# ---- ddr_rd_demux ----
$ cat src/rtl/ddr_rd_demux.sv
// DDR read-path write-back stage: takes a burst descriptor, then scatters each
// 16-byte read beat byte-per-bank across the SRAM banks and pulses done at the end.
module ddr_rd_demux #(
    parameter int NUM_BANKS = 16,
    parameter int ADDR_W    = 19,
    parameter int LEN_W     = 8
) (
    input  logic                        clk,
    input  logic                        rst_n,
    input  logic                        start,
    input  logic [ADDR_W-1:0]           base_addr,
    input  logic [LEN_W-1:0]            len_beats,
    input  logic [3:0]                  num_last_valid,
    input  logic                        last_in,
    input  logic                        ddr_rvalid,
    input  logic [8*NUM_BANKS-1:0]      ddr_rdata,
    output logic                        ddr_rready,
    output logic [NUM_BANKS-1:0]        sram_we,
    output logic [NUM_BANKS*ADDR_W-1:0] sram_addr,
    output logic [NUM_BANKS*8-1:0]      sram_wdata,
    output logic                        busy,
    output logic                        done,
    output logic                        done_last
);

    typedef enum logic [1:0] {
        ST_IDLE  = 2'd0,
        ST_RECV  = 2'd1,
        ST_FLUSH = 2'd2
    } state_t;

    // Lanes 0..nlv are valid in the final beat.
    function automatic logic [NUM_BANKS-1:0] lane_mask(input logic [3:0] nlv);
        logic [NUM_BANKS-1:0] m;
        m = '0;
        for (int i = 0; i < NUM_BANKS; i++) begin
            m[i] = (i <= int'(nlv));
        end
        return m;
    endfunction

    state_t                      state_q, state_d;
    logic [ADDR_W-1:0]           base_q, base_d;
    logic [LEN_W-1:0]            lenm1_q, lenm1_d;
    logic [3:0]                  nlv_q, nlv_d;
    logic                        last_q, last_d;
    logic [LEN_W-1:0]            beat_cnt_q, beat_cnt_d;
    logic                        rready_q, rready_d;
    logic [NUM_BANKS-1:0]        we_q, we_d;
    logic [NUM_BANKS*ADDR_W-1:0] addr_q, addr_d;
    logic [NUM_BANKS*8-1:0]      wdata_q, wdata_d;
    logic                        busy_q, busy_d;
    logic                        done_q, done_d;
    logic                        done_last_q, done_last_d;

    logic                        accept_s;
    logic                        final_s;
    logic [ADDR_W-1:0]           beat_addr_s;

    assign accept_s    = ddr_rvalid && rready_q;
    assign final_s     = (beat_cnt_q == lenm1_q);
    assign beat_addr_s = base_q + ADDR_W'(beat_cnt_q);

    // Next-state and next-output computation for the burst sequencer.
    always_comb begin
        state_d     = state_q;
        base_d      = base_q;
        lenm1_d     = lenm1_q;
        nlv_d       = nlv_q;
        last_d      = last_q;
        beat_cnt_d  = beat_cnt_q;
        rready_d    = rready_q;
        addr_d      = addr_q;
        wdata_d     = wdata_q;
        busy_d      = busy_q;
        we_d        = '0;
        done_d      = 1'b0;
        done_last_d = 1'b0;

        case (state_q)
            ST_IDLE: begin
                if (start) begin
                    state_d    = ST_RECV;
                    base_d     = base_addr;
                    lenm1_d    = (len_beats == '0) ? '0 : (len_beats - LEN_W'(1));
                    nlv_d      = num_last_valid;
                    last_d     = last_in;
                    beat_cnt_d = '0;
                    rready_d   = 1'b1;
                    busy_d     = 1'b1;
                end else begin
                    state_d = ST_IDLE;
                end
            end
            ST_RECV: begin
                if (accept_s) begin
                    addr_d  = {NUM_BANKS{beat_addr_s}};
                    wdata_d = ddr_rdata;
                    if (final_s) begin
                        we_d        = lane_mask(nlv_q);
                        state_d     = ST_FLUSH;
                        rready_d    = 1'b0;
                        done_d      = 1'b1;
                        done_last_d = last_q;
                    end else begin
                        we_d       = '1;
                        beat_cnt_d = beat_cnt_q + LEN_W'(1);
                    end
                end else begin
                    state_d = ST_RECV;
                end
            end
            ST_FLUSH: begin
                state_d = ST_IDLE;
                busy_d  = 1'b0;
            end
            default: begin
                state_d  = ST_IDLE;
                rready_d = 1'b0;
                busy_d   = 1'b0;
            end
        endcase
    end

    // State and registered-output update.
    always_ff @(posedge clk or negedge rst_n) begin
        if (!rst_n) begin
            state_q     <= ST_IDLE;
            base_q      <= '0;
            lenm1_q     <= '0;
            nlv_q       <= 4'd0;
            last_q      <= 1'b0;
            beat_cnt_q  <= '0;
            rready_q    <= 1'b0;
            we_q        <= '0;
            addr_q      <= '0;
            wdata_q     <= '0;
            busy_q      <= 1'b0;
            done_q      <= 1'b0;
            done_last_q <= 1'b0;
        end else begin
            state_q     <= state_d;
            base_q      <= base_d;
            lenm1_q     <= lenm1_d;
            nlv_q       <= nlv_d;
            last_q      <= last_d;
            beat_cnt_q  <= beat_cnt_d;
            rready_q    <= rready_d;
            we_q        <= we_d;
            addr_q      <= addr_d;
            wdata_q     <= wdata_d;
            busy_q      <= busy_d;
            done_q      <= done_d;
            done_last_q <= done_last_d;
        end
    end

    assign ddr_rready = rready_q;
    assign sram_we    = we_q;
    assign sram_addr  = addr_q;
    assign sram_wdata = wdata_q;
    assign busy       = busy_q;
    assign done       = done_q;
    assign done_last  = done_last_q;

endmodule

$ cat config.mk
export PLATFORM = sky130hd
export DESIGN_NAME = ddr_rd_demux
export DESIGN_NICKNAME = d
export VERILOG_FILES = /design/src/rtl/ddr_rd_demux.sv
export SDC_FILE = /design/constraint.sdc
export NUM_CORES = 1
export LEC_CHECK = 0
export ABC_AREA = 1
export CORE_AREA = 4 4 235 237
export CTS_CLUSTER_DIAMETER = 80
export DETAILED_ROUTE_END_ITERATION = 10
export DIE_AREA = 0 0 239 241
export PLACE_DENSITY = 0.49
export SLEW_MARGIN = 20
export SYNTH_ARGS = -nofsm -noshare
export SYNTH_HDL_FRONTEND = slang
export SYNTH_SLANG_ARGS = --single-unit
$ cat constraint.sdc
create_clock -name clk -period 1.75 [get_ports clk]
set_input_delay 0.525 -clock clk [delete_from_list [all_inputs] [get_ports clk]]
set_output_delay 0.525 -clock clk [all_outputs]
set_load 0.01 [all_outputs]
# ---- sr_latch_bank_flat ----
==> config.mk <==
export PLATFORM = sky130hd
export DESIGN_NAME = sr_latch_bank_flat
export DESIGN_NICKNAME = d
export VERILOG_FILES = /design/src/rtl/sr_latch_bank_if.sv /design/src/rtl/sr_latch_bank.sv /design/src/flat_wrapper.sv
export SDC_FILE = /design/constraint.sdc
export NUM_CORES = 1
export LEC_CHECK = 0
export CAP_MARGIN = 25
export CORE_MARGIN = 2
export CORE_UTILIZATION = 40
export CTS_BUF_LIST = sky130_fd_sc_hd__clkbuf_8
export DETAILED_ROUTE_END_ITERATION = 7
export PLACE_DENSITY = 0.69
export SYNTH_ARGS = -nofsm -noshare
export SYNTH_HDL_FRONTEND = slang
export SYNTH_SLANG_ARGS = --single-unit
export TNS_END_PERCENT = 1
==> constraint.sdc <==
create_clock -name clk -period 1.85 [get_ports clk]
set_input_delay 0.37 -clock clk [delete_from_list [all_inputs] [get_ports clk]]
set_output_delay 0.37 -clock clk [all_outputs]
set_load 0.05 [all_outputs]
==> src/rtl/sr_latch_bank_if.sv <==
// Bus bundle for sr_latch_bank: set/reset requests in, stored state and conflict status out.
interface sr_latch_bank_if #(
    parameter int unsigned WIDTH = 8,
    parameter int unsigned CNT_W = 8
);

    logic [WIDTH-1:0] s;
    logic [WIDTH-1:0] r;
    logic             clr_conflict;
    logic [WIDTH-1:0] q;
    logic [WIDTH-1:0] qbar;
    logic [WIDTH-1:0] conflict;
    logic [CNT_W-1:0] conflict_cnt;

    // Event sources / consumers drive requests and observe state
    modport master (
        output s,
        output r,
        output clr_conflict,
        input  q,
        input  qbar,
        input  conflict,
        input  conflict_cnt
    );

    // The storage bank itself
    modport slave (
        input  s,
        input  r,
        input  clr_conflict,
        output q,
        output qbar,
        output conflict,
        output conflict_cnt
    );

endinterface

==> src/rtl/sr_latch_bank.sv <==
// WIDTH-channel clocked set/reset storage bank with input synchronisers,
// parameterised S=R=1 resolution, sticky conflict flags and a saturating
// conflict-cycle counter.
module sr_latch_bank #(
    parameter int unsigned      WIDTH       = 8,
    parameter int unsigned      MODE        = 0,
    parameter int unsigned      SYNC_STAGES = 2,
    parameter logic [WIDTH-1:0] INIT        = '0,
    parameter int unsigned      CNT_W       = 8
) (
    input  logic            clk,
    input  logic            rst,
    sr_latch_bank_if.slave  bus
);

    localparam int unsigned MODE_RESET_DOM = 0;
    localparam int unsigned MODE_SET_DOM   = 1;
    localparam int unsigned MODE_HOLD      = 2;
    localparam int unsigned MODE_TOGGLE    = 3;
    localparam int unsigned RST_STAGES     = 2;
    localparam logic [CNT_W-1:0] CNT_MAX   = '1;

    // Unsupported resolution modes are rejected at elaboration
    generate
        if (MODE > MODE_TOGGLE) begin : g_bad_mode
            $error("sr_latch_bank: MODE must be 0..3");
        end
    endgenerate

    // ------------------------------------------------------------------
    // Reset conditioning: assert asynchronously, release on a clock edge
    // ------------------------------------------------------------------
    logic [RST_STAGES-1:0] rst_pipe_q;
    logic [RST_STAGES-1:0] rst_pipe_d;
    logic                  core_rst;

    // Shift zeros in once the external reset has been removed
    always_comb begin
        rst_pipe_d = {rst_pipe_q[RST_STAGES-2:0], 1'b0};
    end

    // Reset release pipeline
    always_ff @(posedge clk or posedge rst) begin
        if (rst) begin
            rst_pipe_q <= '1;
        end else begin
            rst_pipe_q <= rst_pipe_d;
        end
    end

    assign core_rst = rst_pipe_q[RST_STAGES-1];

    // ------------------------------------------------------------------
    // Input synchronisers
    // ------------------------------------------------------------------
    logic [WIDTH-1:0] ss_c;
    logic [WIDTH-1:0] rs_c;

    generate
        if (SYNC_STAGES == 0) begin : g_no_sync
            assign ss_c = bus.s;
            assign rs_c = bus.r;
        end else begin : g_sync
            logic [SYNC_STAGES-1:0][WIDTH-1:0] s_pipe_q;
            logic [SYNC_STAGES-1:0][WIDTH-1:0] s_pipe_d;
            logic [SYNC_STAGES-1:0][WIDTH-1:0] r_pipe_q;
            logic [SYNC_STAGES-1:0][WIDTH-1:0] r_pipe_d;

            // Each stage takes the previous one; stage 0 takes the raw input
            always_comb begin
                s_pipe_d    = s_pipe_q;
                r_pipe_d    = r_pipe_q;
                s_pipe_d[0] = bus.s;
                r_pipe_d[0] = bus.r;
                for (int unsigned i = 1; i < SYNC_STAGES; i++) begin
                    s_pipe_d[i] = s_pipe_q[i-1];
                    r_pipe_d[i] = r_pipe_q[i-1];
                end
            end

            // Synchroniser flops, flushed by reset
            always_ff @(posedge clk or posedge core_rst) begin
                if (core_rst) begin
                    s_pipe_q <= '0;
                    r_pipe_q <= '0;
                end else begin
                    s_pipe_q <= s_pipe_d;
                    r_pipe_q <= r_pipe_d;
                end
            end

            assign ss_c = s_pipe_q[SYNC_STAGES-1];
            assign rs_c = r_pipe_q[SYNC_STAGES-1];
        end
    endgenerate

    // ------------------------------------------------------------------
    // Storage core and conflict tracking
    // ------------------------------------------------------------------
    logic [WIDTH-1:0] q_q;
    logic [WIDTH-1:0] q_d;
    logic [WIDTH-1:0] qbar_q;
    logic [WIDTH-1:0] qbar_d;
    logic [WIDTH-1:0] conflict_q;
    logic [WIDTH-1:0] conflict_d;
    logic [CNT_W-1:0] cnt_q;
    logic [CNT_W-1:0] cnt_d;
    logic [WIDTH-1:0] conf_c;
    logic             any_conf_c;

    assign conf_c     = ss_c & rs_c;
    assign any_conf_c = |conf_c;

    // Per-channel next state with mode-dependent S=R=1 resolution
    always_comb begin
        q_d = q_q;
        for (int unsigned i = 0; i < WIDTH; i++) begin
            unique case ({ss_c[i], rs_c[i]})
                2'b10: q_d[i] = 1'b1;
                2'b01: q_d[i] = 1'b0;
                2'b11: begin
                    if (MODE == MODE_RESET_DOM) begin
                        q_d[i] = 1'b0;
                    end else if (MODE == MODE_SET_DOM) begin
                        q_d[i] = 1'b1;
                    end else if (MODE == MODE_HOLD) begin
                        q_d[i] = q_q[i];
                    end else begin
                        q_d[i] = ~q_q[i];
                    end
                end
                default: q_d[i] = q_q[i];
            endcase
        end
        qbar_d = ~q_d;
    end

    // Sticky flags and saturating counter; a fresh conflict beats a same-edge clear
    always_comb begin
        conflict_d = conflict_q | conf_c;
        cnt_d      = cnt_q;
        if (bus.clr_conflict) begin
            conflict_d = conf_c;
            cnt_d      = any_conf_c ? CNT_W'(1) : '0;
        end else if (any_conf_c && (cnt_q != CNT_MAX)) begin
            cnt_d = cnt_q + CNT_W'(1);
        end
    end

    // Core state registers
    always_ff @(posedge clk or posedge core_rst) begin
        if (core_rst) begin
            q_q        <= INIT;
            qbar_q     <= ~INIT;
            conflict_q <= '0;
            cnt_q      <= '0;
        end else begin
            q_q        <= q_d;
            qbar_q     <= qbar_d;
            conflict_q <= conflict_d;
            cnt_q      <= cnt_d;
        end
    end

    assign bus.q            = q_q;
    assign bus.qbar         = qbar_q;
    assign bus.conflict     = conflict_q;
    assign bus.conflict_cnt = cnt_q;

endmodule

==> src/flat_wrapper.sv <==
// flat-port wrapper written by rule: the top's interface ports become plain ports
module sr_latch_bank_flat 
#(
    parameter int unsigned      WIDTH       = 8,
    parameter int unsigned      MODE        = 0,
    parameter int unsigned      SYNC_STAGES = 2,
    parameter logic [WIDTH-1:0] INIT        = '0,
    parameter int unsigned      CNT_W       = 8
)
  (clk, rst, bus_s, bus_r, bus_clr_conflict, bus_q, bus_qbar, bus_conflict, bus_conflict_cnt);
  sr_latch_bank_if #(.WIDTH(WIDTH), .CNT_W(CNT_W)) bus_i ();
  input  logic clk;
  input  logic rst;
  input wire logic [$bits(bus_i.s)-1:0] bus_s;
  input wire logic [$bits(bus_i.r)-1:0] bus_r;
  input wire logic [$bits(bus_i.clr_conflict)-1:0] bus_clr_conflict;
  output wire logic [$bits(bus_i.q)-1:0] bus_q;
  output wire logic [$bits(bus_i.qbar)-1:0] bus_qbar;
  output wire logic [$bits(bus_i.conflict)-1:0] bus_conflict;
  output wire logic [$bits(bus_i.conflict_cnt)-1:0] bus_conflict_cnt;
  assign bus_i.s = bus_s;
  assign bus_i.r = bus_r;
  assign bus_i.clr_conflict = bus_clr_conflict;
  assign bus_q = bus_i.q;
  assign bus_qbar = bus_i.qbar;
  assign bus_conflict = bus_i.conflict;
  assign bus_conflict_cnt = bus_i.conflict_cnt;
  sr_latch_bank #(.WIDTH(WIDTH), .MODE(MODE), .SYNC_STAGES(SYNC_STAGES), .INIT(INIT), .CNT_W(CNT_W)) u_core (.clk(clk), .rst(rst), .bus(bus_i));
endmodule
# ---- cg_index_decoder ----
<file path="src/rtl/cg_index_decoder.sv">
`default_nettype none
// ============================================================================
// Module  : cg_index_decoder
// Brief   : Rebuilds a bit mask from a framed valid/ready stream of bit
//           indices; flags duplicate and out-of-range indices per frame.
// Revision: 1.0
// ============================================================================
module cg_index_decoder #(
    parameter  int BITS_WIDTH  = 16,
    localparam int INDEX_WIDTH = $clog2(BITS_WIDTH)
) (
    input  logic                   i_clk,
    input  logic                   i_rst,
    input  logic                   i_valid,
    output logic                   o_ready,
    input  logic [INDEX_WIDTH-1:0] i_index,
    input  logic                   i_last,
    output logic                   o_valid,
    input  logic                   i_ready,
    output logic [BITS_WIDTH-1:0]  o_bits,
    output logic                   o_en,
    output logic                   o_dup,
    output logic                   o_oor
);

    typedef enum logic [0:0] {
        ACCUM = 1'b0,
        WAIT  = 1'b1
    } state_t;

    // One extra bit so a limit equal to 2**INDEX_WIDTH is representable.
    localparam logic [INDEX_WIDTH:0] BITS_LIMIT = (INDEX_WIDTH + 1)'(BITS_WIDTH);

    state_t                  state;
    state_t                  state_next;
    logic [BITS_WIDTH-1:0]   acc;
    logic [BITS_WIDTH-1:0]   acc_next;
    logic                    acc_dup;
    logic                    acc_dup_next;
    logic                    acc_oor;
    logic                    acc_oor_next;
    logic [BITS_WIDTH-1:0]   bits_next;
    logic                    dup_next;
    logic                    oor_next;
    logic                    valid_next;

    logic [BITS_WIDTH-1:0]   dec;
    logic                    beat_dup;
    logic                    beat_oor;
    logic                    accept;
    logic                    out_free;

    // Out-of-range indices match no position, so dec is naturally zero.
    always_comb begin
        dec = '0;
        for (int i = 0; i < BITS_WIDTH; i++) begin
            if (i_index == INDEX_WIDTH'(i)) begin
                dec[i] = 1'b1;
            end
        end
    end

    assign beat_dup = |(acc & dec);
    assign beat_oor = ({1'b0, i_index} >= BITS_LIMIT);
    assign o_ready  = (state == ACCUM) && !i_rst;
    assign accept   = i_valid && o_ready;
    assign out_free = !o_valid || i_ready;
    assign o_en     = |o_bits;

    always_comb begin
        state_next   = state;
        acc_next     = acc;
        acc_dup_next = acc_dup;
        acc_oor_next = acc_oor;
        bits_next    = o_bits;
        dup_next     = o_dup;
        oor_next     = o_oor;
        valid_next   = o_valid;

        if (o_valid && i_ready) begin
            valid_next = 1'b0;
        end

        case (state)
            ACCUM: begin
                if (accept) begin
                    if (i_last && out_free) begin
                        bits_next    = acc | dec;
                        dup_next     = acc_dup | beat_dup;
                        oor_next     = acc_oor | beat_oor;
                        valid_next   = 1'b1;
                        acc_next     = '0;
                        acc_dup_next = 1'b0;
                        acc_oor_next = 1'b0;
                    end else begin
                        acc_next     = acc | dec;
                        acc_dup_next = acc_dup | beat_dup;
                        acc_oor_next = acc_oor | beat_oor;
                        if (i_last) begin
                            state_next = WAIT;
                        end
                    end
                end
            end
            WAIT: begin
                // Completed frame parked in acc until the output drains.
                if (o_valid && i_ready) begin
                    bits_next    = acc;
                    dup_next     = acc_dup;
                    oor_next     = acc_oor;
                    valid_next   = 1'b1;
                    acc_next     = '0;
                    acc_dup_next = 1'b0;
                    acc_oor_next = 1'b0;
                    state_next   = ACCUM;
                end
            end
            default: begin
                state_next = ACCUM;
            end
        endcase
    end

    always_ff @(posedge i_clk or posedge i_rst) begin
        if (i_rst) begin
            state   <= ACCUM;
            acc     <= '0;
            acc_dup <= 1'b0;
            acc_oor <= 1'b0;
            o_bits  <= '0;
            o_dup   <= 1'b0;
            o_oor   <= 1'b0;
            o_valid <= 1'b0;
        end else begin
            state   <= state_next;
            acc     <= acc_next;
            acc_dup <= acc_dup_next;
            acc_oor <= acc_oor_next;
            o_bits  <= bits_next;
            o_dup   <= dup_next;
            o_oor   <= oor_next;
            o_valid <= valid_next;
        end
    end

endmodule
`default_nettype wire

</file>
<file path="config.mk">
export PLATFORM = sky130hd
export DESIGN_NAME = cg_index_decoder
export DESIGN_NICKNAME = d
export VERILOG_FILES = /design/src/rtl/cg_index_decoder.sv
export SDC_FILE = /design/constraint.sdc
export NUM_CORES = 1
export LEC_CHECK = 0
export ABC_AREA = 1
export CORE_MARGIN = 8
export CORE_UTILIZATION = 24
export DETAILED_ROUTE_END_ITERATION = 12
export GPL_ROUTABILITY_DRIVEN = 0
export SLEW_MARGIN = 20
export SYNTH_ARGS = -nofsm -noshare
export SYNTH_HDL_FRONTEND = slang
export SYNTH_SLANG_ARGS = --single-unit
</file>
<file path="constraint.sdc">
create_clock -name i_clk -period 1.32 [get_ports i_clk]
set_input_delay 0.198 -clock i_clk [delete_from_list [all_inputs] [get_ports i_clk]]
set_output_delay 0.198 -clock i_clk [all_outputs]
set_load 0.02 [all_outputs]
</file>
ddr_rd_demux/flops_by_reg.png
Scale bar: 50 um.
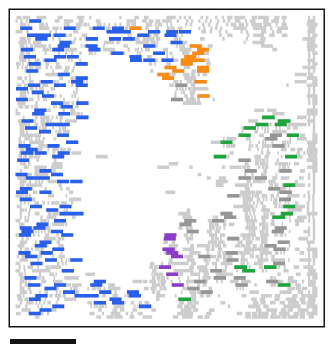
[sram_wdata] blue | sequential cells: 128
[sram_addr] green | sequential cells: 19
[lenm1_q] purple | sequential cells: 8 | where: bottom centre
[sram_we] orange | sequential cells: 16 | where: top centre
not coloured: 38

==> flow_metrics.env, ddr_rd_demux <==
# implementation run metrics
export IMPL_globalplace_congestion=0.824
export IMPL_cts_root_buf="clkbuf_16"
export IMPL_fin_skew_ns=0.0154
export IMPL_largest_reg_flops=128
export IMPL_maxCapViolations=0
export IMPL_dominant_cells="non-clock buffers"
export IMPL_hold_viol=0
export IMPL_nNetsFinal=1965
export IMPL_stdcell_count=2505
export IMPL_setup_violations_final=218
export IMPL_power_leader="combinational cells"
export IMPL_ys_sh_mux=0
export IMPL_failed_checks="setup timing"
export IMPL_p_sw_frac=0.389
export IMPL_cts_tree="built"
export IMPL_setup_ws_ns=-0.0758
export IMPL_ys_sh_xor=0.0181
export IMPL_outcome="finished with violations"
export IMPL_crit_end="sram_addr[61]"
export IMPL_overflow=0
export IMPL_p_switching_mw=12.6
export IMPL_drv_slew=0
export IMPL_post_cts_resized=1508
export IMPL_htreeDepth=1
export IMPL_vias=9740
export IMPL_path_delay_family="flip-flops"
export IMPL_drc=0
export IMPL_pre_cts_ws_ns=-0.353
export IMPL_fin_util=0.330
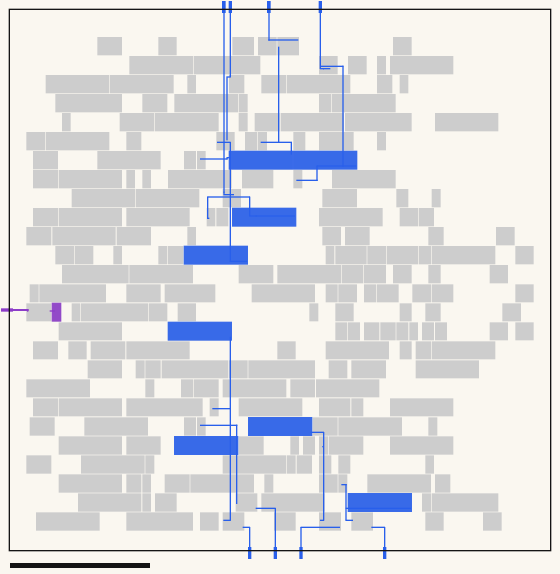
sr_latch_bank_flat/io_fan.png
Scale bar: 20 um.
[rst] purple | direction: input | edge: left | end cells: 1 | buffers: 1 | wire: 2.90 um
[bus_conflict] blue | direction: output | edge: 4 bottom, 4 top | end cells: 8 | buffers: 8 | wire: 258 um

==> flow_metrics.env, sr_latch_bank_flat <==
# implementation run metrics
export IMPL_path_max_fanout=2
export IMPL_dp_hpwl_um=2620
export IMPL_p_clk_mw=1.19
export IMPL_seq_area_frac=0.574
export IMPL_whs_ns=0.206
export IMPL_nNetsFinal=238
export IMPL_yosys_cells=155
export IMPL_ff2ff_setup_slack_ns=0.29
export IMPL_required_ns=1.48
export IMPL_ys_top_logic_family="simple AND/OR/NAND/NOR gates"
export IMPL_p_switching_mw=0.847
export IMPL_outcome="completed"
export IMPL_worstSetupEndpointType="output port"
export IMPL_synth_cells=155
export IMPL_flops=66
export IMPL_p_per_area_mw_per_mm2=1110
export IMPL_wire_per_inst_um=12.6
export IMPL_yosys_area_top_type_share=0.653
export IMPL_pwr_share_seq=0.496
export IMPL_crit_path_start="u_core.bus.conflict[1]$_DFF_PP0_"
export IMPL_pre_cts_ws_ns=0.316
export IMPL_dr_wl_met3_um=168
export IMPL_synthDistinctLibCells=27
export IMPL_htreeDepth=3
export IMPL_vdd_drop_max_v=0.000665
export IMPL_yosys_area_mm2=0.00215
export IMPL_use_met1=0.179
export IMPL_cts_root_buf="clkbuf_8"
export IMPL_numCtsBuffers=9
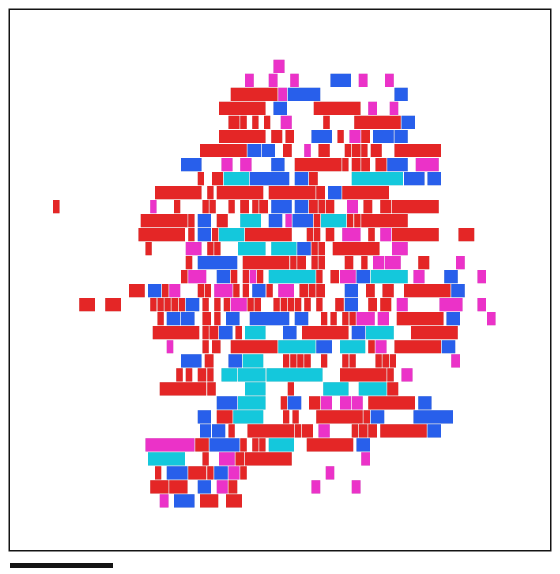
cg_index_decoder/sizes.png
Scale bar: 20 um.
[_0 and _1 cells] red | cells: 195 | share: 58% | most used: nand2_1
[_3 and _4 cells] blue | cells: 63 | share: 19% | most used: buf_4
[_6 and larger] cyan | cells: 24 | share: 7.1% | most used: clkbuf_8
[_2 cells] magenta | cells: 57 | share: 17% | most used: nor2_2

==> flow_metrics.env, cg_index_decoder <==
# implementation run metrics
export IMPL_cp_slowest_cell="dfrtp_1"
export IMPL_clockBufferDepth=2
export IMPL_setup_ws_ns=-0.176
export IMPL_period_used=1.13
export IMPL_outcome="finished with violations"
export IMPL_nonClkBufAreaFrac=0.238
export IMPL_fin_util=0.403
export IMPL_setup_violations_final=22
export IMPL_required_ns=1.12
export IMPL_failed_checks="setup timing"
export IMPL_largest_area_cell="dfrtp_1"
export IMPL_ff2ff_setup_slack_ns=-0.09
export IMPL_postSynthAreaPerCell_um2=7.42
export IMPL_worstSetupEndpointType="output port"
export IMPL_first_global_vias=1845
export IMPL_comb_power_mw=2.98
export IMPL_worst_path_stages=3
export IMPL_pwr_share_comb=0.504
export IMPL_regArea_um2=902
export IMPL_drt_iter0_markers=76
export IMPL_pwr_share_seq=0.316

==> layout pictures side by side <==
Clock wiring as the flow saved it.
panel A
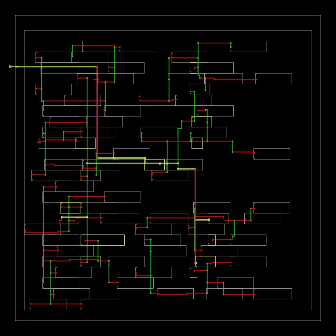
panel B
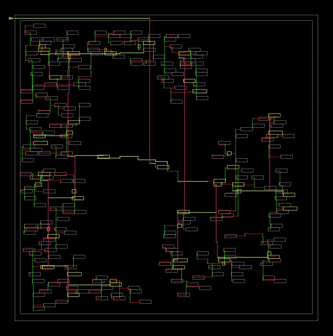
panel C
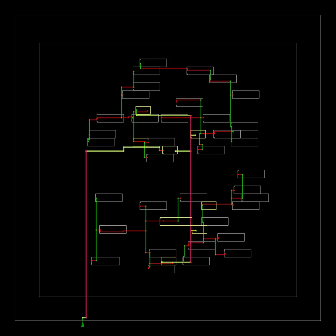
panel A -> sr_latch_bank_flat
panel C -> cg_index_decoder
panel B -> ddr_rd_demux
The one with the fewest clock buffers is panel C.
The one with the most clock buffers is panel B.


# ---- ddr_cmd_issuer ----
ddr_cmd_issuer/clk_routes.png
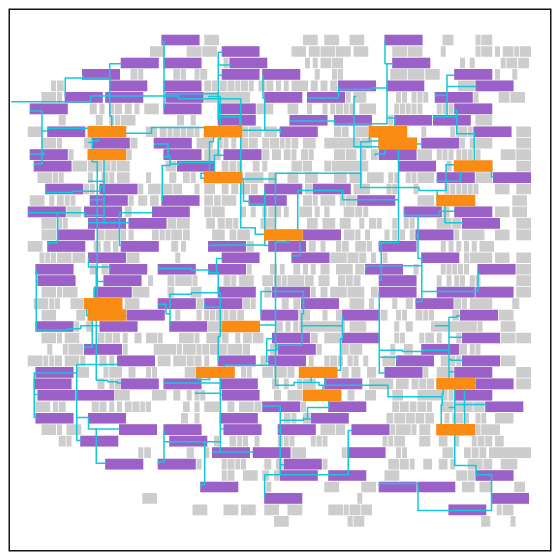

$ cat src/rtl/ddr_cmd_pkg.sv
// Shared definitions for the DDR command issuer: chip command bit indices, FSM state
// encoding and bank-table lookup result.
package ddr_cmd_pkg;

  localparam int unsigned CMD_WIDTH = 19;
  localparam int unsigned CMD_ACT   = 0;
  localparam int unsigned CMD_PR    = 11;
  localparam int unsigned CMD_PRA   = 12;
  localparam int unsigned CMD_RD    = 13;
  localparam int unsigned CMD_REF   = 15;
  localparam int unsigned CMD_WR    = 18;

  localparam logic [3:0] StIdle    = 4'd0;
  localparam logic [3:0] StPre     = 4'd1;
  localparam logic [3:0] StWaitRp  = 4'd2;
  localparam logic [3:0] StAct     = 4'd3;
  localparam logic [3:0] StWaitRcd = 4'd4;
  localparam logic [3:0] StRdWr    = 4'd5;
  localparam logic [3:0] StWaitCcd = 4'd6;
  localparam logic [3:0] StRefPra  = 4'd7;
  localparam logic [3:0] StRefWrp  = 4'd8;
  localparam logic [3:0] StRef     = 4'd9;
  localparam logic [3:0] StWaitRfc = 4'd10;

  typedef enum logic [1:0] {
    LkClosed = 2'd0,
    LkHit    = 2'd1,
    LkMiss   = 2'd2
  } lookup_e;

  function automatic logic [CMD_WIDTH-1:0] cmd_bit(input int unsigned idx);
    return CMD_WIDTH'(1) << idx;
  endfunction

  function automatic int unsigned max_u(input int unsigned a, input int unsigned b);
    return (a > b) ? a : b;
  endfunction

endpackage

$ cat src/rtl/ddr_bank_table.sv
// Per-bank open flag and open-row store; classifies a lookup as hit, closed or miss.
module ddr_bank_table
  import ddr_cmd_pkg::*;
#(
  parameter int unsigned NumBanks = 4,
  parameter int unsigned RowWidth = 17,
  localparam int unsigned BankW   = (NumBanks > 1) ? $clog2(NumBanks) : 1
) (
  input  logic                clk_i,
  input  logic                rst_ni,
  input  logic [BankW-1:0]    lk_bank_i,
  input  logic [RowWidth-1:0] lk_row_i,
  output lookup_e             lk_result_o,
  output logic                any_open_o,
  input  logic                set_i,
  input  logic [BankW-1:0]    set_bank_i,
  input  logic [RowWidth-1:0] set_row_i,
  input  logic                clr_i,
  input  logic [BankW-1:0]    clr_bank_i,
  input  logic                clr_all_i
);

  logic [NumBanks-1:0] open_q, open_d;
  logic [RowWidth-1:0] row_q [NumBanks];
  logic [RowWidth-1:0] row_d [NumBanks];

  always_comb begin
    open_d = open_q;
    row_d  = row_q;
    if (clr_i) begin
      open_d[clr_bank_i] = 1'b0;
    end
    if (set_i) begin
      open_d[set_bank_i] = 1'b1;
      row_d[set_bank_i]  = set_row_i;
    end
    if (clr_all_i) begin
      open_d = '0;
    end
  end

  always_ff @(posedge clk_i or negedge rst_ni) begin
    if (!rst_ni) begin
      open_q <= '0;
      for (int i = 0; i < NumBanks; i++) begin
        row_q[i] <= '0;
      end
    end else begin
      open_q <= open_d;
      row_q  <= row_d;
    end
  end

  always_comb begin
    if (!open_q[lk_bank_i]) begin
      lk_result_o = LkClosed;
    end else if (row_q[lk_bank_i] == lk_row_i) begin
      lk_result_o = LkHit;
    end else begin
      lk_result_o = LkMiss;
    end
  end

  assign any_open_o = |open_q;

endmodule

$ cat src/rtl/ddr_cmd_issuer.sv
// Open-page DRAM command issuer enforcing tRCD/tRP/tCCD; periodic refresh is compiled in
// when AUTO_REFRESH_EN is defined.
module ddr_cmd_issuer
  import ddr_cmd_pkg::*;
#(
  parameter int unsigned ADDRWIDTH     = 17,
  parameter int unsigned BANKGROUPS    = 2,
  parameter int unsigned BANKSPERGROUP = 2,
  parameter int unsigned COLS          = 1024,
  parameter int unsigned TRCD          = 4,
  parameter int unsigned TRP           = 4,
  parameter int unsigned TCCD          = 4,
  parameter int unsigned TREFI         = 1560,
  parameter int unsigned TRFC          = 32,
  localparam int unsigned CADDRWIDTH   = $clog2(COLS),
  localparam int unsigned BGWIDTH      = $clog2(BANKGROUPS),
  localparam int unsigned BAWIDTH      = $clog2(BANKSPERGROUP)
) (
  input  logic                  clk,
  input  logic                  reset_n,
  input  logic                  req_valid,
  output logic                  req_ready,
  input  logic                  req_write,
  input  logic [BGWIDTH:0]      req_bg,
  input  logic [BAWIDTH:0]      req_ba,
  input  logic [ADDRWIDTH-1:0]  req_row,
  input  logic [CADDRWIDTH-1:0] req_col,
  output logic [CMD_WIDTH-1:0]  commands,
  output logic [BGWIDTH:0]      bg,
  output logic [BAWIDTH:0]      ba,
  output logic [ADDRWIDTH-1:0]  row,
  output logic [CADDRWIDTH-1:0] column,
  output logic                  issue_valid,
  output logic                  issue_write,
  output logic                  busy
);

  localparam int unsigned NumBanks = BANKGROUPS * BANKSPERGROUP;
  localparam int unsigned BankW    = (NumBanks > 1) ? $clog2(NumBanks) : 1;
  localparam int unsigned CntMax   = max_u(max_u(TRCD, TRP), max_u(TCCD, TRFC));
  localparam int unsigned CntW     = $clog2(CntMax + 1);

  logic [3:0]            state_q, state_d;
  logic [CntW-1:0]       cnt_q, cnt_d;
  logic                  ready_q, ready_d;
  logic [CMD_WIDTH-1:0]  cmd_q, cmd_d;
  logic [BGWIDTH:0]      bg_q, bg_d;
  logic [BAWIDTH:0]      ba_q, ba_d;
  logic [ADDRWIDTH-1:0]  row_q, row_d;
  logic [CADDRWIDTH-1:0] col_q, col_d;
  logic                  issue_valid_q, issue_valid_d;
  logic                  issue_write_q, issue_write_d;

  logic                  rq_write_q, rq_write_d;
  logic [BGWIDTH:0]      rq_bg_q, rq_bg_d;
  logic [BAWIDTH:0]      rq_ba_q, rq_ba_d;
  logic [BankW-1:0]      rq_bank_q, rq_bank_d;
  logic [ADDRWIDTH-1:0]  rq_row_q, rq_row_d;
  logic [CADDRWIDTH-1:0] rq_col_q, rq_col_d;

  logic                  in_range, idle;
  logic [BGWIDTH:0]      in_bg;
  logic [BAWIDTH:0]      in_ba;
  logic [BankW-1:0]      in_bank;
  logic                  cur_write;
  logic [BGWIDTH:0]      cur_bg;
  logic [BAWIDTH:0]      cur_ba;
  logic [BankW-1:0]      cur_bank;
  logic [ADDRWIDTH-1:0]  cur_row;
  logic [CADDRWIDTH-1:0] cur_col;

  lookup_e               lk_result;
  logic                  any_open, tbl_set, tbl_clr, tbl_clr_all;
  logic                  do_act, do_rdwr;
  logic                  ref_pend_q, ref_pend_d, ref_done;

  // Out-of-range bank group or bank is folded onto bank 0, including the address driven out.
  assign in_range = (32'(req_bg) < BANKGROUPS) && (32'(req_ba) < BANKSPERGROUP);
  assign in_bg    = in_range ? req_bg : '0;
  assign in_ba    = in_range ? req_ba : '0;
  assign in_bank  = in_range ? BankW'(32'(req_bg) * BANKSPERGROUP + 32'(req_ba)) : '0;

  // In IDLE the request is issued in the capture cycle, so use the live inputs there.
  assign idle      = (state_q == StIdle);
  assign cur_write = idle ? req_write : rq_write_q;
  assign cur_bg    = idle ? in_bg     : rq_bg_q;
  assign cur_ba    = idle ? in_ba     : rq_ba_q;
  assign cur_bank  = idle ? in_bank   : rq_bank_q;
  assign cur_row   = idle ? req_row   : rq_row_q;
  assign cur_col   = idle ? req_col   : rq_col_q;

  ddr_bank_table #(
    .NumBanks (NumBanks),
    .RowWidth (ADDRWIDTH)
  ) u_bank_table (
    .clk_i       (clk),
    .rst_ni      (reset_n),
    .lk_bank_i   (in_bank),
    .lk_row_i    (req_row),
    .lk_result_o (lk_result),
    .any_open_o  (any_open),
    .set_i       (tbl_set),
    .set_bank_i  (cur_bank),
    .set_row_i   (cur_row),
    .clr_i       (tbl_clr),
    .clr_bank_i  (in_bank),
    .clr_all_i   (tbl_clr_all)
  );

  always_comb begin
    state_d       = state_q;
    cnt_d         = cnt_q;
    cmd_d         = '0;
    bg_d          = bg_q;
    ba_d          = ba_q;
    row_d         = row_q;
    col_d         = col_q;
    issue_valid_d = 1'b0;
    issue_write_d = issue_write_q;
    rq_write_d    = rq_write_q;
    rq_bg_d       = rq_bg_q;
    rq_ba_d       = rq_ba_q;
    rq_bank_d     = rq_bank_q;
    rq_row_d      = rq_row_q;
    rq_col_d      = rq_col_q;
    tbl_set       = 1'b0;
    tbl_clr       = 1'b0;
    tbl_clr_all   = 1'b0;
    ref_done      = 1'b0;
    do_act        = 1'b0;
    do_rdwr       = 1'b0;

    case (state_q)
      StIdle: begin
`ifdef AUTO_REFRESH_EN
        if (ref_pend_q) begin
          tbl_clr_all = 1'b1;
          if (any_open) begin
            cmd_d   = cmd_bit(CMD_PRA);
            cnt_d   = CntW'(TRP);
            state_d = StRefPra;
          end else begin
            cmd_d   = cmd_bit(CMD_REF);
            cnt_d   = CntW'(TRFC);
            state_d = StRef;
          end
        end else
`endif
        if (req_valid && ready_q) begin
          rq_write_d = req_write;
          rq_bg_d    = in_bg;
          rq_ba_d    = in_ba;
          rq_bank_d  = in_bank;
          rq_row_d   = req_row;
          rq_col_d   = req_col;
          case (lk_result)
            LkHit:    do_rdwr = 1'b1;
            LkClosed: do_act  = 1'b1;
            default: begin
              cmd_d   = cmd_bit(CMD_PR);
              bg_d    = cur_bg;
              ba_d    = cur_ba;
              tbl_clr = 1'b1;
              cnt_d   = CntW'(TRP);
              state_d = StPre;
            end
          endcase
        end
      end
      StPre, StWaitRp: begin
        if (cnt_q == CntW'(1)) begin
          do_act = 1'b1;
        end else begin
          cnt_d   = cnt_q - CntW'(1);
          state_d = StWaitRp;
        end
      end
      StAct, StWaitRcd: begin
        if (cnt_q == CntW'(1)) begin
          do_rdwr = 1'b1;
        end else begin
          cnt_d   = cnt_q - CntW'(1);
          state_d = StWaitRcd;
        end
      end
      StRdWr, StWaitCcd: begin
        if (cnt_q == CntW'(1)) begin
          state_d = StIdle;
        end else begin
          cnt_d   = cnt_q - CntW'(1);
          state_d = StWaitCcd;
        end
      end
`ifdef AUTO_REFRESH_EN
      StRefPra, StRefWrp: begin
        if (cnt_q == CntW'(1)) begin
          cmd_d       = cmd_bit(CMD_REF);
          tbl_clr_all = 1'b1;
          cnt_d       = CntW'(TRFC);
          state_d     = StRef;
        end else begin
          cnt_d   = cnt_q - CntW'(1);
          state_d = StRefWrp;
        end
      end
      StRef, StWaitRfc: begin
        if (cnt_q == CntW'(1)) begin
          ref_done = 1'b1;
          state_d  = StIdle;
        end else begin
          cnt_d   = cnt_q - CntW'(1);
          state_d = StWaitRfc;
        end
      end
`endif
      default: state_d = StIdle;
    endcase

    if (do_act) begin
      cmd_d   = cmd_bit(CMD_ACT);
      bg_d    = cur_bg;
      ba_d    = cur_ba;
      row_d   = cur_row;
      tbl_set = 1'b1;
      cnt_d   = CntW'(TRCD);
      state_d = StAct;
    end

    // The CCD countdown starts one short so ready reopens a cycle before the next slot.
    if (do_rdwr) begin
      cmd_d         = cur_write ? cmd_bit(CMD_WR) : cmd_bit(CMD_RD);
      bg_d          = cur_bg;
      ba_d          = cur_ba;
      col_d         = cur_col;
      issue_valid_d = 1'b1;
      issue_write_d = cur_write;
      if (TCCD <= 1) begin
        state_d = StIdle;
      end else begin
        cnt_d   = CntW'(TCCD - 1);
        state_d = StRdWr;
      end
    end
  end

`ifdef AUTO_REFRESH_EN
  localparam int unsigned RefW = (TREFI > 1) ? $clog2(TREFI) : 1;

  logic [RefW-1:0] ref_cnt_q, ref_cnt_d;
  logic            ref_wrap;

  // A wrap while refresh is already pending is absorbed, not queued.
  always_comb begin
    ref_wrap   = (ref_cnt_q == RefW'(TREFI - 1));
    ref_cnt_d  = ref_wrap ? '0 : ref_cnt_q + RefW'(1);
    ref_pend_d = (ref_pend_q & ~ref_done) | ref_wrap;
  end

  always_ff @(posedge clk or negedge reset_n) begin
    if (!reset_n) begin
      ref_cnt_q  <= '0;
      ref_pend_q <= 1'b0;
    end else begin
      ref_cnt_q  <= ref_cnt_d;
      ref_pend_q <= ref_pend_d;
    end
  end
`else
  logic unused_cfg;

  assign ref_pend_q = 1'b0;
  assign ref_pend_d = 1'b0;
  assign unused_cfg = ^{TREFI, any_open, ref_done};
`endif

  always_comb begin
    ready_d = (state_d == StIdle) && !ref_pend_d;
  end

  always_ff @(posedge clk or negedge reset_n) begin
    if (!reset_n) begin
      state_q       <= StIdle;
      cnt_q         <= '0;
      ready_q       <= 1'b0;
      cmd_q         <= '0;
      bg_q          <= '0;
      ba_q          <= '0;
      row_q         <= '0;
      col_q         <= '0;
      issue_valid_q <= 1'b0;
      issue_write_q <= 1'b0;
      rq_write_q    <= 1'b0;
      rq_bg_q       <= '0;
      rq_ba_q       <= '0;
      rq_bank_q     <= '0;
      rq_row_q      <= '0;
      rq_col_q      <= '0;
    end else begin
      state_q       <= state_d;
      cnt_q         <= cnt_d;
      ready_q       <= ready_d;
      cmd_q         <= cmd_d;
      bg_q          <= bg_d;
      ba_q          <= ba_d;
      row_q         <= row_d;
      col_q         <= col_d;
      issue_valid_q <= issue_valid_d;
      issue_write_q <= issue_write_d;
      rq_write_q    <= rq_write_d;
      rq_bg_q       <= rq_bg_d;
      rq_ba_q       <= rq_ba_d;
      rq_bank_q     <= rq_bank_d;
      rq_row_q      <= rq_row_d;
      rq_col_q      <= rq_col_d;
    end
  end

  assign req_ready   = ready_q;
  assign commands    = cmd_q;
  assign bg          = bg_q;
  assign ba          = ba_q;
  assign row         = row_q;
  assign column      = col_q;
  assign issue_valid = issue_valid_q;
  assign issue_write = issue_write_q;
  assign busy        = (state_q != StIdle);

endmodule
$ cat config.mk
export PLATFORM = sky130hd
export DESIGN_NAME = ddr_cmd_issuer
export DESIGN_NICKNAME = d
export VERILOG_FILES = /design/src/rtl/ddr_cmd_pkg.sv /design/src/rtl/ddr_bank_table.sv /design/src/rtl/ddr_cmd_issuer.sv
export SDC_FILE = /design/constraint.sdc
export NUM_CORES = 1
export LEC_CHECK = 0
export CAP_MARGIN = 20
export CORE_MARGIN = 4
export CORE_UTILIZATION = 50
export CTS_BUF_LIST = sky130_fd_sc_hd__clkbuf_16
export CTS_CLUSTER_SIZE = 12
export DETAILED_ROUTE_END_ITERATION = 6
export GPL_TIMING_DRIVEN = 0
export PLACE_DENSITY = 0.73
export SKIP_CTS_REPAIR_TIMING = 1
export SLEW_MARGIN = 5
export SYNTH_ARGS = -nofsm -noshare
export SYNTH_HDL_FRONTEND = slang
export SYNTH_SLANG_ARGS = --single-unit
$ cat constraint.sdc
create_clock -name clk -period 3.4 [get_ports clk]
set_clock_uncertainty 0.05 [all_clocks]
set_input_delay 0.51 -clock clk [delete_from_list [all_inputs] [get_ports clk]]
set_output_delay 0.51 -clock clk [all_outputs]
set_load 0.1 [all_outputs]
# ---- demux4_router ----
===== config.mk =====
export PLATFORM = sky130hd
export DESIGN_NAME = demux4_router
export DESIGN_NICKNAME = d
export VERILOG_FILES = /design/src/rtl/demux4_router_pkg.sv /design/src/rtl/demux4_fifo.sv /design/src/rtl/demux4_router.sv
export VERILOG_INCLUDE_DIRS = /design/src /design/src/rtl
export SDC_FILE = /design/constraint.sdc
export NUM_CORES = 1
export LEC_CHECK = 0
export CORE_MARGIN = 3
export CORE_UTILIZATION = 35
export DETAILED_ROUTE_END_ITERATION = 10
export PLACE_DENSITY = 0.58
export SYNTH_ARGS = -nofsm -noshare
export SYNTH_HDL_FRONTEND = slang
export SYNTH_SLANG_ARGS = --single-unit
export TNS_END_PERCENT = 1

===== constraint.sdc =====
create_clock -name clk -period 6.8 [get_ports clk]
set_input_delay 1.36 -clock clk [delete_from_list [all_inputs] [get_ports clk]]
set_output_delay 1.36 -clock clk [all_outputs]
set_load 0.005 [all_outputs]

===== src/rtl/demux4_defs.vh =====
`ifndef DEMUX4_DEFS_VH
`define DEMUX4_DEFS_VH
// Channel-select encodings and channel count shared by the demux4 router files.
`define DEMUX4_CH0    2'd0
`define DEMUX4_CH1    2'd1
`define DEMUX4_CH2    2'd2
`define DEMUX4_CH3    2'd3
`define DEMUX4_NUM_CH 4
`endif


===== src/rtl/demux4_router_pkg.sv =====
`default_nettype none
// ============================================================================
// Module   : demux4_router_pkg
// Brief    : Shared types and select-decode helper for the demux4 router.
// Revision : 1.0 - initial release
// ============================================================================
`include "demux4_defs.vh"

package demux4_router_pkg;
  localparam int N_CH = `DEMUX4_NUM_CH;

  typedef logic [1:0] ch_sel_t;

  function automatic logic [N_CH-1:0] sel_onehot(input ch_sel_t s);
    logic [N_CH-1:0] v;
    case (s)
      `DEMUX4_CH0: v = 4'b0001;
      `DEMUX4_CH1: v = 4'b0010;
      `DEMUX4_CH2: v = 4'b0100;
      default:     v = 4'b1000;
    endcase
    return v;
  endfunction
endpackage

`default_nettype wire


===== src/rtl/demux4_fifo.sv =====
`default_nettype none
// ============================================================================
// Module   : demux4_fifo
// Brief    : Synchronous FIFO with registered head word that holds when empty.
// Revision : 1.0 - initial release
// ============================================================================
module demux4_fifo #(
  parameter int WIDTH = 32,
  parameter int DEPTH = 2
) (
  input  logic                       clk,
  input  logic                       rst,
  input  logic                       i_push,
  input  logic [WIDTH-1:0]           i_data,
  input  logic                       i_pop,
  output logic [WIDTH-1:0]           o_data,
  output logic                       o_empty,
  output logic                       o_full,
  output logic [$clog2(DEPTH):0]     o_count
);
  localparam int AW = $clog2(DEPTH);

  logic [WIDTH-1:0] r_mem [DEPTH];
  logic [AW-1:0]    r_wptr;
  logic [AW-1:0]    r_rptr;
  logic [AW:0]      r_count;
  logic [WIDTH-1:0] r_head;

  logic             w_push;
  logic             w_pop;
  logic [AW-1:0]    w_rptr_n;
  logic [AW:0]      w_count_n;
  logic [WIDTH-1:0] w_head_n;

  assign o_empty  = (r_count == '0);
  assign o_full   = (r_count == (AW+1)'(DEPTH));
  assign o_count  = r_count;
  assign o_data   = r_head;
  assign w_push   = i_push & ~o_full;
  assign w_pop    = i_pop & ~o_empty;
  assign w_rptr_n = w_pop ? r_rptr + 1'b1 : r_rptr;

  always_comb begin
    w_count_n = r_count;
    case ({w_push, w_pop})
      2'b10:   w_count_n = r_count + 1'b1;
      2'b01:   w_count_n = r_count - 1'b1;
      default: w_count_n = r_count;
    endcase
  end

  // Next head is the incoming word only when no older entry survives this edge.
  always_comb begin
    w_head_n = r_head;
    if (w_count_n != '0) begin
      if (w_push && (r_count == (AW+1)'(w_pop)))
        w_head_n = i_data;
      else
        w_head_n = r_mem[w_rptr_n];
    end
  end

  always_ff @(posedge clk) begin
    if (w_push && !rst)
      r_mem[r_wptr] <= i_data;
  end

  always_ff @(posedge clk) begin
    if (rst) begin
      r_wptr  <= '0;
      r_rptr  <= '0;
      r_count <= '0;
      r_head  <= '0;
    end else begin
      if (w_push)
        r_wptr <= r_wptr + 1'b1;
      r_rptr  <= w_rptr_n;
      r_count <= w_count_n;
      r_head  <= w_head_n;
    end
  end
endmodule

`default_nettype wire


===== src/rtl/demux4_router.sv =====
`default_nettype none
// ============================================================================
// Module   : demux4_router
// Brief    : Buffered 1-to-4 demux with per-destination FIFOs and backpressure.
//            Optional per-channel accepted-word counters via DEMUX4_STATS_EN.
// Revision : 1.0 - initial release
// ============================================================================
module demux4_router
  import demux4_router_pkg::*;
#(
  parameter int WIDTH = 32,
  parameter int DEPTH = 2
`ifdef DEMUX4_STATS_EN
  ,
  parameter int CNT_W = 16
`endif
) (
  input  logic                 clk,
  input  logic                 reset,
  input  logic [WIDTH-1:0]     in_data,
  input  logic [1:0]           in_sel,
  input  logic                 in_valid,
  output logic                 in_ready,
  output logic [4*WIDTH-1:0]   out_data,
  output logic [3:0]           out_valid,
`ifdef DEMUX4_STATS_EN
  output logic [4*CNT_W-1:0]   stat_cnt,
`endif
  input  logic [3:0]           out_ready
);
  localparam int CW = $clog2(DEPTH) + 1;

  logic [CW-1:0]   w_count [N_CH];
  logic [N_CH-1:0] w_empty;
  logic [N_CH-1:0] w_full;
  logic [N_CH-1:0] w_push;
  logic [N_CH-1:0] w_sel_oh;

  // Readiness depends only on registered occupancy, so a pop cannot free a slot same-cycle.
  assign in_ready = !reset && (w_count[in_sel] < CW'(DEPTH));
  assign w_sel_oh = sel_onehot(in_sel);
  assign w_push   = (in_valid && in_ready) ? w_sel_oh : '0;

  for (genvar i = 0; i < N_CH; i++) begin : g_ch
    demux4_fifo #(
      .WIDTH (WIDTH),
      .DEPTH (DEPTH)
    ) u_fifo (
      .clk     (clk),
      .rst     (reset),
      .i_push  (w_push[i]),
      .i_data  (in_data),
      .i_pop   (out_ready[i]),
      .o_data  (out_data[i*WIDTH +: WIDTH]),
      .o_empty (w_empty[i]),
      .o_full  (w_full[i]),
      .o_count (w_count[i])
    );
    assign out_valid[i] = ~w_empty[i];

`ifdef DEMUX4_STATS_EN
    logic [CNT_W-1:0] r_cnt;
    always_ff @(posedge clk) begin
      if (reset)
        r_cnt <= '0;
      else if (w_push[i])
        r_cnt <= r_cnt + 1'b1;
    end
    assign stat_cnt[i*CNT_W +: CNT_W] = r_cnt;
`endif
  end

  logic w_unused;
  assign w_unused = ^w_full;
endmodule

`default_nettype wire


ddr_cmd_issuer/placement_by_type.png
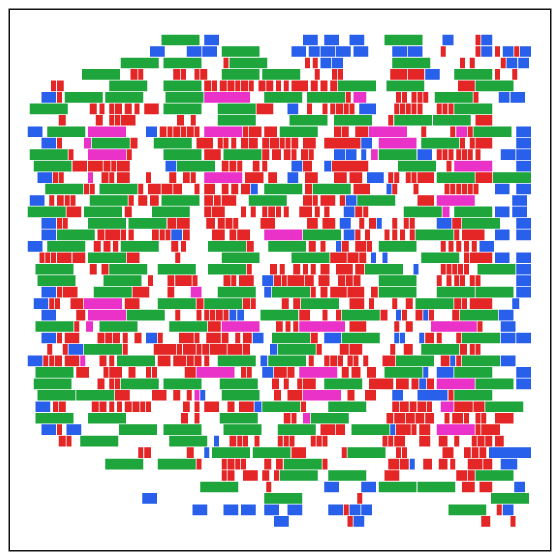
[sequential cells] green | cells: 153 | share of their area: 44%
[remaining buffers and delay cells] blue | cells: 140 | share of their area: 14%
[clock drivers and dummy loads] magenta | cells: 32 | share of their area: 6.7%
[combinational and other logic] red | cells: 567 | share of their area: 36%
sequential cell area share: 0.429
design area: 0.00893 mm2
placement row count: 43
utilization after layout: 0.638
core footprint: 0.0140 mm2

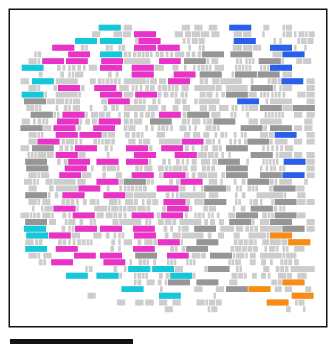
ddr_cmd_issuer/flops_by_reg.png
Scale bar: 50 um.
[column] blue | sequential cells: 10 | where: upper right
[cnt_q] orange | sequential cells: 6 | where: lower right
[row] cyan | sequential cells: 17
[u_bank_table.row_q] magenta | sequential cells: 68
sequential group power: 2.93 mW
register area: 0.00383 mm2

About ddr_cmd_issuer/clk_routes.png:
[flip-flops] purple | count: 153
[clock wires] cyan | length: 1810 um
[clock drivers] orange | count: 17
flops lie: widely spread
routed clock nets: 18
Worst-Skew Late Latency: 0.43 ns
clock network power share: 0.228
Clock net power: 1.88 mW

==> flow_metrics.env, ddr_cmd_issuer <==
# implementation run metrics
export IMPL_vias_per_cell=5.65
export IMPL_pre_cts_ws_ns=-0.702
export IMPL_period_used=0.975
export IMPL_dominant_cells="registers"
export IMPL_ys_flop_type="dfrtp_1"
export IMPL_grt_usage=0.243
export IMPL_worstSetupEndpointType="flip-flop"
export IMPL_ff2ff_setup_slack_ns=0.20
export IMPL_antenna_cells=0
export IMPL_vdd_drop_max_v=0.000649
export IMPL_flops=153
export IMPL_dr_wl_met2_um=9630
export IMPL_largest_area_cell="dfrtp_1"
export IMPL_edf_count=0
export IMPL_dp_hpwl_um=13400
export IMPL_drt_wl_total_um=19600
export IMPL_synth_seq_share=0.530
export IMPL_highest_layer="met4"
export IMPL_outcome="completed"
export IMPL_yosys_cells=765
export IMPL_r2r_end="u_bank_table.row_q[6]$_DFFE_PN0P_"
export IMPL_synth_cells=765
export IMPL_first_global_vias=6013
export IMPL_synthAdderAreaFrac=0.00485
export IMPL_placed_cells=1033
export IMPL_p_sw_frac=0.430
export IMPL_crit_path_start="req_ba[0]"
export IMPL_logic_gate_count=554
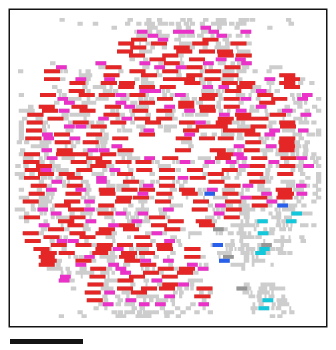
demux4_router/flops_by_reg.png
Scale bar: 50 um.
[g_ch.u_fifo.r_rptr] blue | sequential cells: 4
[g_ch.u_fifo.r_mem] red | sequential cells: 256
[g_ch.u_fifo.o_data] magenta | sequential cells: 128 | where: widely spread
[g_ch.u_fifo.o_count] cyan | sequential cells: 8 | where: lower right
not coloured: 4

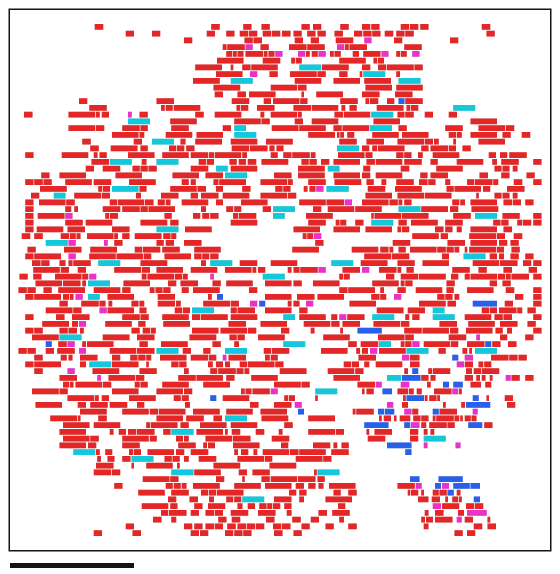
demux4_router/sizes.png
Scale bar: 50 um.
[_2 cells] magenta | cells: 56 | share: 4.5% | most used: or3b_2
[_6 and larger] cyan | cells: 57 | share: 4.5% | most used: clkbuf_16
[_3 and _4 cells] blue | cells: 33 | share: 2.6% | most used: buf_4
[_0 and _1 cells] red | cells: 1108 | share: 88% | most used: edfxtp_1
design area: 0.0194 mm2
area delta synth->final: 24.0%

==> flow_metrics.env, demux4_router <==
# implementation run metrics
export IMPL_fin_skew_ns=0.0154
export IMPL_first_global_vias=9864
export IMPL_period_used=0.678
export IMPL_nonClkBufAreaFrac=0.0948
export IMPL_post_cts_resized=0
export IMPL_warnings=26
export IMPL_synth_async_reset_ratio=0
export IMPL_p_leak_nw=6.84
export IMPL_pre_cts_ws_ns=1.91
export IMPL_core_area_mm2=0.0436
export IMPL_worst_path_stages=4
export IMPL_synthesis_nets=1122
export IMPL_fin_tns_setup_ns=0
export IMPL_stdcell_count=1839
export IMPL_htreeDepth=2
export IMPL_yosys_cells=1077
export IMPL_use_met3=0.0362
export IMPL_fp_util=0.359
export IMPL_signal_buffers=188
export IMPL_aoi_share=0.0877
export IMPL_power_total_mw=6.03
export IMPL_globalplace_congestion=0.693
export IMPL_nClkBuffers=69
export IMPL_flops=400
export IMPL_outcome="completed"
export IMPL_comb_area_mm2=0.00483
export IMPL_placed_area_mm2=0.0180

# ---- ff_bit_source ----
$ cat config.mk
export PLATFORM = sky130hd
export DESIGN_NAME = ff_bit_source
export DESIGN_NICKNAME = d
export VERILOG_FILES = /design/src/rtl/ff_bit_source.sv
export SDC_FILE = /design/constraint.sdc
export NUM_CORES = 1
export LEC_CHECK = 0
export CAP_MARGIN = 10
export CORE_AREA = 4 4 134 84
export CTS_CLUSTER_DIAMETER = 80
export CTS_CLUSTER_SIZE = 40
export DETAILED_ROUTE_END_ITERATION = 10
export DIE_AREA = 0 0 138 88
export SLEW_MARGIN = 20
export SYNTH_ARGS = -nofsm -noshare
export SYNTH_HDL_FRONTEND = slang
export SYNTH_SLANG_ARGS = --single-unit
$ cat constraint.sdc
create_clock -name ff_clk -period 1.8 [get_ports ff_clk]
set_clock_uncertainty 0.2 [all_clocks]
set_input_delay 0.36 -clock ff_clk [delete_from_list [all_inputs] [get_ports ff_clk]]
set_output_delay 0.36 -clock ff_clk [all_outputs]
set_load 0.05 [all_outputs]
$ cat src/rtl/ff_bit_source.sv
// ff_bit_source: drains ping-pong nibble buffer banks on rx_toggle events, exposes the frame ID and serialises the payload LSB-first per ff_en
module ff_bit_source #(
  parameter int FRAMEID_LEN = 8,
  parameter int PAYLOAD_LEN = 1056,
  parameter int IDX_W = 9
) (
  input  logic                   ff_clk,
  input  logic                   reset,
  input  logic                   enable,
  input  logic                   rx_toggle,
  output logic [IDX_W:0]         rd_addr,
  input  logic [3:0]             rd_data,
  input  logic                   ff_en,
  output logic                   ff_data,
  output logic                   ff_valid,
  output logic                   frame_start,
  output logic                   frame_end,
  output logic [FRAMEID_LEN-1:0] frameid,
  output logic                   overrun
);
  localparam int NID = FRAMEID_LEN / 4;
  localparam int CW = $clog2(PAYLOAD_LEN);
  localparam int KW = $clog2(NID + 1);
  typedef enum logic [1:0] {IDLE, ID, LOAD, SEND} state_t;
  state_t st, st_nx;
  logic s1, s2, s3, evt, take, bank, pend_vld, pend_bank, fire, last, wrap;
  logic [3:0] sh, pf;
  logic [CW-1:0] cnt;
  logic [KW-1:0] k;
  logic [FRAMEID_LEN-1:0] id_sh, id_nx;
  always_ff @(posedge ff_clk) begin
    s1 <= rx_toggle;
    s2 <= s1;
    s3 <= s2;
  end
  assign evt = (s2 ^ s3) & enable & ~reset;
  assign take = (st == IDLE) && (pend_vld || evt);
  assign bank = evt ? ~s2 : pend_bank;
  assign fire = (st == SEND) && ff_en;
  assign last = cnt == CW'(PAYLOAD_LEN - 1);
  assign wrap = cnt[1:0] == 2'd3;
  assign id_nx = FRAMEID_LEN'({rd_data, id_sh} >> 4);
  always_comb begin
    st_nx = st;
    st_nx = st == IDLE ? (take ? ID : IDLE)
          : st == ID   ? (k == KW'(NID) ? LOAD : ID)
          : st == LOAD ? SEND
          : (fire && last ? IDLE : SEND);
  end
  always_ff @(posedge ff_clk) st <= reset ? IDLE : st_nx;
  always_ff @(posedge ff_clk) begin
    if (reset) begin
      rd_addr <= '0;
      ff_data <= 1'b0;
      ff_valid <= 1'b0;
      frame_start <= 1'b0;
      frame_end <= 1'b0;
      frameid <= '0;
      overrun <= 1'b0;
      pend_vld <= 1'b0;
      pend_bank <= 1'b0;
      sh <= '0;
      pf <= '0;
      cnt <= '0;
      k <= '0;
      id_sh <= '0;
    end else begin
      pend_vld <= take ? 1'b0 : (evt | pend_vld);
      pend_bank <= (evt && !take) ? ~s2 : pend_bank;
      overrun <= evt && pend_vld && !take;
      ff_valid <= fire;
      frame_start <= fire && cnt == '0;
      frame_end <= fire && last;
      pf <= rd_data;
      if (take) begin
        rd_addr <= {bank, {IDX_W{1'b0}}};
        k <= '0;
      end
      if (st == ID) begin
        rd_addr <= rd_addr + 1'b1;
        k <= k + 1'b1;
        if (k != '0) id_sh <= id_nx;
        if (k == KW'(NID)) frameid <= id_nx;
      end
      if (st == LOAD) begin
        sh <= rd_data;
        cnt <= '0;
      end
      if (fire) begin
        ff_data <= sh[0];
        sh <= wrap ? pf : sh >> 1;
        cnt <= cnt + 1'b1;
        if (wrap) rd_addr <= rd_addr + 1'b1;
      end
    end
  end
endmodule

# ---- reg_port_sequencer_flat ----
`config.mk`:
```
export PLATFORM = sky130hd
export DESIGN_NAME = reg_port_sequencer_flat
export DESIGN_NICKNAME = d
export VERILOG_FILES = /design/src/rtl/reg_port_sequencer_pkg.sv /design/src/rtl/reg_port_sequencer_if.sv /design/src/rtl/reg_port_sequencer_stall_limiter.sv /design/src/rtl/reg_port_sequencer.sv /design/src/flat_wrapper.sv
export SDC_FILE = /design/constraint.sdc
export NUM_CORES = 1
export LEC_CHECK = 0
export ABC_CLOCK_PERIOD_IN_PS = 4300
export CAP_MARGIN = 20
export CORE_MARGIN = 2
export CORE_UTILIZATION = 30
export CTS_BUF_LIST = sky130_fd_sc_hd__clkbuf_8
export CTS_CLUSTER_SIZE = 24
export DETAILED_ROUTE_END_ITERATION = 10
export GPL_TIMING_DRIVEN = 0
export SYNTH_ARGS = -nofsm -noshare
export SYNTH_HDL_FRONTEND = slang
export SYNTH_SLANG_ARGS = --single-unit
```
`constraint.sdc`:
```
create_clock -name clk -period 4.3 [get_ports clk]
set_input_delay 0.645 -clock clk [delete_from_list [all_inputs] [get_ports clk]]
set_output_delay 0.645 -clock clk [all_outputs]
set_load 0.01 [all_outputs]
```
`src/rtl/reg_port_sequencer_pkg.sv`:
```
// Shared widths and FSM encoding for the register-port operand sequencer.
package reg_port_sequencer_pkg;
    localparam int DATA_W_DEF    = 16;
    localparam int SEL_W_DEF     = 3;
    localparam int OP_W_DEF      = 4;
    localparam int STALL_MAX_DEF = 3;

    typedef enum logic [1:0] {
        IDLE   = 2'd0,
        READ_A = 2'd1,
        READ_B = 2'd2,
        OUT    = 2'd3
    } seq_state_e;
endpackage

```
`src/rtl/reg_port_sequencer_if.sv`:
```
// Issue, writeback, register-bank and execute-handoff signals of the sequencer.
interface reg_port_sequencer_if
    import reg_port_sequencer_pkg::*;
#(
    parameter int DATA_W = DATA_W_DEF,
    parameter int SEL_W  = SEL_W_DEF,
    parameter int OP_W   = OP_W_DEF
) ();
    logic              issue_valid;
    logic              issue_ready;
    logic [SEL_W-1:0]  issue_rs1;
    logic [SEL_W-1:0]  issue_rs2;
    logic [SEL_W-1:0]  issue_rd;
    logic [OP_W-1:0]   issue_op;

    logic              wb_valid;
    logic              wb_ready;
    logic [SEL_W-1:0]  wb_rd;
    logic [DATA_W-1:0] wb_data;

    logic [SEL_W-1:0]  rb_sel;
    logic              rb_treg;
    logic              rb_lreg;
    logic [DATA_W-1:0] rb_in;
    logic [DATA_W-1:0] rb_out;

    logic              ex_valid;
    logic              ex_ready;
    logic [DATA_W-1:0] ex_a;
    logic [DATA_W-1:0] ex_b;
    logic [SEL_W-1:0]  ex_rd;
    logic [OP_W-1:0]   ex_op;

    // slave is the sequencer's view; master is the surrounding pipeline and bank
    modport slave (
        input  issue_valid, issue_rs1, issue_rs2, issue_rd, issue_op,
        output issue_ready,
        input  wb_valid, wb_rd, wb_data,
        output wb_ready,
        output rb_sel, rb_treg, rb_lreg, rb_in,
        input  rb_out,
        output ex_valid, ex_a, ex_b, ex_rd, ex_op,
        input  ex_ready
    );

    modport master (
        output issue_valid, issue_rs1, issue_rs2, issue_rd, issue_op,
        input  issue_ready,
        output wb_valid, wb_rd, wb_data,
        input  wb_ready,
        input  rb_sel, rb_treg, rb_lreg, rb_in,
        output rb_out,
        input  ex_valid, ex_a, ex_b, ex_rd, ex_op,
        output ex_ready
    );
endinterface

```
`src/rtl/reg_port_sequencer_stall_limiter.sv`:
```
// Counts consecutive writeback cycles that stole the bank port from a pending
// read and refuses writebacks once the limit is reached so the read can go.
module stall_limiter
    import reg_port_sequencer_pkg::*;
#(
    parameter int STALL_MAX = STALL_MAX_DEF
) (
    input  logic clk,
    input  logic rst_n,
    input  logic en_i,
    input  logic in_read_i,
    input  logic wb_valid_i,
    input  logic read_done_i,
    output logic wb_ready_o
);
    localparam int CNT_W = (STALL_MAX < 2) ? 1 : $clog2(STALL_MAX + 1);

    logic [CNT_W-1:0] cnt_q, cnt_d;
    logic             at_max;

    assign at_max     = (cnt_q == CNT_W'(STALL_MAX));
    assign wb_ready_o = en_i && !(in_read_i && at_max);

    always_comb begin
        cnt_d = cnt_q;
        if (read_done_i)
            cnt_d = '0;
        else if (in_read_i && wb_valid_i && wb_ready_o && !at_max)
            cnt_d = cnt_q + 1'b1;
    end

    always_ff @(posedge clk or negedge rst_n) begin
        if (!rst_n) cnt_q <= '0;
        else        cnt_q <= cnt_d;
    end
endmodule

```
`src/rtl/reg_port_sequencer.sv`:
```
// Operand-fetch sequencer: reads two source registers through a single bank
// port shared with writeback (writeback wins, bounded by stall_limiter).
module reg_port_sequencer
    import reg_port_sequencer_pkg::*;
#(
    parameter int DATA_W    = DATA_W_DEF,
    parameter int SEL_W     = SEL_W_DEF,
    parameter int OP_W      = OP_W_DEF,
    parameter int STALL_MAX = STALL_MAX_DEF
) (
    input  logic                  clk,
    input  logic                  rst_n,
    reg_port_sequencer_if.slave   seq_if
);
    seq_state_e        state_q, state_d;
    logic [SEL_W-1:0]  rs1_q, rs1_d, rs2_q, rs2_d, rd_q, rd_d;
    logic [OP_W-1:0]   op_q, op_d;
    logic [DATA_W-1:0] a_q, a_d, b_q, b_d;
    logic              active_q;

    logic              wb_ready, wb_fire, in_read, read_done;
    logic              issue_ready, ex_valid, rb_treg, rb_lreg;
    logic [SEL_W-1:0]  rb_sel;

    // Holds every handshake output low until the first edge after reset release.
    always_ff @(posedge clk or negedge rst_n) begin
        if (!rst_n) active_q <= 1'b0;
        else        active_q <= 1'b1;
    end

    assign in_read = (state_q == READ_A) || (state_q == READ_B);
    assign wb_fire = seq_if.wb_valid && wb_ready;

    stall_limiter #(.STALL_MAX(STALL_MAX)) u_stall (
        .clk         (clk),
        .rst_n       (rst_n),
        .en_i        (active_q),
        .in_read_i   (in_read),
        .wb_valid_i  (seq_if.wb_valid),
        .read_done_i (read_done),
        .wb_ready_o  (wb_ready)
    );

    always_comb begin
        state_d     = state_q;
        rs1_d       = rs1_q;
        rs2_d       = rs2_q;
        rd_d        = rd_q;
        op_d        = op_q;
        a_d         = a_q;
        b_d         = b_q;
        read_done   = 1'b0;
        issue_ready = 1'b0;
        ex_valid    = 1'b0;
        rb_sel      = '0;
        rb_treg     = 1'b0;
        rb_lreg     = 1'b0;

        if (wb_fire) begin
            rb_sel  = seq_if.wb_rd;
            rb_lreg = 1'b1;
        end

        unique case (state_q)
            IDLE: begin
                issue_ready = active_q;
                if (active_q && seq_if.issue_valid) begin
                    rs1_d   = seq_if.issue_rs1;
                    rs2_d   = seq_if.issue_rs2;
                    rd_d    = seq_if.issue_rd;
                    op_d    = seq_if.issue_op;
                    state_d = READ_A;
                end
            end
            READ_A: if (!wb_fire) begin
                rb_sel    = rs1_q;
                rb_treg   = 1'b1;
                read_done = 1'b1;
                a_d       = seq_if.rb_out;
                if (rs1_q == rs2_q) begin
                    b_d     = seq_if.rb_out;
                    state_d = OUT;
                end else begin
                    state_d = READ_B;
                end
            end
            READ_B: if (!wb_fire) begin
                rb_sel    = rs2_q;
                rb_treg   = 1'b1;
                read_done = 1'b1;
                b_d       = seq_if.rb_out;
                state_d   = OUT;
            end
            OUT: begin
                ex_valid = 1'b1;
                if (seq_if.ex_ready) state_d = IDLE;
            end
            default: state_d = IDLE;
        endcase
    end

    always_ff @(posedge clk or negedge rst_n) begin
        if (!rst_n) begin
            state_q <= IDLE;
            rs1_q   <= '0;
            rs2_q   <= '0;
            rd_q    <= '0;
            op_q    <= '0;
            a_q     <= '0;
            b_q     <= '0;
        end else begin
            state_q <= state_d;
            rs1_q   <= rs1_d;
            rs2_q   <= rs2_d;
            rd_q    <= rd_d;
            op_q    <= op_d;
            a_q     <= a_d;
            b_q     <= b_d;
        end
    end

    assign seq_if.issue_ready = issue_ready;
    assign seq_if.wb_ready    = wb_ready;
    assign seq_if.rb_sel      = rb_sel;
    assign seq_if.rb_treg     = rb_treg;
    assign seq_if.rb_lreg     = rb_lreg;
    assign seq_if.rb_in       = active_q ? seq_if.wb_data : '0;
    assign seq_if.ex_valid    = ex_valid;
    assign seq_if.ex_a        = a_q;
    assign seq_if.ex_b        = b_q;
    assign seq_if.ex_rd       = rd_q;
    assign seq_if.ex_op       = op_q;
endmodule

```
`src/flat_wrapper.sv`:
```
// flat-port wrapper written by rule: the top's interface ports become plain ports
module reg_port_sequencer_flat import reg_port_sequencer_pkg::*;
#(
    parameter int DATA_W    = DATA_W_DEF,
    parameter int SEL_W     = SEL_W_DEF,
    parameter int OP_W      = OP_W_DEF,
    parameter int STALL_MAX = STALL_MAX_DEF
)
  (clk, rst_n, seq_if_issue_valid, seq_if_issue_rs1, seq_if_issue_rs2, seq_if_issue_rd, seq_if_issue_op, seq_if_issue_ready, seq_if_wb_valid, seq_if_wb_rd, seq_if_wb_data, seq_if_wb_ready, seq_if_rb_sel, seq_if_rb_treg, seq_if_rb_lreg, seq_if_rb_in, seq_if_rb_out, seq_if_ex_valid, seq_if_ex_a, seq_if_ex_b, seq_if_ex_rd, seq_if_ex_op, seq_if_ex_ready);
  reg_port_sequencer_if #(.DATA_W(DATA_W), .SEL_W(SEL_W), .OP_W(OP_W)) seq_if_i ();
  input  logic clk;
  input  logic rst_n;
  input wire logic [$bits(seq_if_i.issue_valid)-1:0] seq_if_issue_valid;
  input wire logic [$bits(seq_if_i.issue_rs1)-1:0] seq_if_issue_rs1;
  input wire logic [$bits(seq_if_i.issue_rs2)-1:0] seq_if_issue_rs2;
  input wire logic [$bits(seq_if_i.issue_rd)-1:0] seq_if_issue_rd;
  input wire logic [$bits(seq_if_i.issue_op)-1:0] seq_if_issue_op;
  output wire logic [$bits(seq_if_i.issue_ready)-1:0] seq_if_issue_ready;
  input wire logic [$bits(seq_if_i.wb_valid)-1:0] seq_if_wb_valid;
  input wire logic [$bits(seq_if_i.wb_rd)-1:0] seq_if_wb_rd;
  input wire logic [$bits(seq_if_i.wb_data)-1:0] seq_if_wb_data;
  output wire logic [$bits(seq_if_i.wb_ready)-1:0] seq_if_wb_ready;
  output wire logic [$bits(seq_if_i.rb_sel)-1:0] seq_if_rb_sel;
  output wire logic [$bits(seq_if_i.rb_treg)-1:0] seq_if_rb_treg;
  output wire logic [$bits(seq_if_i.rb_lreg)-1:0] seq_if_rb_lreg;
  output wire logic [$bits(seq_if_i.rb_in)-1:0] seq_if_rb_in;
  input wire logic [$bits(seq_if_i.rb_out)-1:0] seq_if_rb_out;
  output wire logic [$bits(seq_if_i.ex_valid)-1:0] seq_if_ex_valid;
  output wire logic [$bits(seq_if_i.ex_a)-1:0] seq_if_ex_a;
  output wire logic [$bits(seq_if_i.ex_b)-1:0] seq_if_ex_b;
  output wire logic [$bits(seq_if_i.ex_rd)-1:0] seq_if_ex_rd;
  output wire logic [$bits(seq_if_i.ex_op)-1:0] seq_if_ex_op;
  input wire logic [$bits(seq_if_i.ex_ready)-1:0] seq_if_ex_ready;
  assign seq_if_i.issue_valid = seq_if_issue_valid;
  assign seq_if_i.issue_rs1 = seq_if_issue_rs1;
  assign seq_if_i.issue_rs2 = seq_if_issue_rs2;
  assign seq_if_i.issue_rd = seq_if_issue_rd;
  assign seq_if_i.issue_op = seq_if_issue_op;
  assign seq_if_issue_ready = seq_if_i.issue_ready;
  assign seq_if_i.wb_valid = seq_if_wb_valid;
  assign seq_if_i.wb_rd = seq_if_wb_rd;
  assign seq_if_i.wb_data = seq_if_wb_data;
  assign seq_if_wb_ready = seq_if_i.wb_ready;
  assign seq_if_rb_sel = seq_if_i.rb_sel;
  assign seq_if_rb_treg = seq_if_i.rb_treg;
  assign seq_if_rb_lreg = seq_if_i.rb_lreg;
  assign seq_if_rb_in = seq_if_i.rb_in;
  assign seq_if_i.rb_out = seq_if_rb_out;
  assign seq_if_ex_valid = seq_if_i.ex_valid;
  assign seq_if_ex_a = seq_if_i.ex_a;
  assign seq_if_ex_b = seq_if_i.ex_b;
  assign seq_if_ex_rd = seq_if_i.ex_rd;
  assign seq_if_ex_op = seq_if_i.ex_op;
  assign seq_if_i.ex_ready = seq_if_ex_ready;
  reg_port_sequencer #(.DATA_W(DATA_W), .SEL_W(SEL_W), .OP_W(OP_W), .STALL_MAX(STALL_MAX)) u_core (.clk(clk), .rst_n(rst_n), .seq_if(seq_if_i));
endmodule
```
# ---- bsg_wormhole_concentrator_out ----
$ cat config.mk
export PLATFORM = sky130hd
export DESIGN_NAME = bsg_wormhole_concentrator_out
export DESIGN_NICKNAME = d
export VERILOG_FILES = /design/src/rtl/bsg_wormhole_concentrator_out.sv
export SDC_FILE = /design/constraint.sdc
export NUM_CORES = 1
export LEC_CHECK = 0
export ABC_AREA = 0
export CAP_MARGIN = 20
export CELL_PAD_IN_SITES_DETAIL_PLACEMENT = 0
export CELL_PAD_IN_SITES_GLOBAL_PLACEMENT = 1
export CORE_ASPECT_RATIO = 0.9
export CORE_MARGIN = 1
export CORE_UTILIZATION = 34
export DETAILED_ROUTE_END_ITERATION = 6
export PLACE_DENSITY_LB_ADDON = 0.1
export SLEW_MARGIN = 5
export SYNTH_ARGS = -nofsm -noshare
export SYNTH_HDL_FRONTEND = slang
export SYNTH_SLANG_ARGS = --single-unit
$ cat constraint.sdc
create_clock -name clk_i -period 2.3 [get_ports clk_i]
set_input_delay 0.46 -clock clk_i [delete_from_list [all_inputs] [get_ports clk_i]]
set_output_delay 0.46 -clock clk_i [all_outputs]
set_load 0.01 [all_outputs]
$ cat src/rtl/bsg_wormhole_concentrator_out.sv
// Purpose : split one concentrated wormhole link into num_out_p links, steering each packet by its header cid.
// Latency : 1 cycle from input acceptance to output valid; 1 flit/cycle sustained, no bubble between packets.
// Backpr. : 2-entry input buffer; a stalled destination holds the buffer head, so input ready drops once 2 flits wait.
//
// Ports:
//   clk_i, reset_i                      - clock, synchronous active-high reset
//   concentrated_link_v_i/_data_i       - input flit valid / data
//   concentrated_link_ready_and_rev_o   - input ready (buffer not full, low during reset)
//   links_v_o[num_out_p]                - per-output valid, at most one bit set
//   links_data_o[num_out_p*flit]        - buffer head replicated on every output
//   links_ready_and_rev_i[num_out_p]    - per-output ready

// Purpose : two-entry flit buffer feeding the router.
// Latency : write in cycle t is visible at the head in cycle t+1.
// Backpr. : enq_rdy is low while both entries are occupied.
module bsg_wormhole_concentrator_out_fifo #(
    parameter int width_p = 16
) (
    input  logic               clk_i,
    input  logic               reset_i,
    input  logic               enq_vld,
    input  logic [width_p-1:0] enq_dat,
    output logic               enq_rdy,
    output logic               deq_vld,
    output logic [width_p-1:0] deq_dat,
    input  logic               deq_yumi
);
    logic [width_p-1:0] mem_r [2];
    logic               wptr_r;
    logic               rptr_r;
    logic [1:0]         cnt_r;
    logic               enq;
    logic               deq;

    assign enq_rdy = (cnt_r != 2'd2);
    assign deq_vld = (cnt_r != 2'd0);
    assign deq_dat = mem_r[rptr_r];
    assign enq     = enq_vld & enq_rdy;
    assign deq     = deq_yumi & deq_vld;

    always_ff @(posedge clk_i) begin
        if (reset_i) begin
            wptr_r <= 1'b0;
            rptr_r <= 1'b0;
            cnt_r  <= 2'd0;
        end else begin
            if (enq) wptr_r <= ~wptr_r;
            if (deq) rptr_r <= ~rptr_r;
            cnt_r <= cnt_r + 2'(enq) - 2'(deq);
        end
    end

    // Storage needs no reset: occupancy alone decides what is valid.
    always_ff @(posedge clk_i) begin
        if (enq) mem_r[wptr_r] <= enq_dat;
    end
endmodule

module bsg_wormhole_concentrator_out #(
    // Field-width defaults are nominal; instantiations are expected to set all of them.
    parameter int flit_width_p = 16,
    parameter int len_width_p  = 4,
    parameter int cid_width_p  = 2,
    parameter int cord_width_p = 4,
    parameter int num_out_p    = 1,
    parameter int debug_lp     = 0
) (
    input  logic                              clk_i,
    input  logic                              reset_i,
    input  logic                              concentrated_link_v_i,
    input  logic [flit_width_p-1:0]           concentrated_link_data_i,
    output logic                              concentrated_link_ready_and_rev_o,
    output logic [num_out_p-1:0]              links_v_o,
    output logic [num_out_p*flit_width_p-1:0] links_data_o,
    input  logic [num_out_p-1:0]              links_ready_and_rev_i
);
    // cid may be zero-width for a single output; keep a 1-bit destination then.
    localparam int cid_w_lp   = (cid_width_p > 0) ? cid_width_p : 1;
    localparam int cid_lsb_lp = cord_width_p + len_width_p;

    typedef enum logic {HDR, BODY} state_e;

    logic                    fifo_vld;
    logic                    fifo_rdy;
    logic                    fifo_yumi;
    logic [flit_width_p-1:0] fifo_dat;

    state_e                  state_r, state_n;
    logic [len_width_p-1:0]  cnt_r, cnt_n;
    logic [cid_w_lp-1:0]     dest_r, dest_n;

    logic [len_width_p-1:0]  hdr_len;
    logic [cid_w_lp-1:0]     hdr_cid;
    logic [cid_w_lp-1:0]     dest;
    logic [num_out_p-1:0]    dest_oh;
    logic                    dest_legal;
    logic                    dest_rdy;

    bsg_wormhole_concentrator_out_fifo #(
        .width_p (flit_width_p)
    ) u_fifo (
        .clk_i    (clk_i),
        .reset_i  (reset_i),
        .enq_vld  (concentrated_link_v_i),
        .enq_dat  (concentrated_link_data_i),
        .enq_rdy  (fifo_rdy),
        .deq_vld  (fifo_vld),
        .deq_dat  (fifo_dat),
        .deq_yumi (fifo_yumi)
    );

    assign hdr_len = fifo_dat[cord_width_p +: len_width_p];

    generate
        if (cid_width_p == 0 || num_out_p == 1) begin : g_single_dest
            assign hdr_cid = '0;
        end else begin : g_cid_dest
            assign hdr_cid = fifo_dat[cid_lsb_lp +: cid_width_p];
        end
    endgenerate

    // Header flits route by their own cid; body flits follow the latched one.
    assign dest = (state_r == BODY) ? dest_r : hdr_cid;

    // One-hot decode; a cid beyond the last output decodes to all zeros,
    // which both suppresses valid and marks the packet for dropping.
    generate
        for (genvar d = 0; d < num_out_p; d++) begin : g_dec
            assign dest_oh[d] = (dest == cid_w_lp'(d));
        end
    endgenerate

    assign dest_legal = |dest_oh;
    assign dest_rdy   = |(dest_oh & links_ready_and_rev_i);

    // Illegal-cid flits drain at one per cycle regardless of output ready.
    assign fifo_yumi  = fifo_vld & (dest_legal ? dest_rdy : 1'b1);

    assign links_v_o    = (fifo_vld & ~reset_i) ? dest_oh : '0;
    assign links_data_o = {num_out_p{fifo_dat}};
    assign concentrated_link_ready_and_rev_o = fifo_rdy & ~reset_i;

    always_comb begin
        state_n = state_r;
        cnt_n   = cnt_r;
        dest_n  = dest_r;
        if (fifo_yumi) begin
            unique case (state_r)
                HDR: begin
                    if (hdr_len != '0) begin
                        state_n = BODY;
                        cnt_n   = hdr_len;
                        dest_n  = hdr_cid;
                    end
                end
                BODY: begin
                    // cnt_r is at least 1 in BODY, so this never wraps.
                    cnt_n = cnt_r - len_width_p'(1);
                    if (cnt_r == len_width_p'(1)) state_n = HDR;
                end
                default: ;
            endcase
        end
    end

    always_ff @(posedge clk_i) begin
        if (reset_i) begin
            state_r <= HDR;
            cnt_r   <= '0;
            dest_r  <= '0;
        end else begin
            state_r <= state_n;
            cnt_r   <= cnt_n;
            dest_r  <= dest_n;
        end
    end

    generate
        if (debug_lp != 0) begin : g_debug
`ifndef SYNTHESIS
            always_ff @(posedge clk_i) begin
                if (!reset_i && fifo_yumi && state_r == HDR)
                    $display("%m: header cid=%0d len=%0d cord=%0h",
                             hdr_cid, hdr_len, fifo_dat[cord_width_p-1:0]);
            end
`endif
        end
    endgenerate
endmodule

# ---- adc_capture ----
$ cat src/rtl/adc_capture_pkg.sv
// adc_capture_pkg: shared serialiser state type and width helper for the ADC capture front-end
package adc_capture_pkg;

    typedef enum logic {IDLE, PUSH} ser_state_t;

    function automatic int clog2_min1(input int n);
        return (n <= 2) ? 1 : $clog2(n);
    endfunction

endpackage

$ cat src/rtl/adc_capture_fifo.sv
// adc_capture_fifo: synchronous FIFO with push/pop/clear, occupancy count and combinational head read
module adc_capture_fifo #(
    parameter int W     = 8,
    parameter int DEPTH = 16
) (
    input  logic                   clk,
    input  logic                   rst_n,
    input  logic                   clear,
    input  logic                   push,
    input  logic                   pop,
    input  logic [W-1:0]           din,
    output logic [W-1:0]           head,
    output logic [$clog2(DEPTH):0] count,
    output logic                   empty,
    output logic                   push_ok
);
    localparam int AW = $clog2(DEPTH);

    logic [W-1:0]  mem [DEPTH];
    logic [AW-1:0] rd_ptr;
    logic [AW-1:0] wr_ptr;
    logic          full;
    logic          pop_ok;

    assign full    = count == (AW+1)'(DEPTH);
    assign empty   = count == '0;
    assign pop_ok  = pop && !empty;
    assign push_ok = push && (!full || pop_ok);
    assign head    = mem[rd_ptr];

    // pointers and occupancy; clear overrides any same-cycle push or pop
    always_ff @(posedge clk or negedge rst_n) begin
        if (!rst_n) begin
            rd_ptr <= '0;
            wr_ptr <= '0;
            count  <= '0;
        end else if (clear) begin
            rd_ptr <= '0;
            wr_ptr <= '0;
            count  <= '0;
        end else begin
            if (push_ok) wr_ptr <= wr_ptr + 1'b1;
            if (pop_ok) rd_ptr <= rd_ptr + 1'b1;
            count <= count + (AW+1)'(push_ok) - (AW+1)'(pop_ok);
        end
    end

    // storage is not reset; only entries between the pointers are ever observed
    always_ff @(posedge clk) begin
        if (push_ok && !clear) mem[wr_ptr] <= din;
    end

endmodule

$ cat src/rtl/adc_capture.sv
// adc_capture: ADC sample-clock divider, multi-channel capture and serialised tagged output stream
module adc_capture
    import adc_capture_pkg::*;
#(
    parameter int  DATA_W   = 8,
    parameter int  CHANNELS = 1,
    parameter int  DEPTH    = 16,
    parameter int  DIV_W    = 8,
    localparam int CH_W     = clog2_min1(CHANNELS)
) (
    input  logic                       clk,
    input  logic                       rst_n,
    input  logic                       cfg_enable,
    input  logic [DIV_W-1:0]           cfg_div,
    input  logic                       cfg_clear,
    output logic                       adc_clock,
    input  logic [CHANNELS*DATA_W-1:0] adc_data,
    output logic                       out_valid,
    input  logic                       out_ready,
    output logic [DATA_W-1:0]          out_bits,
    output logic [CH_W-1:0]            out_chan,
    output logic [$clog2(DEPTH):0]     fifo_count,
    output logic                       overflow
);
    localparam int WW = CH_W + DATA_W;

    logic [DIV_W-1:0]           cnt;
    logic                       wrap;
    logic                       strobe;
    ser_state_t                 state;
    logic [CH_W-1:0]            idx;
    logic [CHANNELS*DATA_W-1:0] hold;
    logic [DATA_W-1:0]          cur;
    logic                       push;
    logic                       push_ok;
    logic                       fifo_empty;
    logic [WW-1:0]              head;

    assign wrap      = cfg_enable && cnt == cfg_div;
    assign strobe    = wrap && adc_clock;
    assign push      = state == PUSH;
    assign cur       = hold[int'(idx)*DATA_W +: DATA_W];
    assign out_valid = !fifo_empty;
    assign out_bits  = head[DATA_W-1:0];
    assign out_chan  = out_valid ? head[WW-1:DATA_W] : '0;

    // sample-clock divider: half-period of cfg_div+1 cycles, held low while disabled
    always_ff @(posedge clk or negedge rst_n) begin
        if (!rst_n) begin
            cnt       <= '0;
            adc_clock <= 1'b0;
        end else if (!cfg_enable) begin
            cnt       <= '0;
            adc_clock <= 1'b0;
        end else if (wrap) begin
            cnt       <= '0;
            adc_clock <= !adc_clock;
        end else begin
            cnt <= cnt + 1'b1;
        end
    end

    // capture on adc_clock fall, then push one channel per cycle; drops set the sticky overflow
    always_ff @(posedge clk or negedge rst_n) begin
        if (!rst_n) begin
            state    <= IDLE;
            idx      <= '0;
            hold     <= '0;
            overflow <= 1'b0;
        end else if (cfg_clear) begin
            state    <= IDLE;
            idx      <= '0;
            overflow <= 1'b0;
        end else begin
            if ((strobe && push) || (push && !push_ok)) overflow <= 1'b1;
            if (strobe && !push) begin
                state <= PUSH;
                idx   <= '0;
                hold  <= adc_data;
            end else if (push) begin
                state <= (idx == CH_W'(CHANNELS - 1)) ? IDLE : PUSH;
                idx   <= idx + 1'b1;
            end
        end
    end

    adc_capture_fifo #(
        .W     (WW),
        .DEPTH (DEPTH)
    ) u_fifo (
        .clk     (clk),
        .rst_n   (rst_n),
        .clear   (cfg_clear),
        .push    (push),
        .pop     (out_valid && out_ready),
        .din     ({idx, cur}),
        .head    (head),
        .count   (fifo_count),
        .empty   (fifo_empty),
        .push_ok (push_ok)
    );

endmodule
$ cat config.mk
export PLATFORM = sky130hd
export DESIGN_NAME = adc_capture
export DESIGN_NICKNAME = d
export VERILOG_FILES = /design/src/rtl/adc_capture_pkg.sv /design/src/rtl/adc_capture_fifo.sv /design/src/rtl/adc_capture.sv
export SDC_FILE = /design/constraint.sdc
export NUM_CORES = 1
export LEC_CHECK = 0
export ABC_AREA = 1
export ABC_CLOCK_PERIOD_IN_PS = 6340
export CORE_ASPECT_RATIO = 0.75
export CORE_UTILIZATION = 60
export DETAILED_ROUTE_END_ITERATION = 10
export PLACE_DENSITY = 0.8
export SETUP_SLACK_MARGIN = 0.2
export SLEW_MARGIN = 20
export SYNTH_ARGS = -nofsm -noshare
export SYNTH_HDL_FRONTEND = slang
export SYNTH_SLANG_ARGS = --single-unit
$ cat constraint.sdc
create_clock -name clk -period 6.34 [get_ports clk]
set_clock_uncertainty 0.05 [all_clocks]
set_input_delay 1.268 -clock clk [delete_from_list [all_inputs] [get_ports clk]]
set_output_delay 1.268 -clock clk [all_outputs]
set_load 0.1 [all_outputs]
bsg_wormhole_concentrator_out/sizes.png
Scale bar: 20 um.
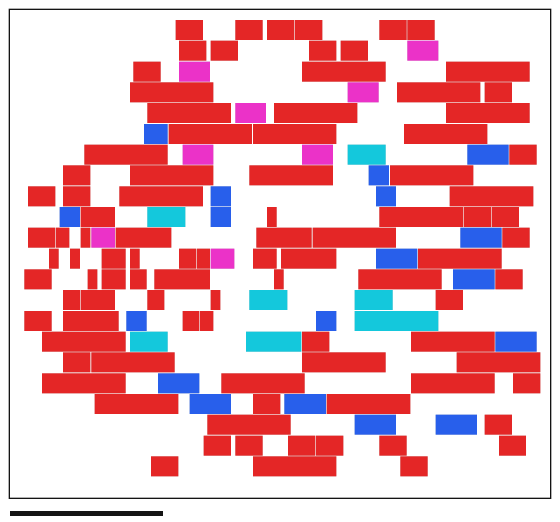
[_2 cells] magenta | cells: 8 | share: 6.3% | most used: mux2_2
[_6 and larger] cyan | cells: 7 | share: 5.5% | most used: clkbuf_8
[_0 and _1 cells] red | cells: 95 | share: 74% | most used: clkdlybuf4s50_1
[_3 and _4 cells] blue | cells: 18 | share: 14% | most used: mux2_4
Worst Slack Setup Final: 0.204 ns
Buffers, non-clock: 44
design area: 0.00203 mm2
area delta synth->final: 40.9%

==> flow_metrics.env, bsg_wormhole_concentrator_out <==
# implementation run metrics
export IMPL_drc=4
export IMPL_met2_usage=0.184
export IMPL_failed_checks="DRC"
export IMPL_use_met3=0.0363
export IMPL_fp_util=0.354
export IMPL_dr_wl_met2_um=1140
export IMPL_grt_usage=0.115
export IMPL_layout_top_cell="clkdlybuf4s50_1"
export IMPL_die_h_um=63.8
export IMPL_top_regs="u_fifo.mem_r (32), u_fifo.cnt_r (2)"
export IMPL_cp_slowest_cell="clkdlybuf4s50_1"
export IMPL_path_buffers=2
export IMPL_setup_violations_final=0
export IMPL_hold_depth=2
export IMPL_outcome="finished with violations"
export IMPL_p_leak_nw=0.743
export IMPL_rsz0062_at_grt="no"
export IMPL_r2r_start="u_fifo.cnt_r[1]$_SDFF_PP0_"
export IMPL_ff2ff_setup_slack_ns=0.77
export IMPL_grt_pass1_wl_um=3810
export IMPL_path_delay_family="buffers and inverters"
export IMPL_ys_warn_count=0
export IMPL_p_per_area_mw_per_mm2=1070
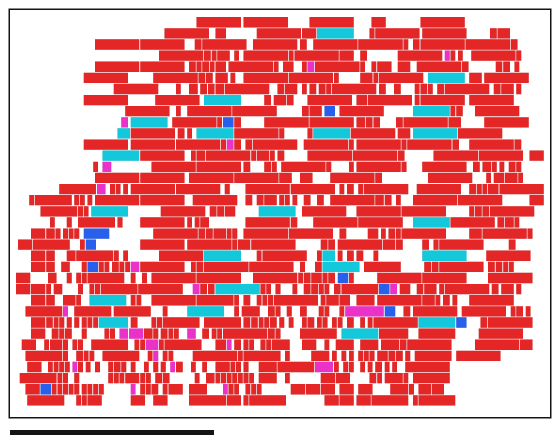
adc_capture/sizes.png
Scale bar: 50 um.
[_6 and larger] cyan | cells: 23 | share: 3.2% | most used: clkbuf_16
[_3 and _4 cells] blue | cells: 10 | share: 1.4% | most used: clkinvlp_4
[_2 cells] magenta | cells: 22 | share: 3.1% | most used: inv_2
[_0 and _1 cells] red | cells: 663 | share: 92% | most used: edfxtp_1
Buffers, non-clock: 41
area delta synth->final: 14.1%
design area: 0.00868 mm2

==> flow_metrics.env, adc_capture <==
# implementation run metrics
export IMPL_yosys_area_top_type_share=0.568
export IMPL_ys_warn_count=0
export IMPL_synthDistinctLibCells=31
export IMPL_fin_tns_setup_ns=0
export IMPL_drive_gt1_frac=0.0766
export IMPL_drt_iter0_markers=679
export IMPL_pwr_share_seq=0.388
export IMPL_clockBufferDepth=2
export IMPL_top_regs="u_fifo.mem (144), cnt (8), hold (8)"
export IMPL_outcome="completed"
export IMPL_worstSetupEndpointType="output port"
export IMPL_required_ns=5.02
export IMPL_top_cell="edfxtp_1"
export IMPL_largest_reg_flops=144
export IMPL_regArea_mm2=0.00515
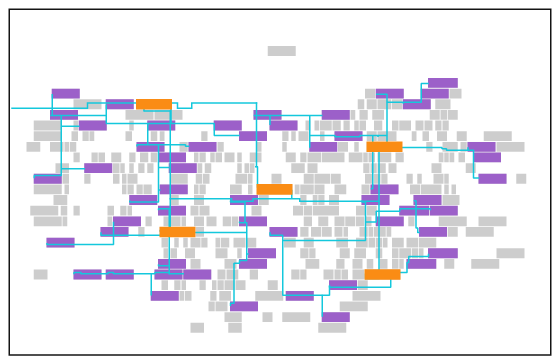
ff_bit_source/clk_routes.png
[flip-flops] purple | count: 55
[clock wires] cyan | length: 786 um
[clock drivers] orange | count: 5
routed clock nets: 6

==> flow_metrics.env, ff_bit_source <==
# implementation run metrics
export IMPL_outcome="finished with violations"
export IMPL_failed_checks="setup timing"
export IMPL_area_growth_pct=42.9
export IMPL_drc=0
export IMPL_core_area_mm2=0.00988
export IMPL_top_cell="dfxtp_1"
export IMPL_ff2ff_setup_slack_ns=-0.04
export IMPL_cts_setup_buffers=0
export IMPL_finalCriticalPeriod_ns=1.84
export IMPL_numSynthFlops=55
export IMPL_setup_ws_ns=-0.0447
export IMPL_vias_per_cell=4.86
export IMPL_cts_sinks=55
export IMPL_dominant_cells="multi-input combinational cells"
export IMPL_worstPathArrival_ns=1.82
export IMPL_synth_seq_share=0.447
export IMPL_relSlewSlack=0.777
export IMPL_setup_violations_final=2
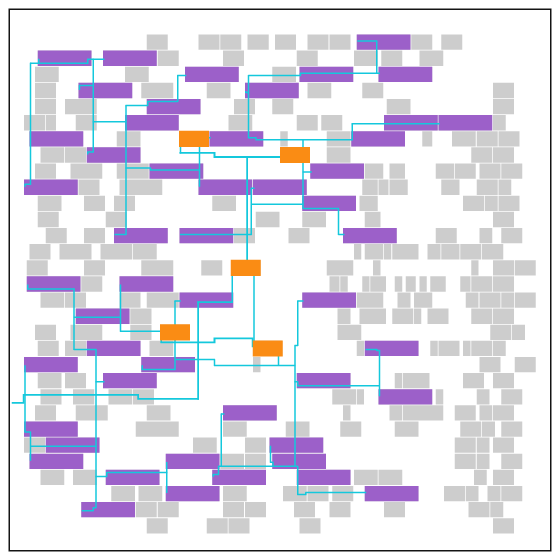
reg_port_sequencer_flat/clk_routes.png
[clock wires] cyan | length: 653 um
[clock drivers] orange | count: 5
[flip-flops] purple | count: 50
flops lie: widely spread
routed clock nets: 6

==> flow_metrics.env, reg_port_sequencer_flat <==
# implementation run metrics
export IMPL_signal_buffers=123
export IMPL_ys_warn_count=0
export IMPL_top_usage_layer="met2"
export IMPL_vias=1696
export IMPL_worstSetupEndpointType="output port"
export IMPL_p_switching_mw=0.791
export IMPL_drt_antenna_violating_nets=0
export IMPL_vdd_drop_max_v=0.000303
export IMPL_chipArea_mm2=0.00830
export IMPL_cp_slowest_cell="clkdlybuf4s50_1"
export IMPL_edf_count=0
export IMPL_use_met1=0.158
export IMPL_outcome="completed"
export IMPL_comb_share=0.258
export IMPL_die_w_um=91.1
export IMPL_synth_area_mm2=0.00228
export IMPL_pre_cts_ws_ns=1.37
export IMPL_ctsHoldBuffers=0
export IMPL_post_cts_resized=0
export IMPL_crit_end="seq_if_rb_sel[2]"
export IMPL_synthDistinctLibCells=29
export IMPL_path_buffers=2


==> layout pictures side by side <==
Cell classes on the final placement.
Plate I
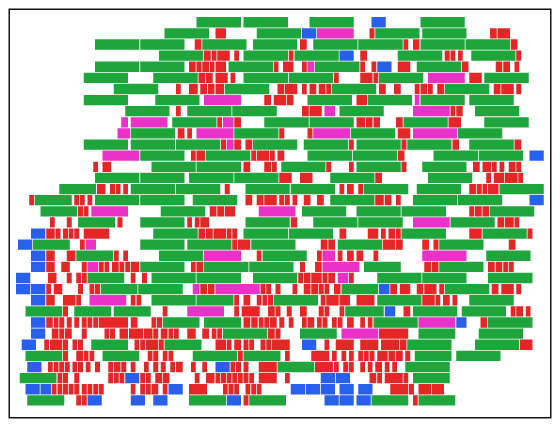
Plate II
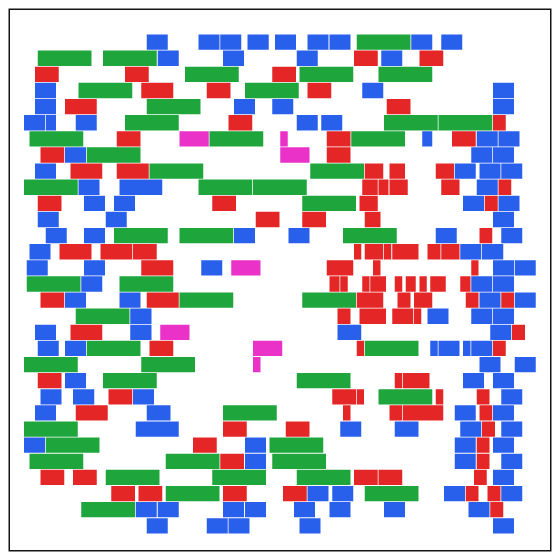
Plate III
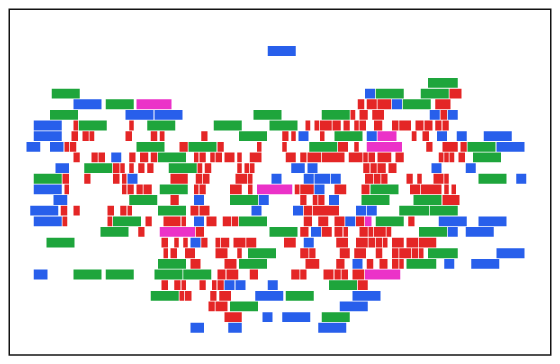
Plate IV
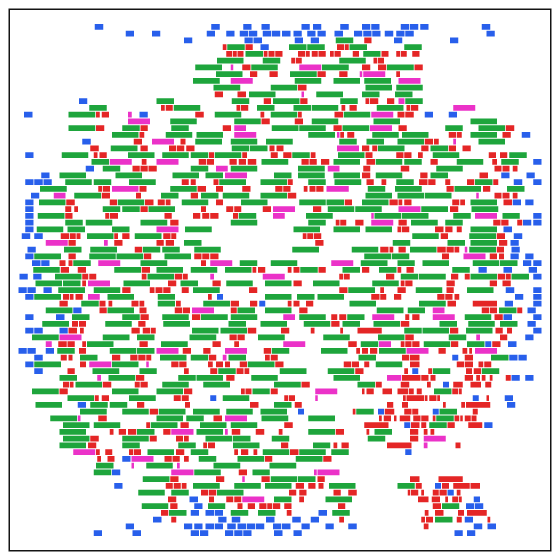
Plate V
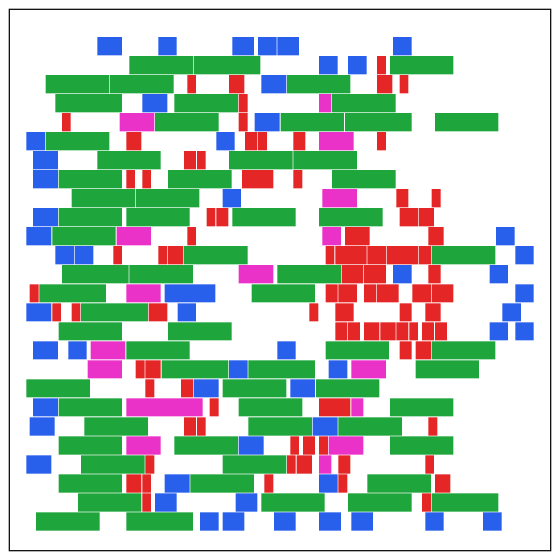
Plate VI
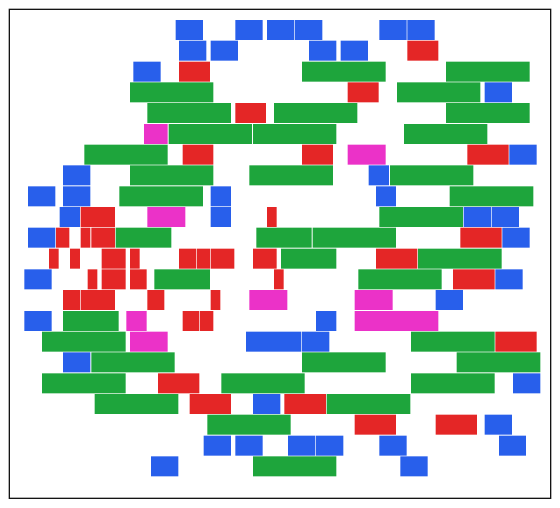
Plate IV comes from demux4_router.
Plate II comes from reg_port_sequencer_flat.
Plate I comes from adc_capture.
Plate V comes from sr_latch_bank_flat.
Plate VI comes from bsg_wormhole_concentrator_out.
Plate III comes from ff_bit_source.
The one with the highest utilization is Plate I.

Key to Plate III:
[sequential cells] green | cells: 55 | share of their area: 33%
[clock drivers and dummy loads] magenta | cells: 7 | share of their area: 4.3%
[remaining buffers and delay cells] blue | cells: 67 | share of their area: 24%
[combinational and other logic] red | cells: 220 | share of their area: 39%


==> notes/layouts.md <==
Pictures saved along the way, in no particular order.

Cells by drive strength.
(a)
Scale bar: 20 um.
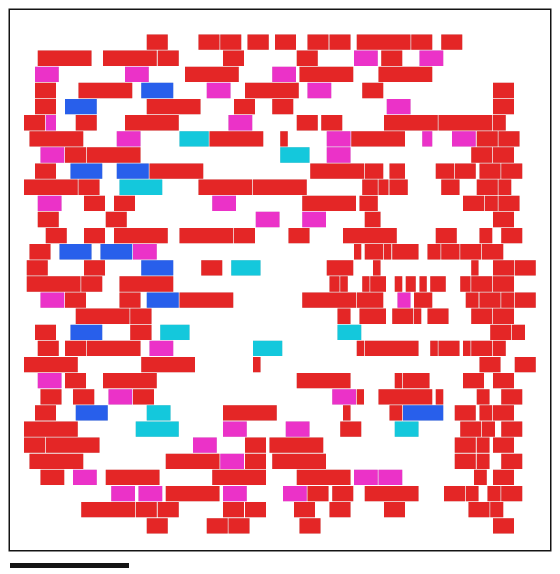
(b)
Scale bar: 50 um.
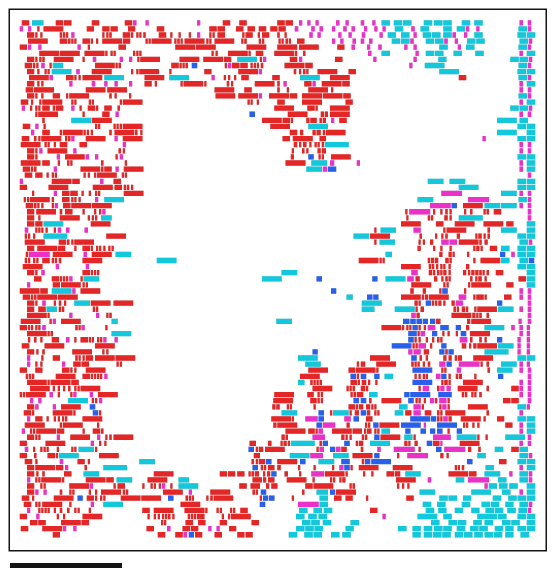
(c)
Scale bar: 20 um.
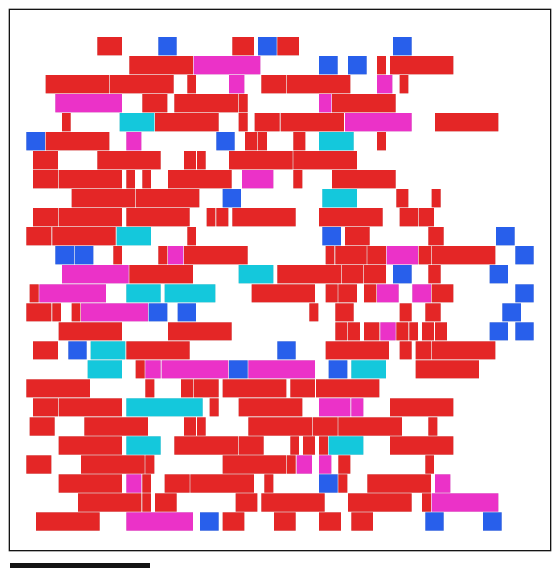
(d)
Scale bar: 50 um.
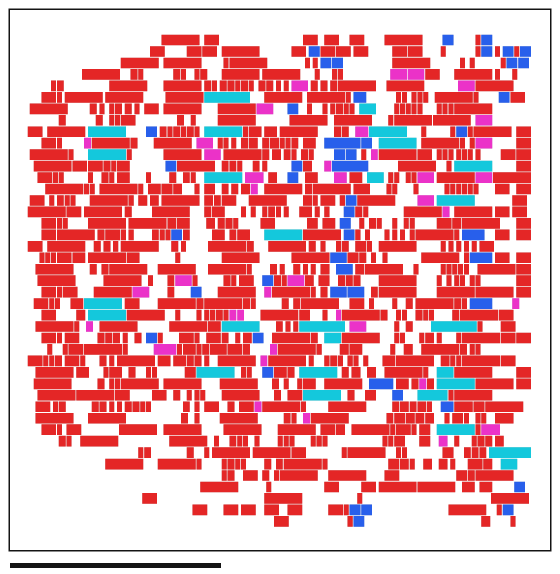
(e)
Scale bar: 50 um.
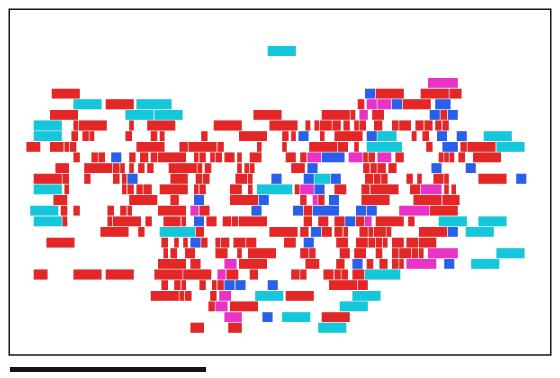
| from | picture |
|---|---|
| sr_latch_bank_flat | (c) |
| ddr_cmd_issuer | (d) |
| ddr_rd_demux | (b) |
| reg_port_sequencer_flat | (a) |
| ff_bit_source | (e) |

Power is estimated from default activity; no workload was simulated.
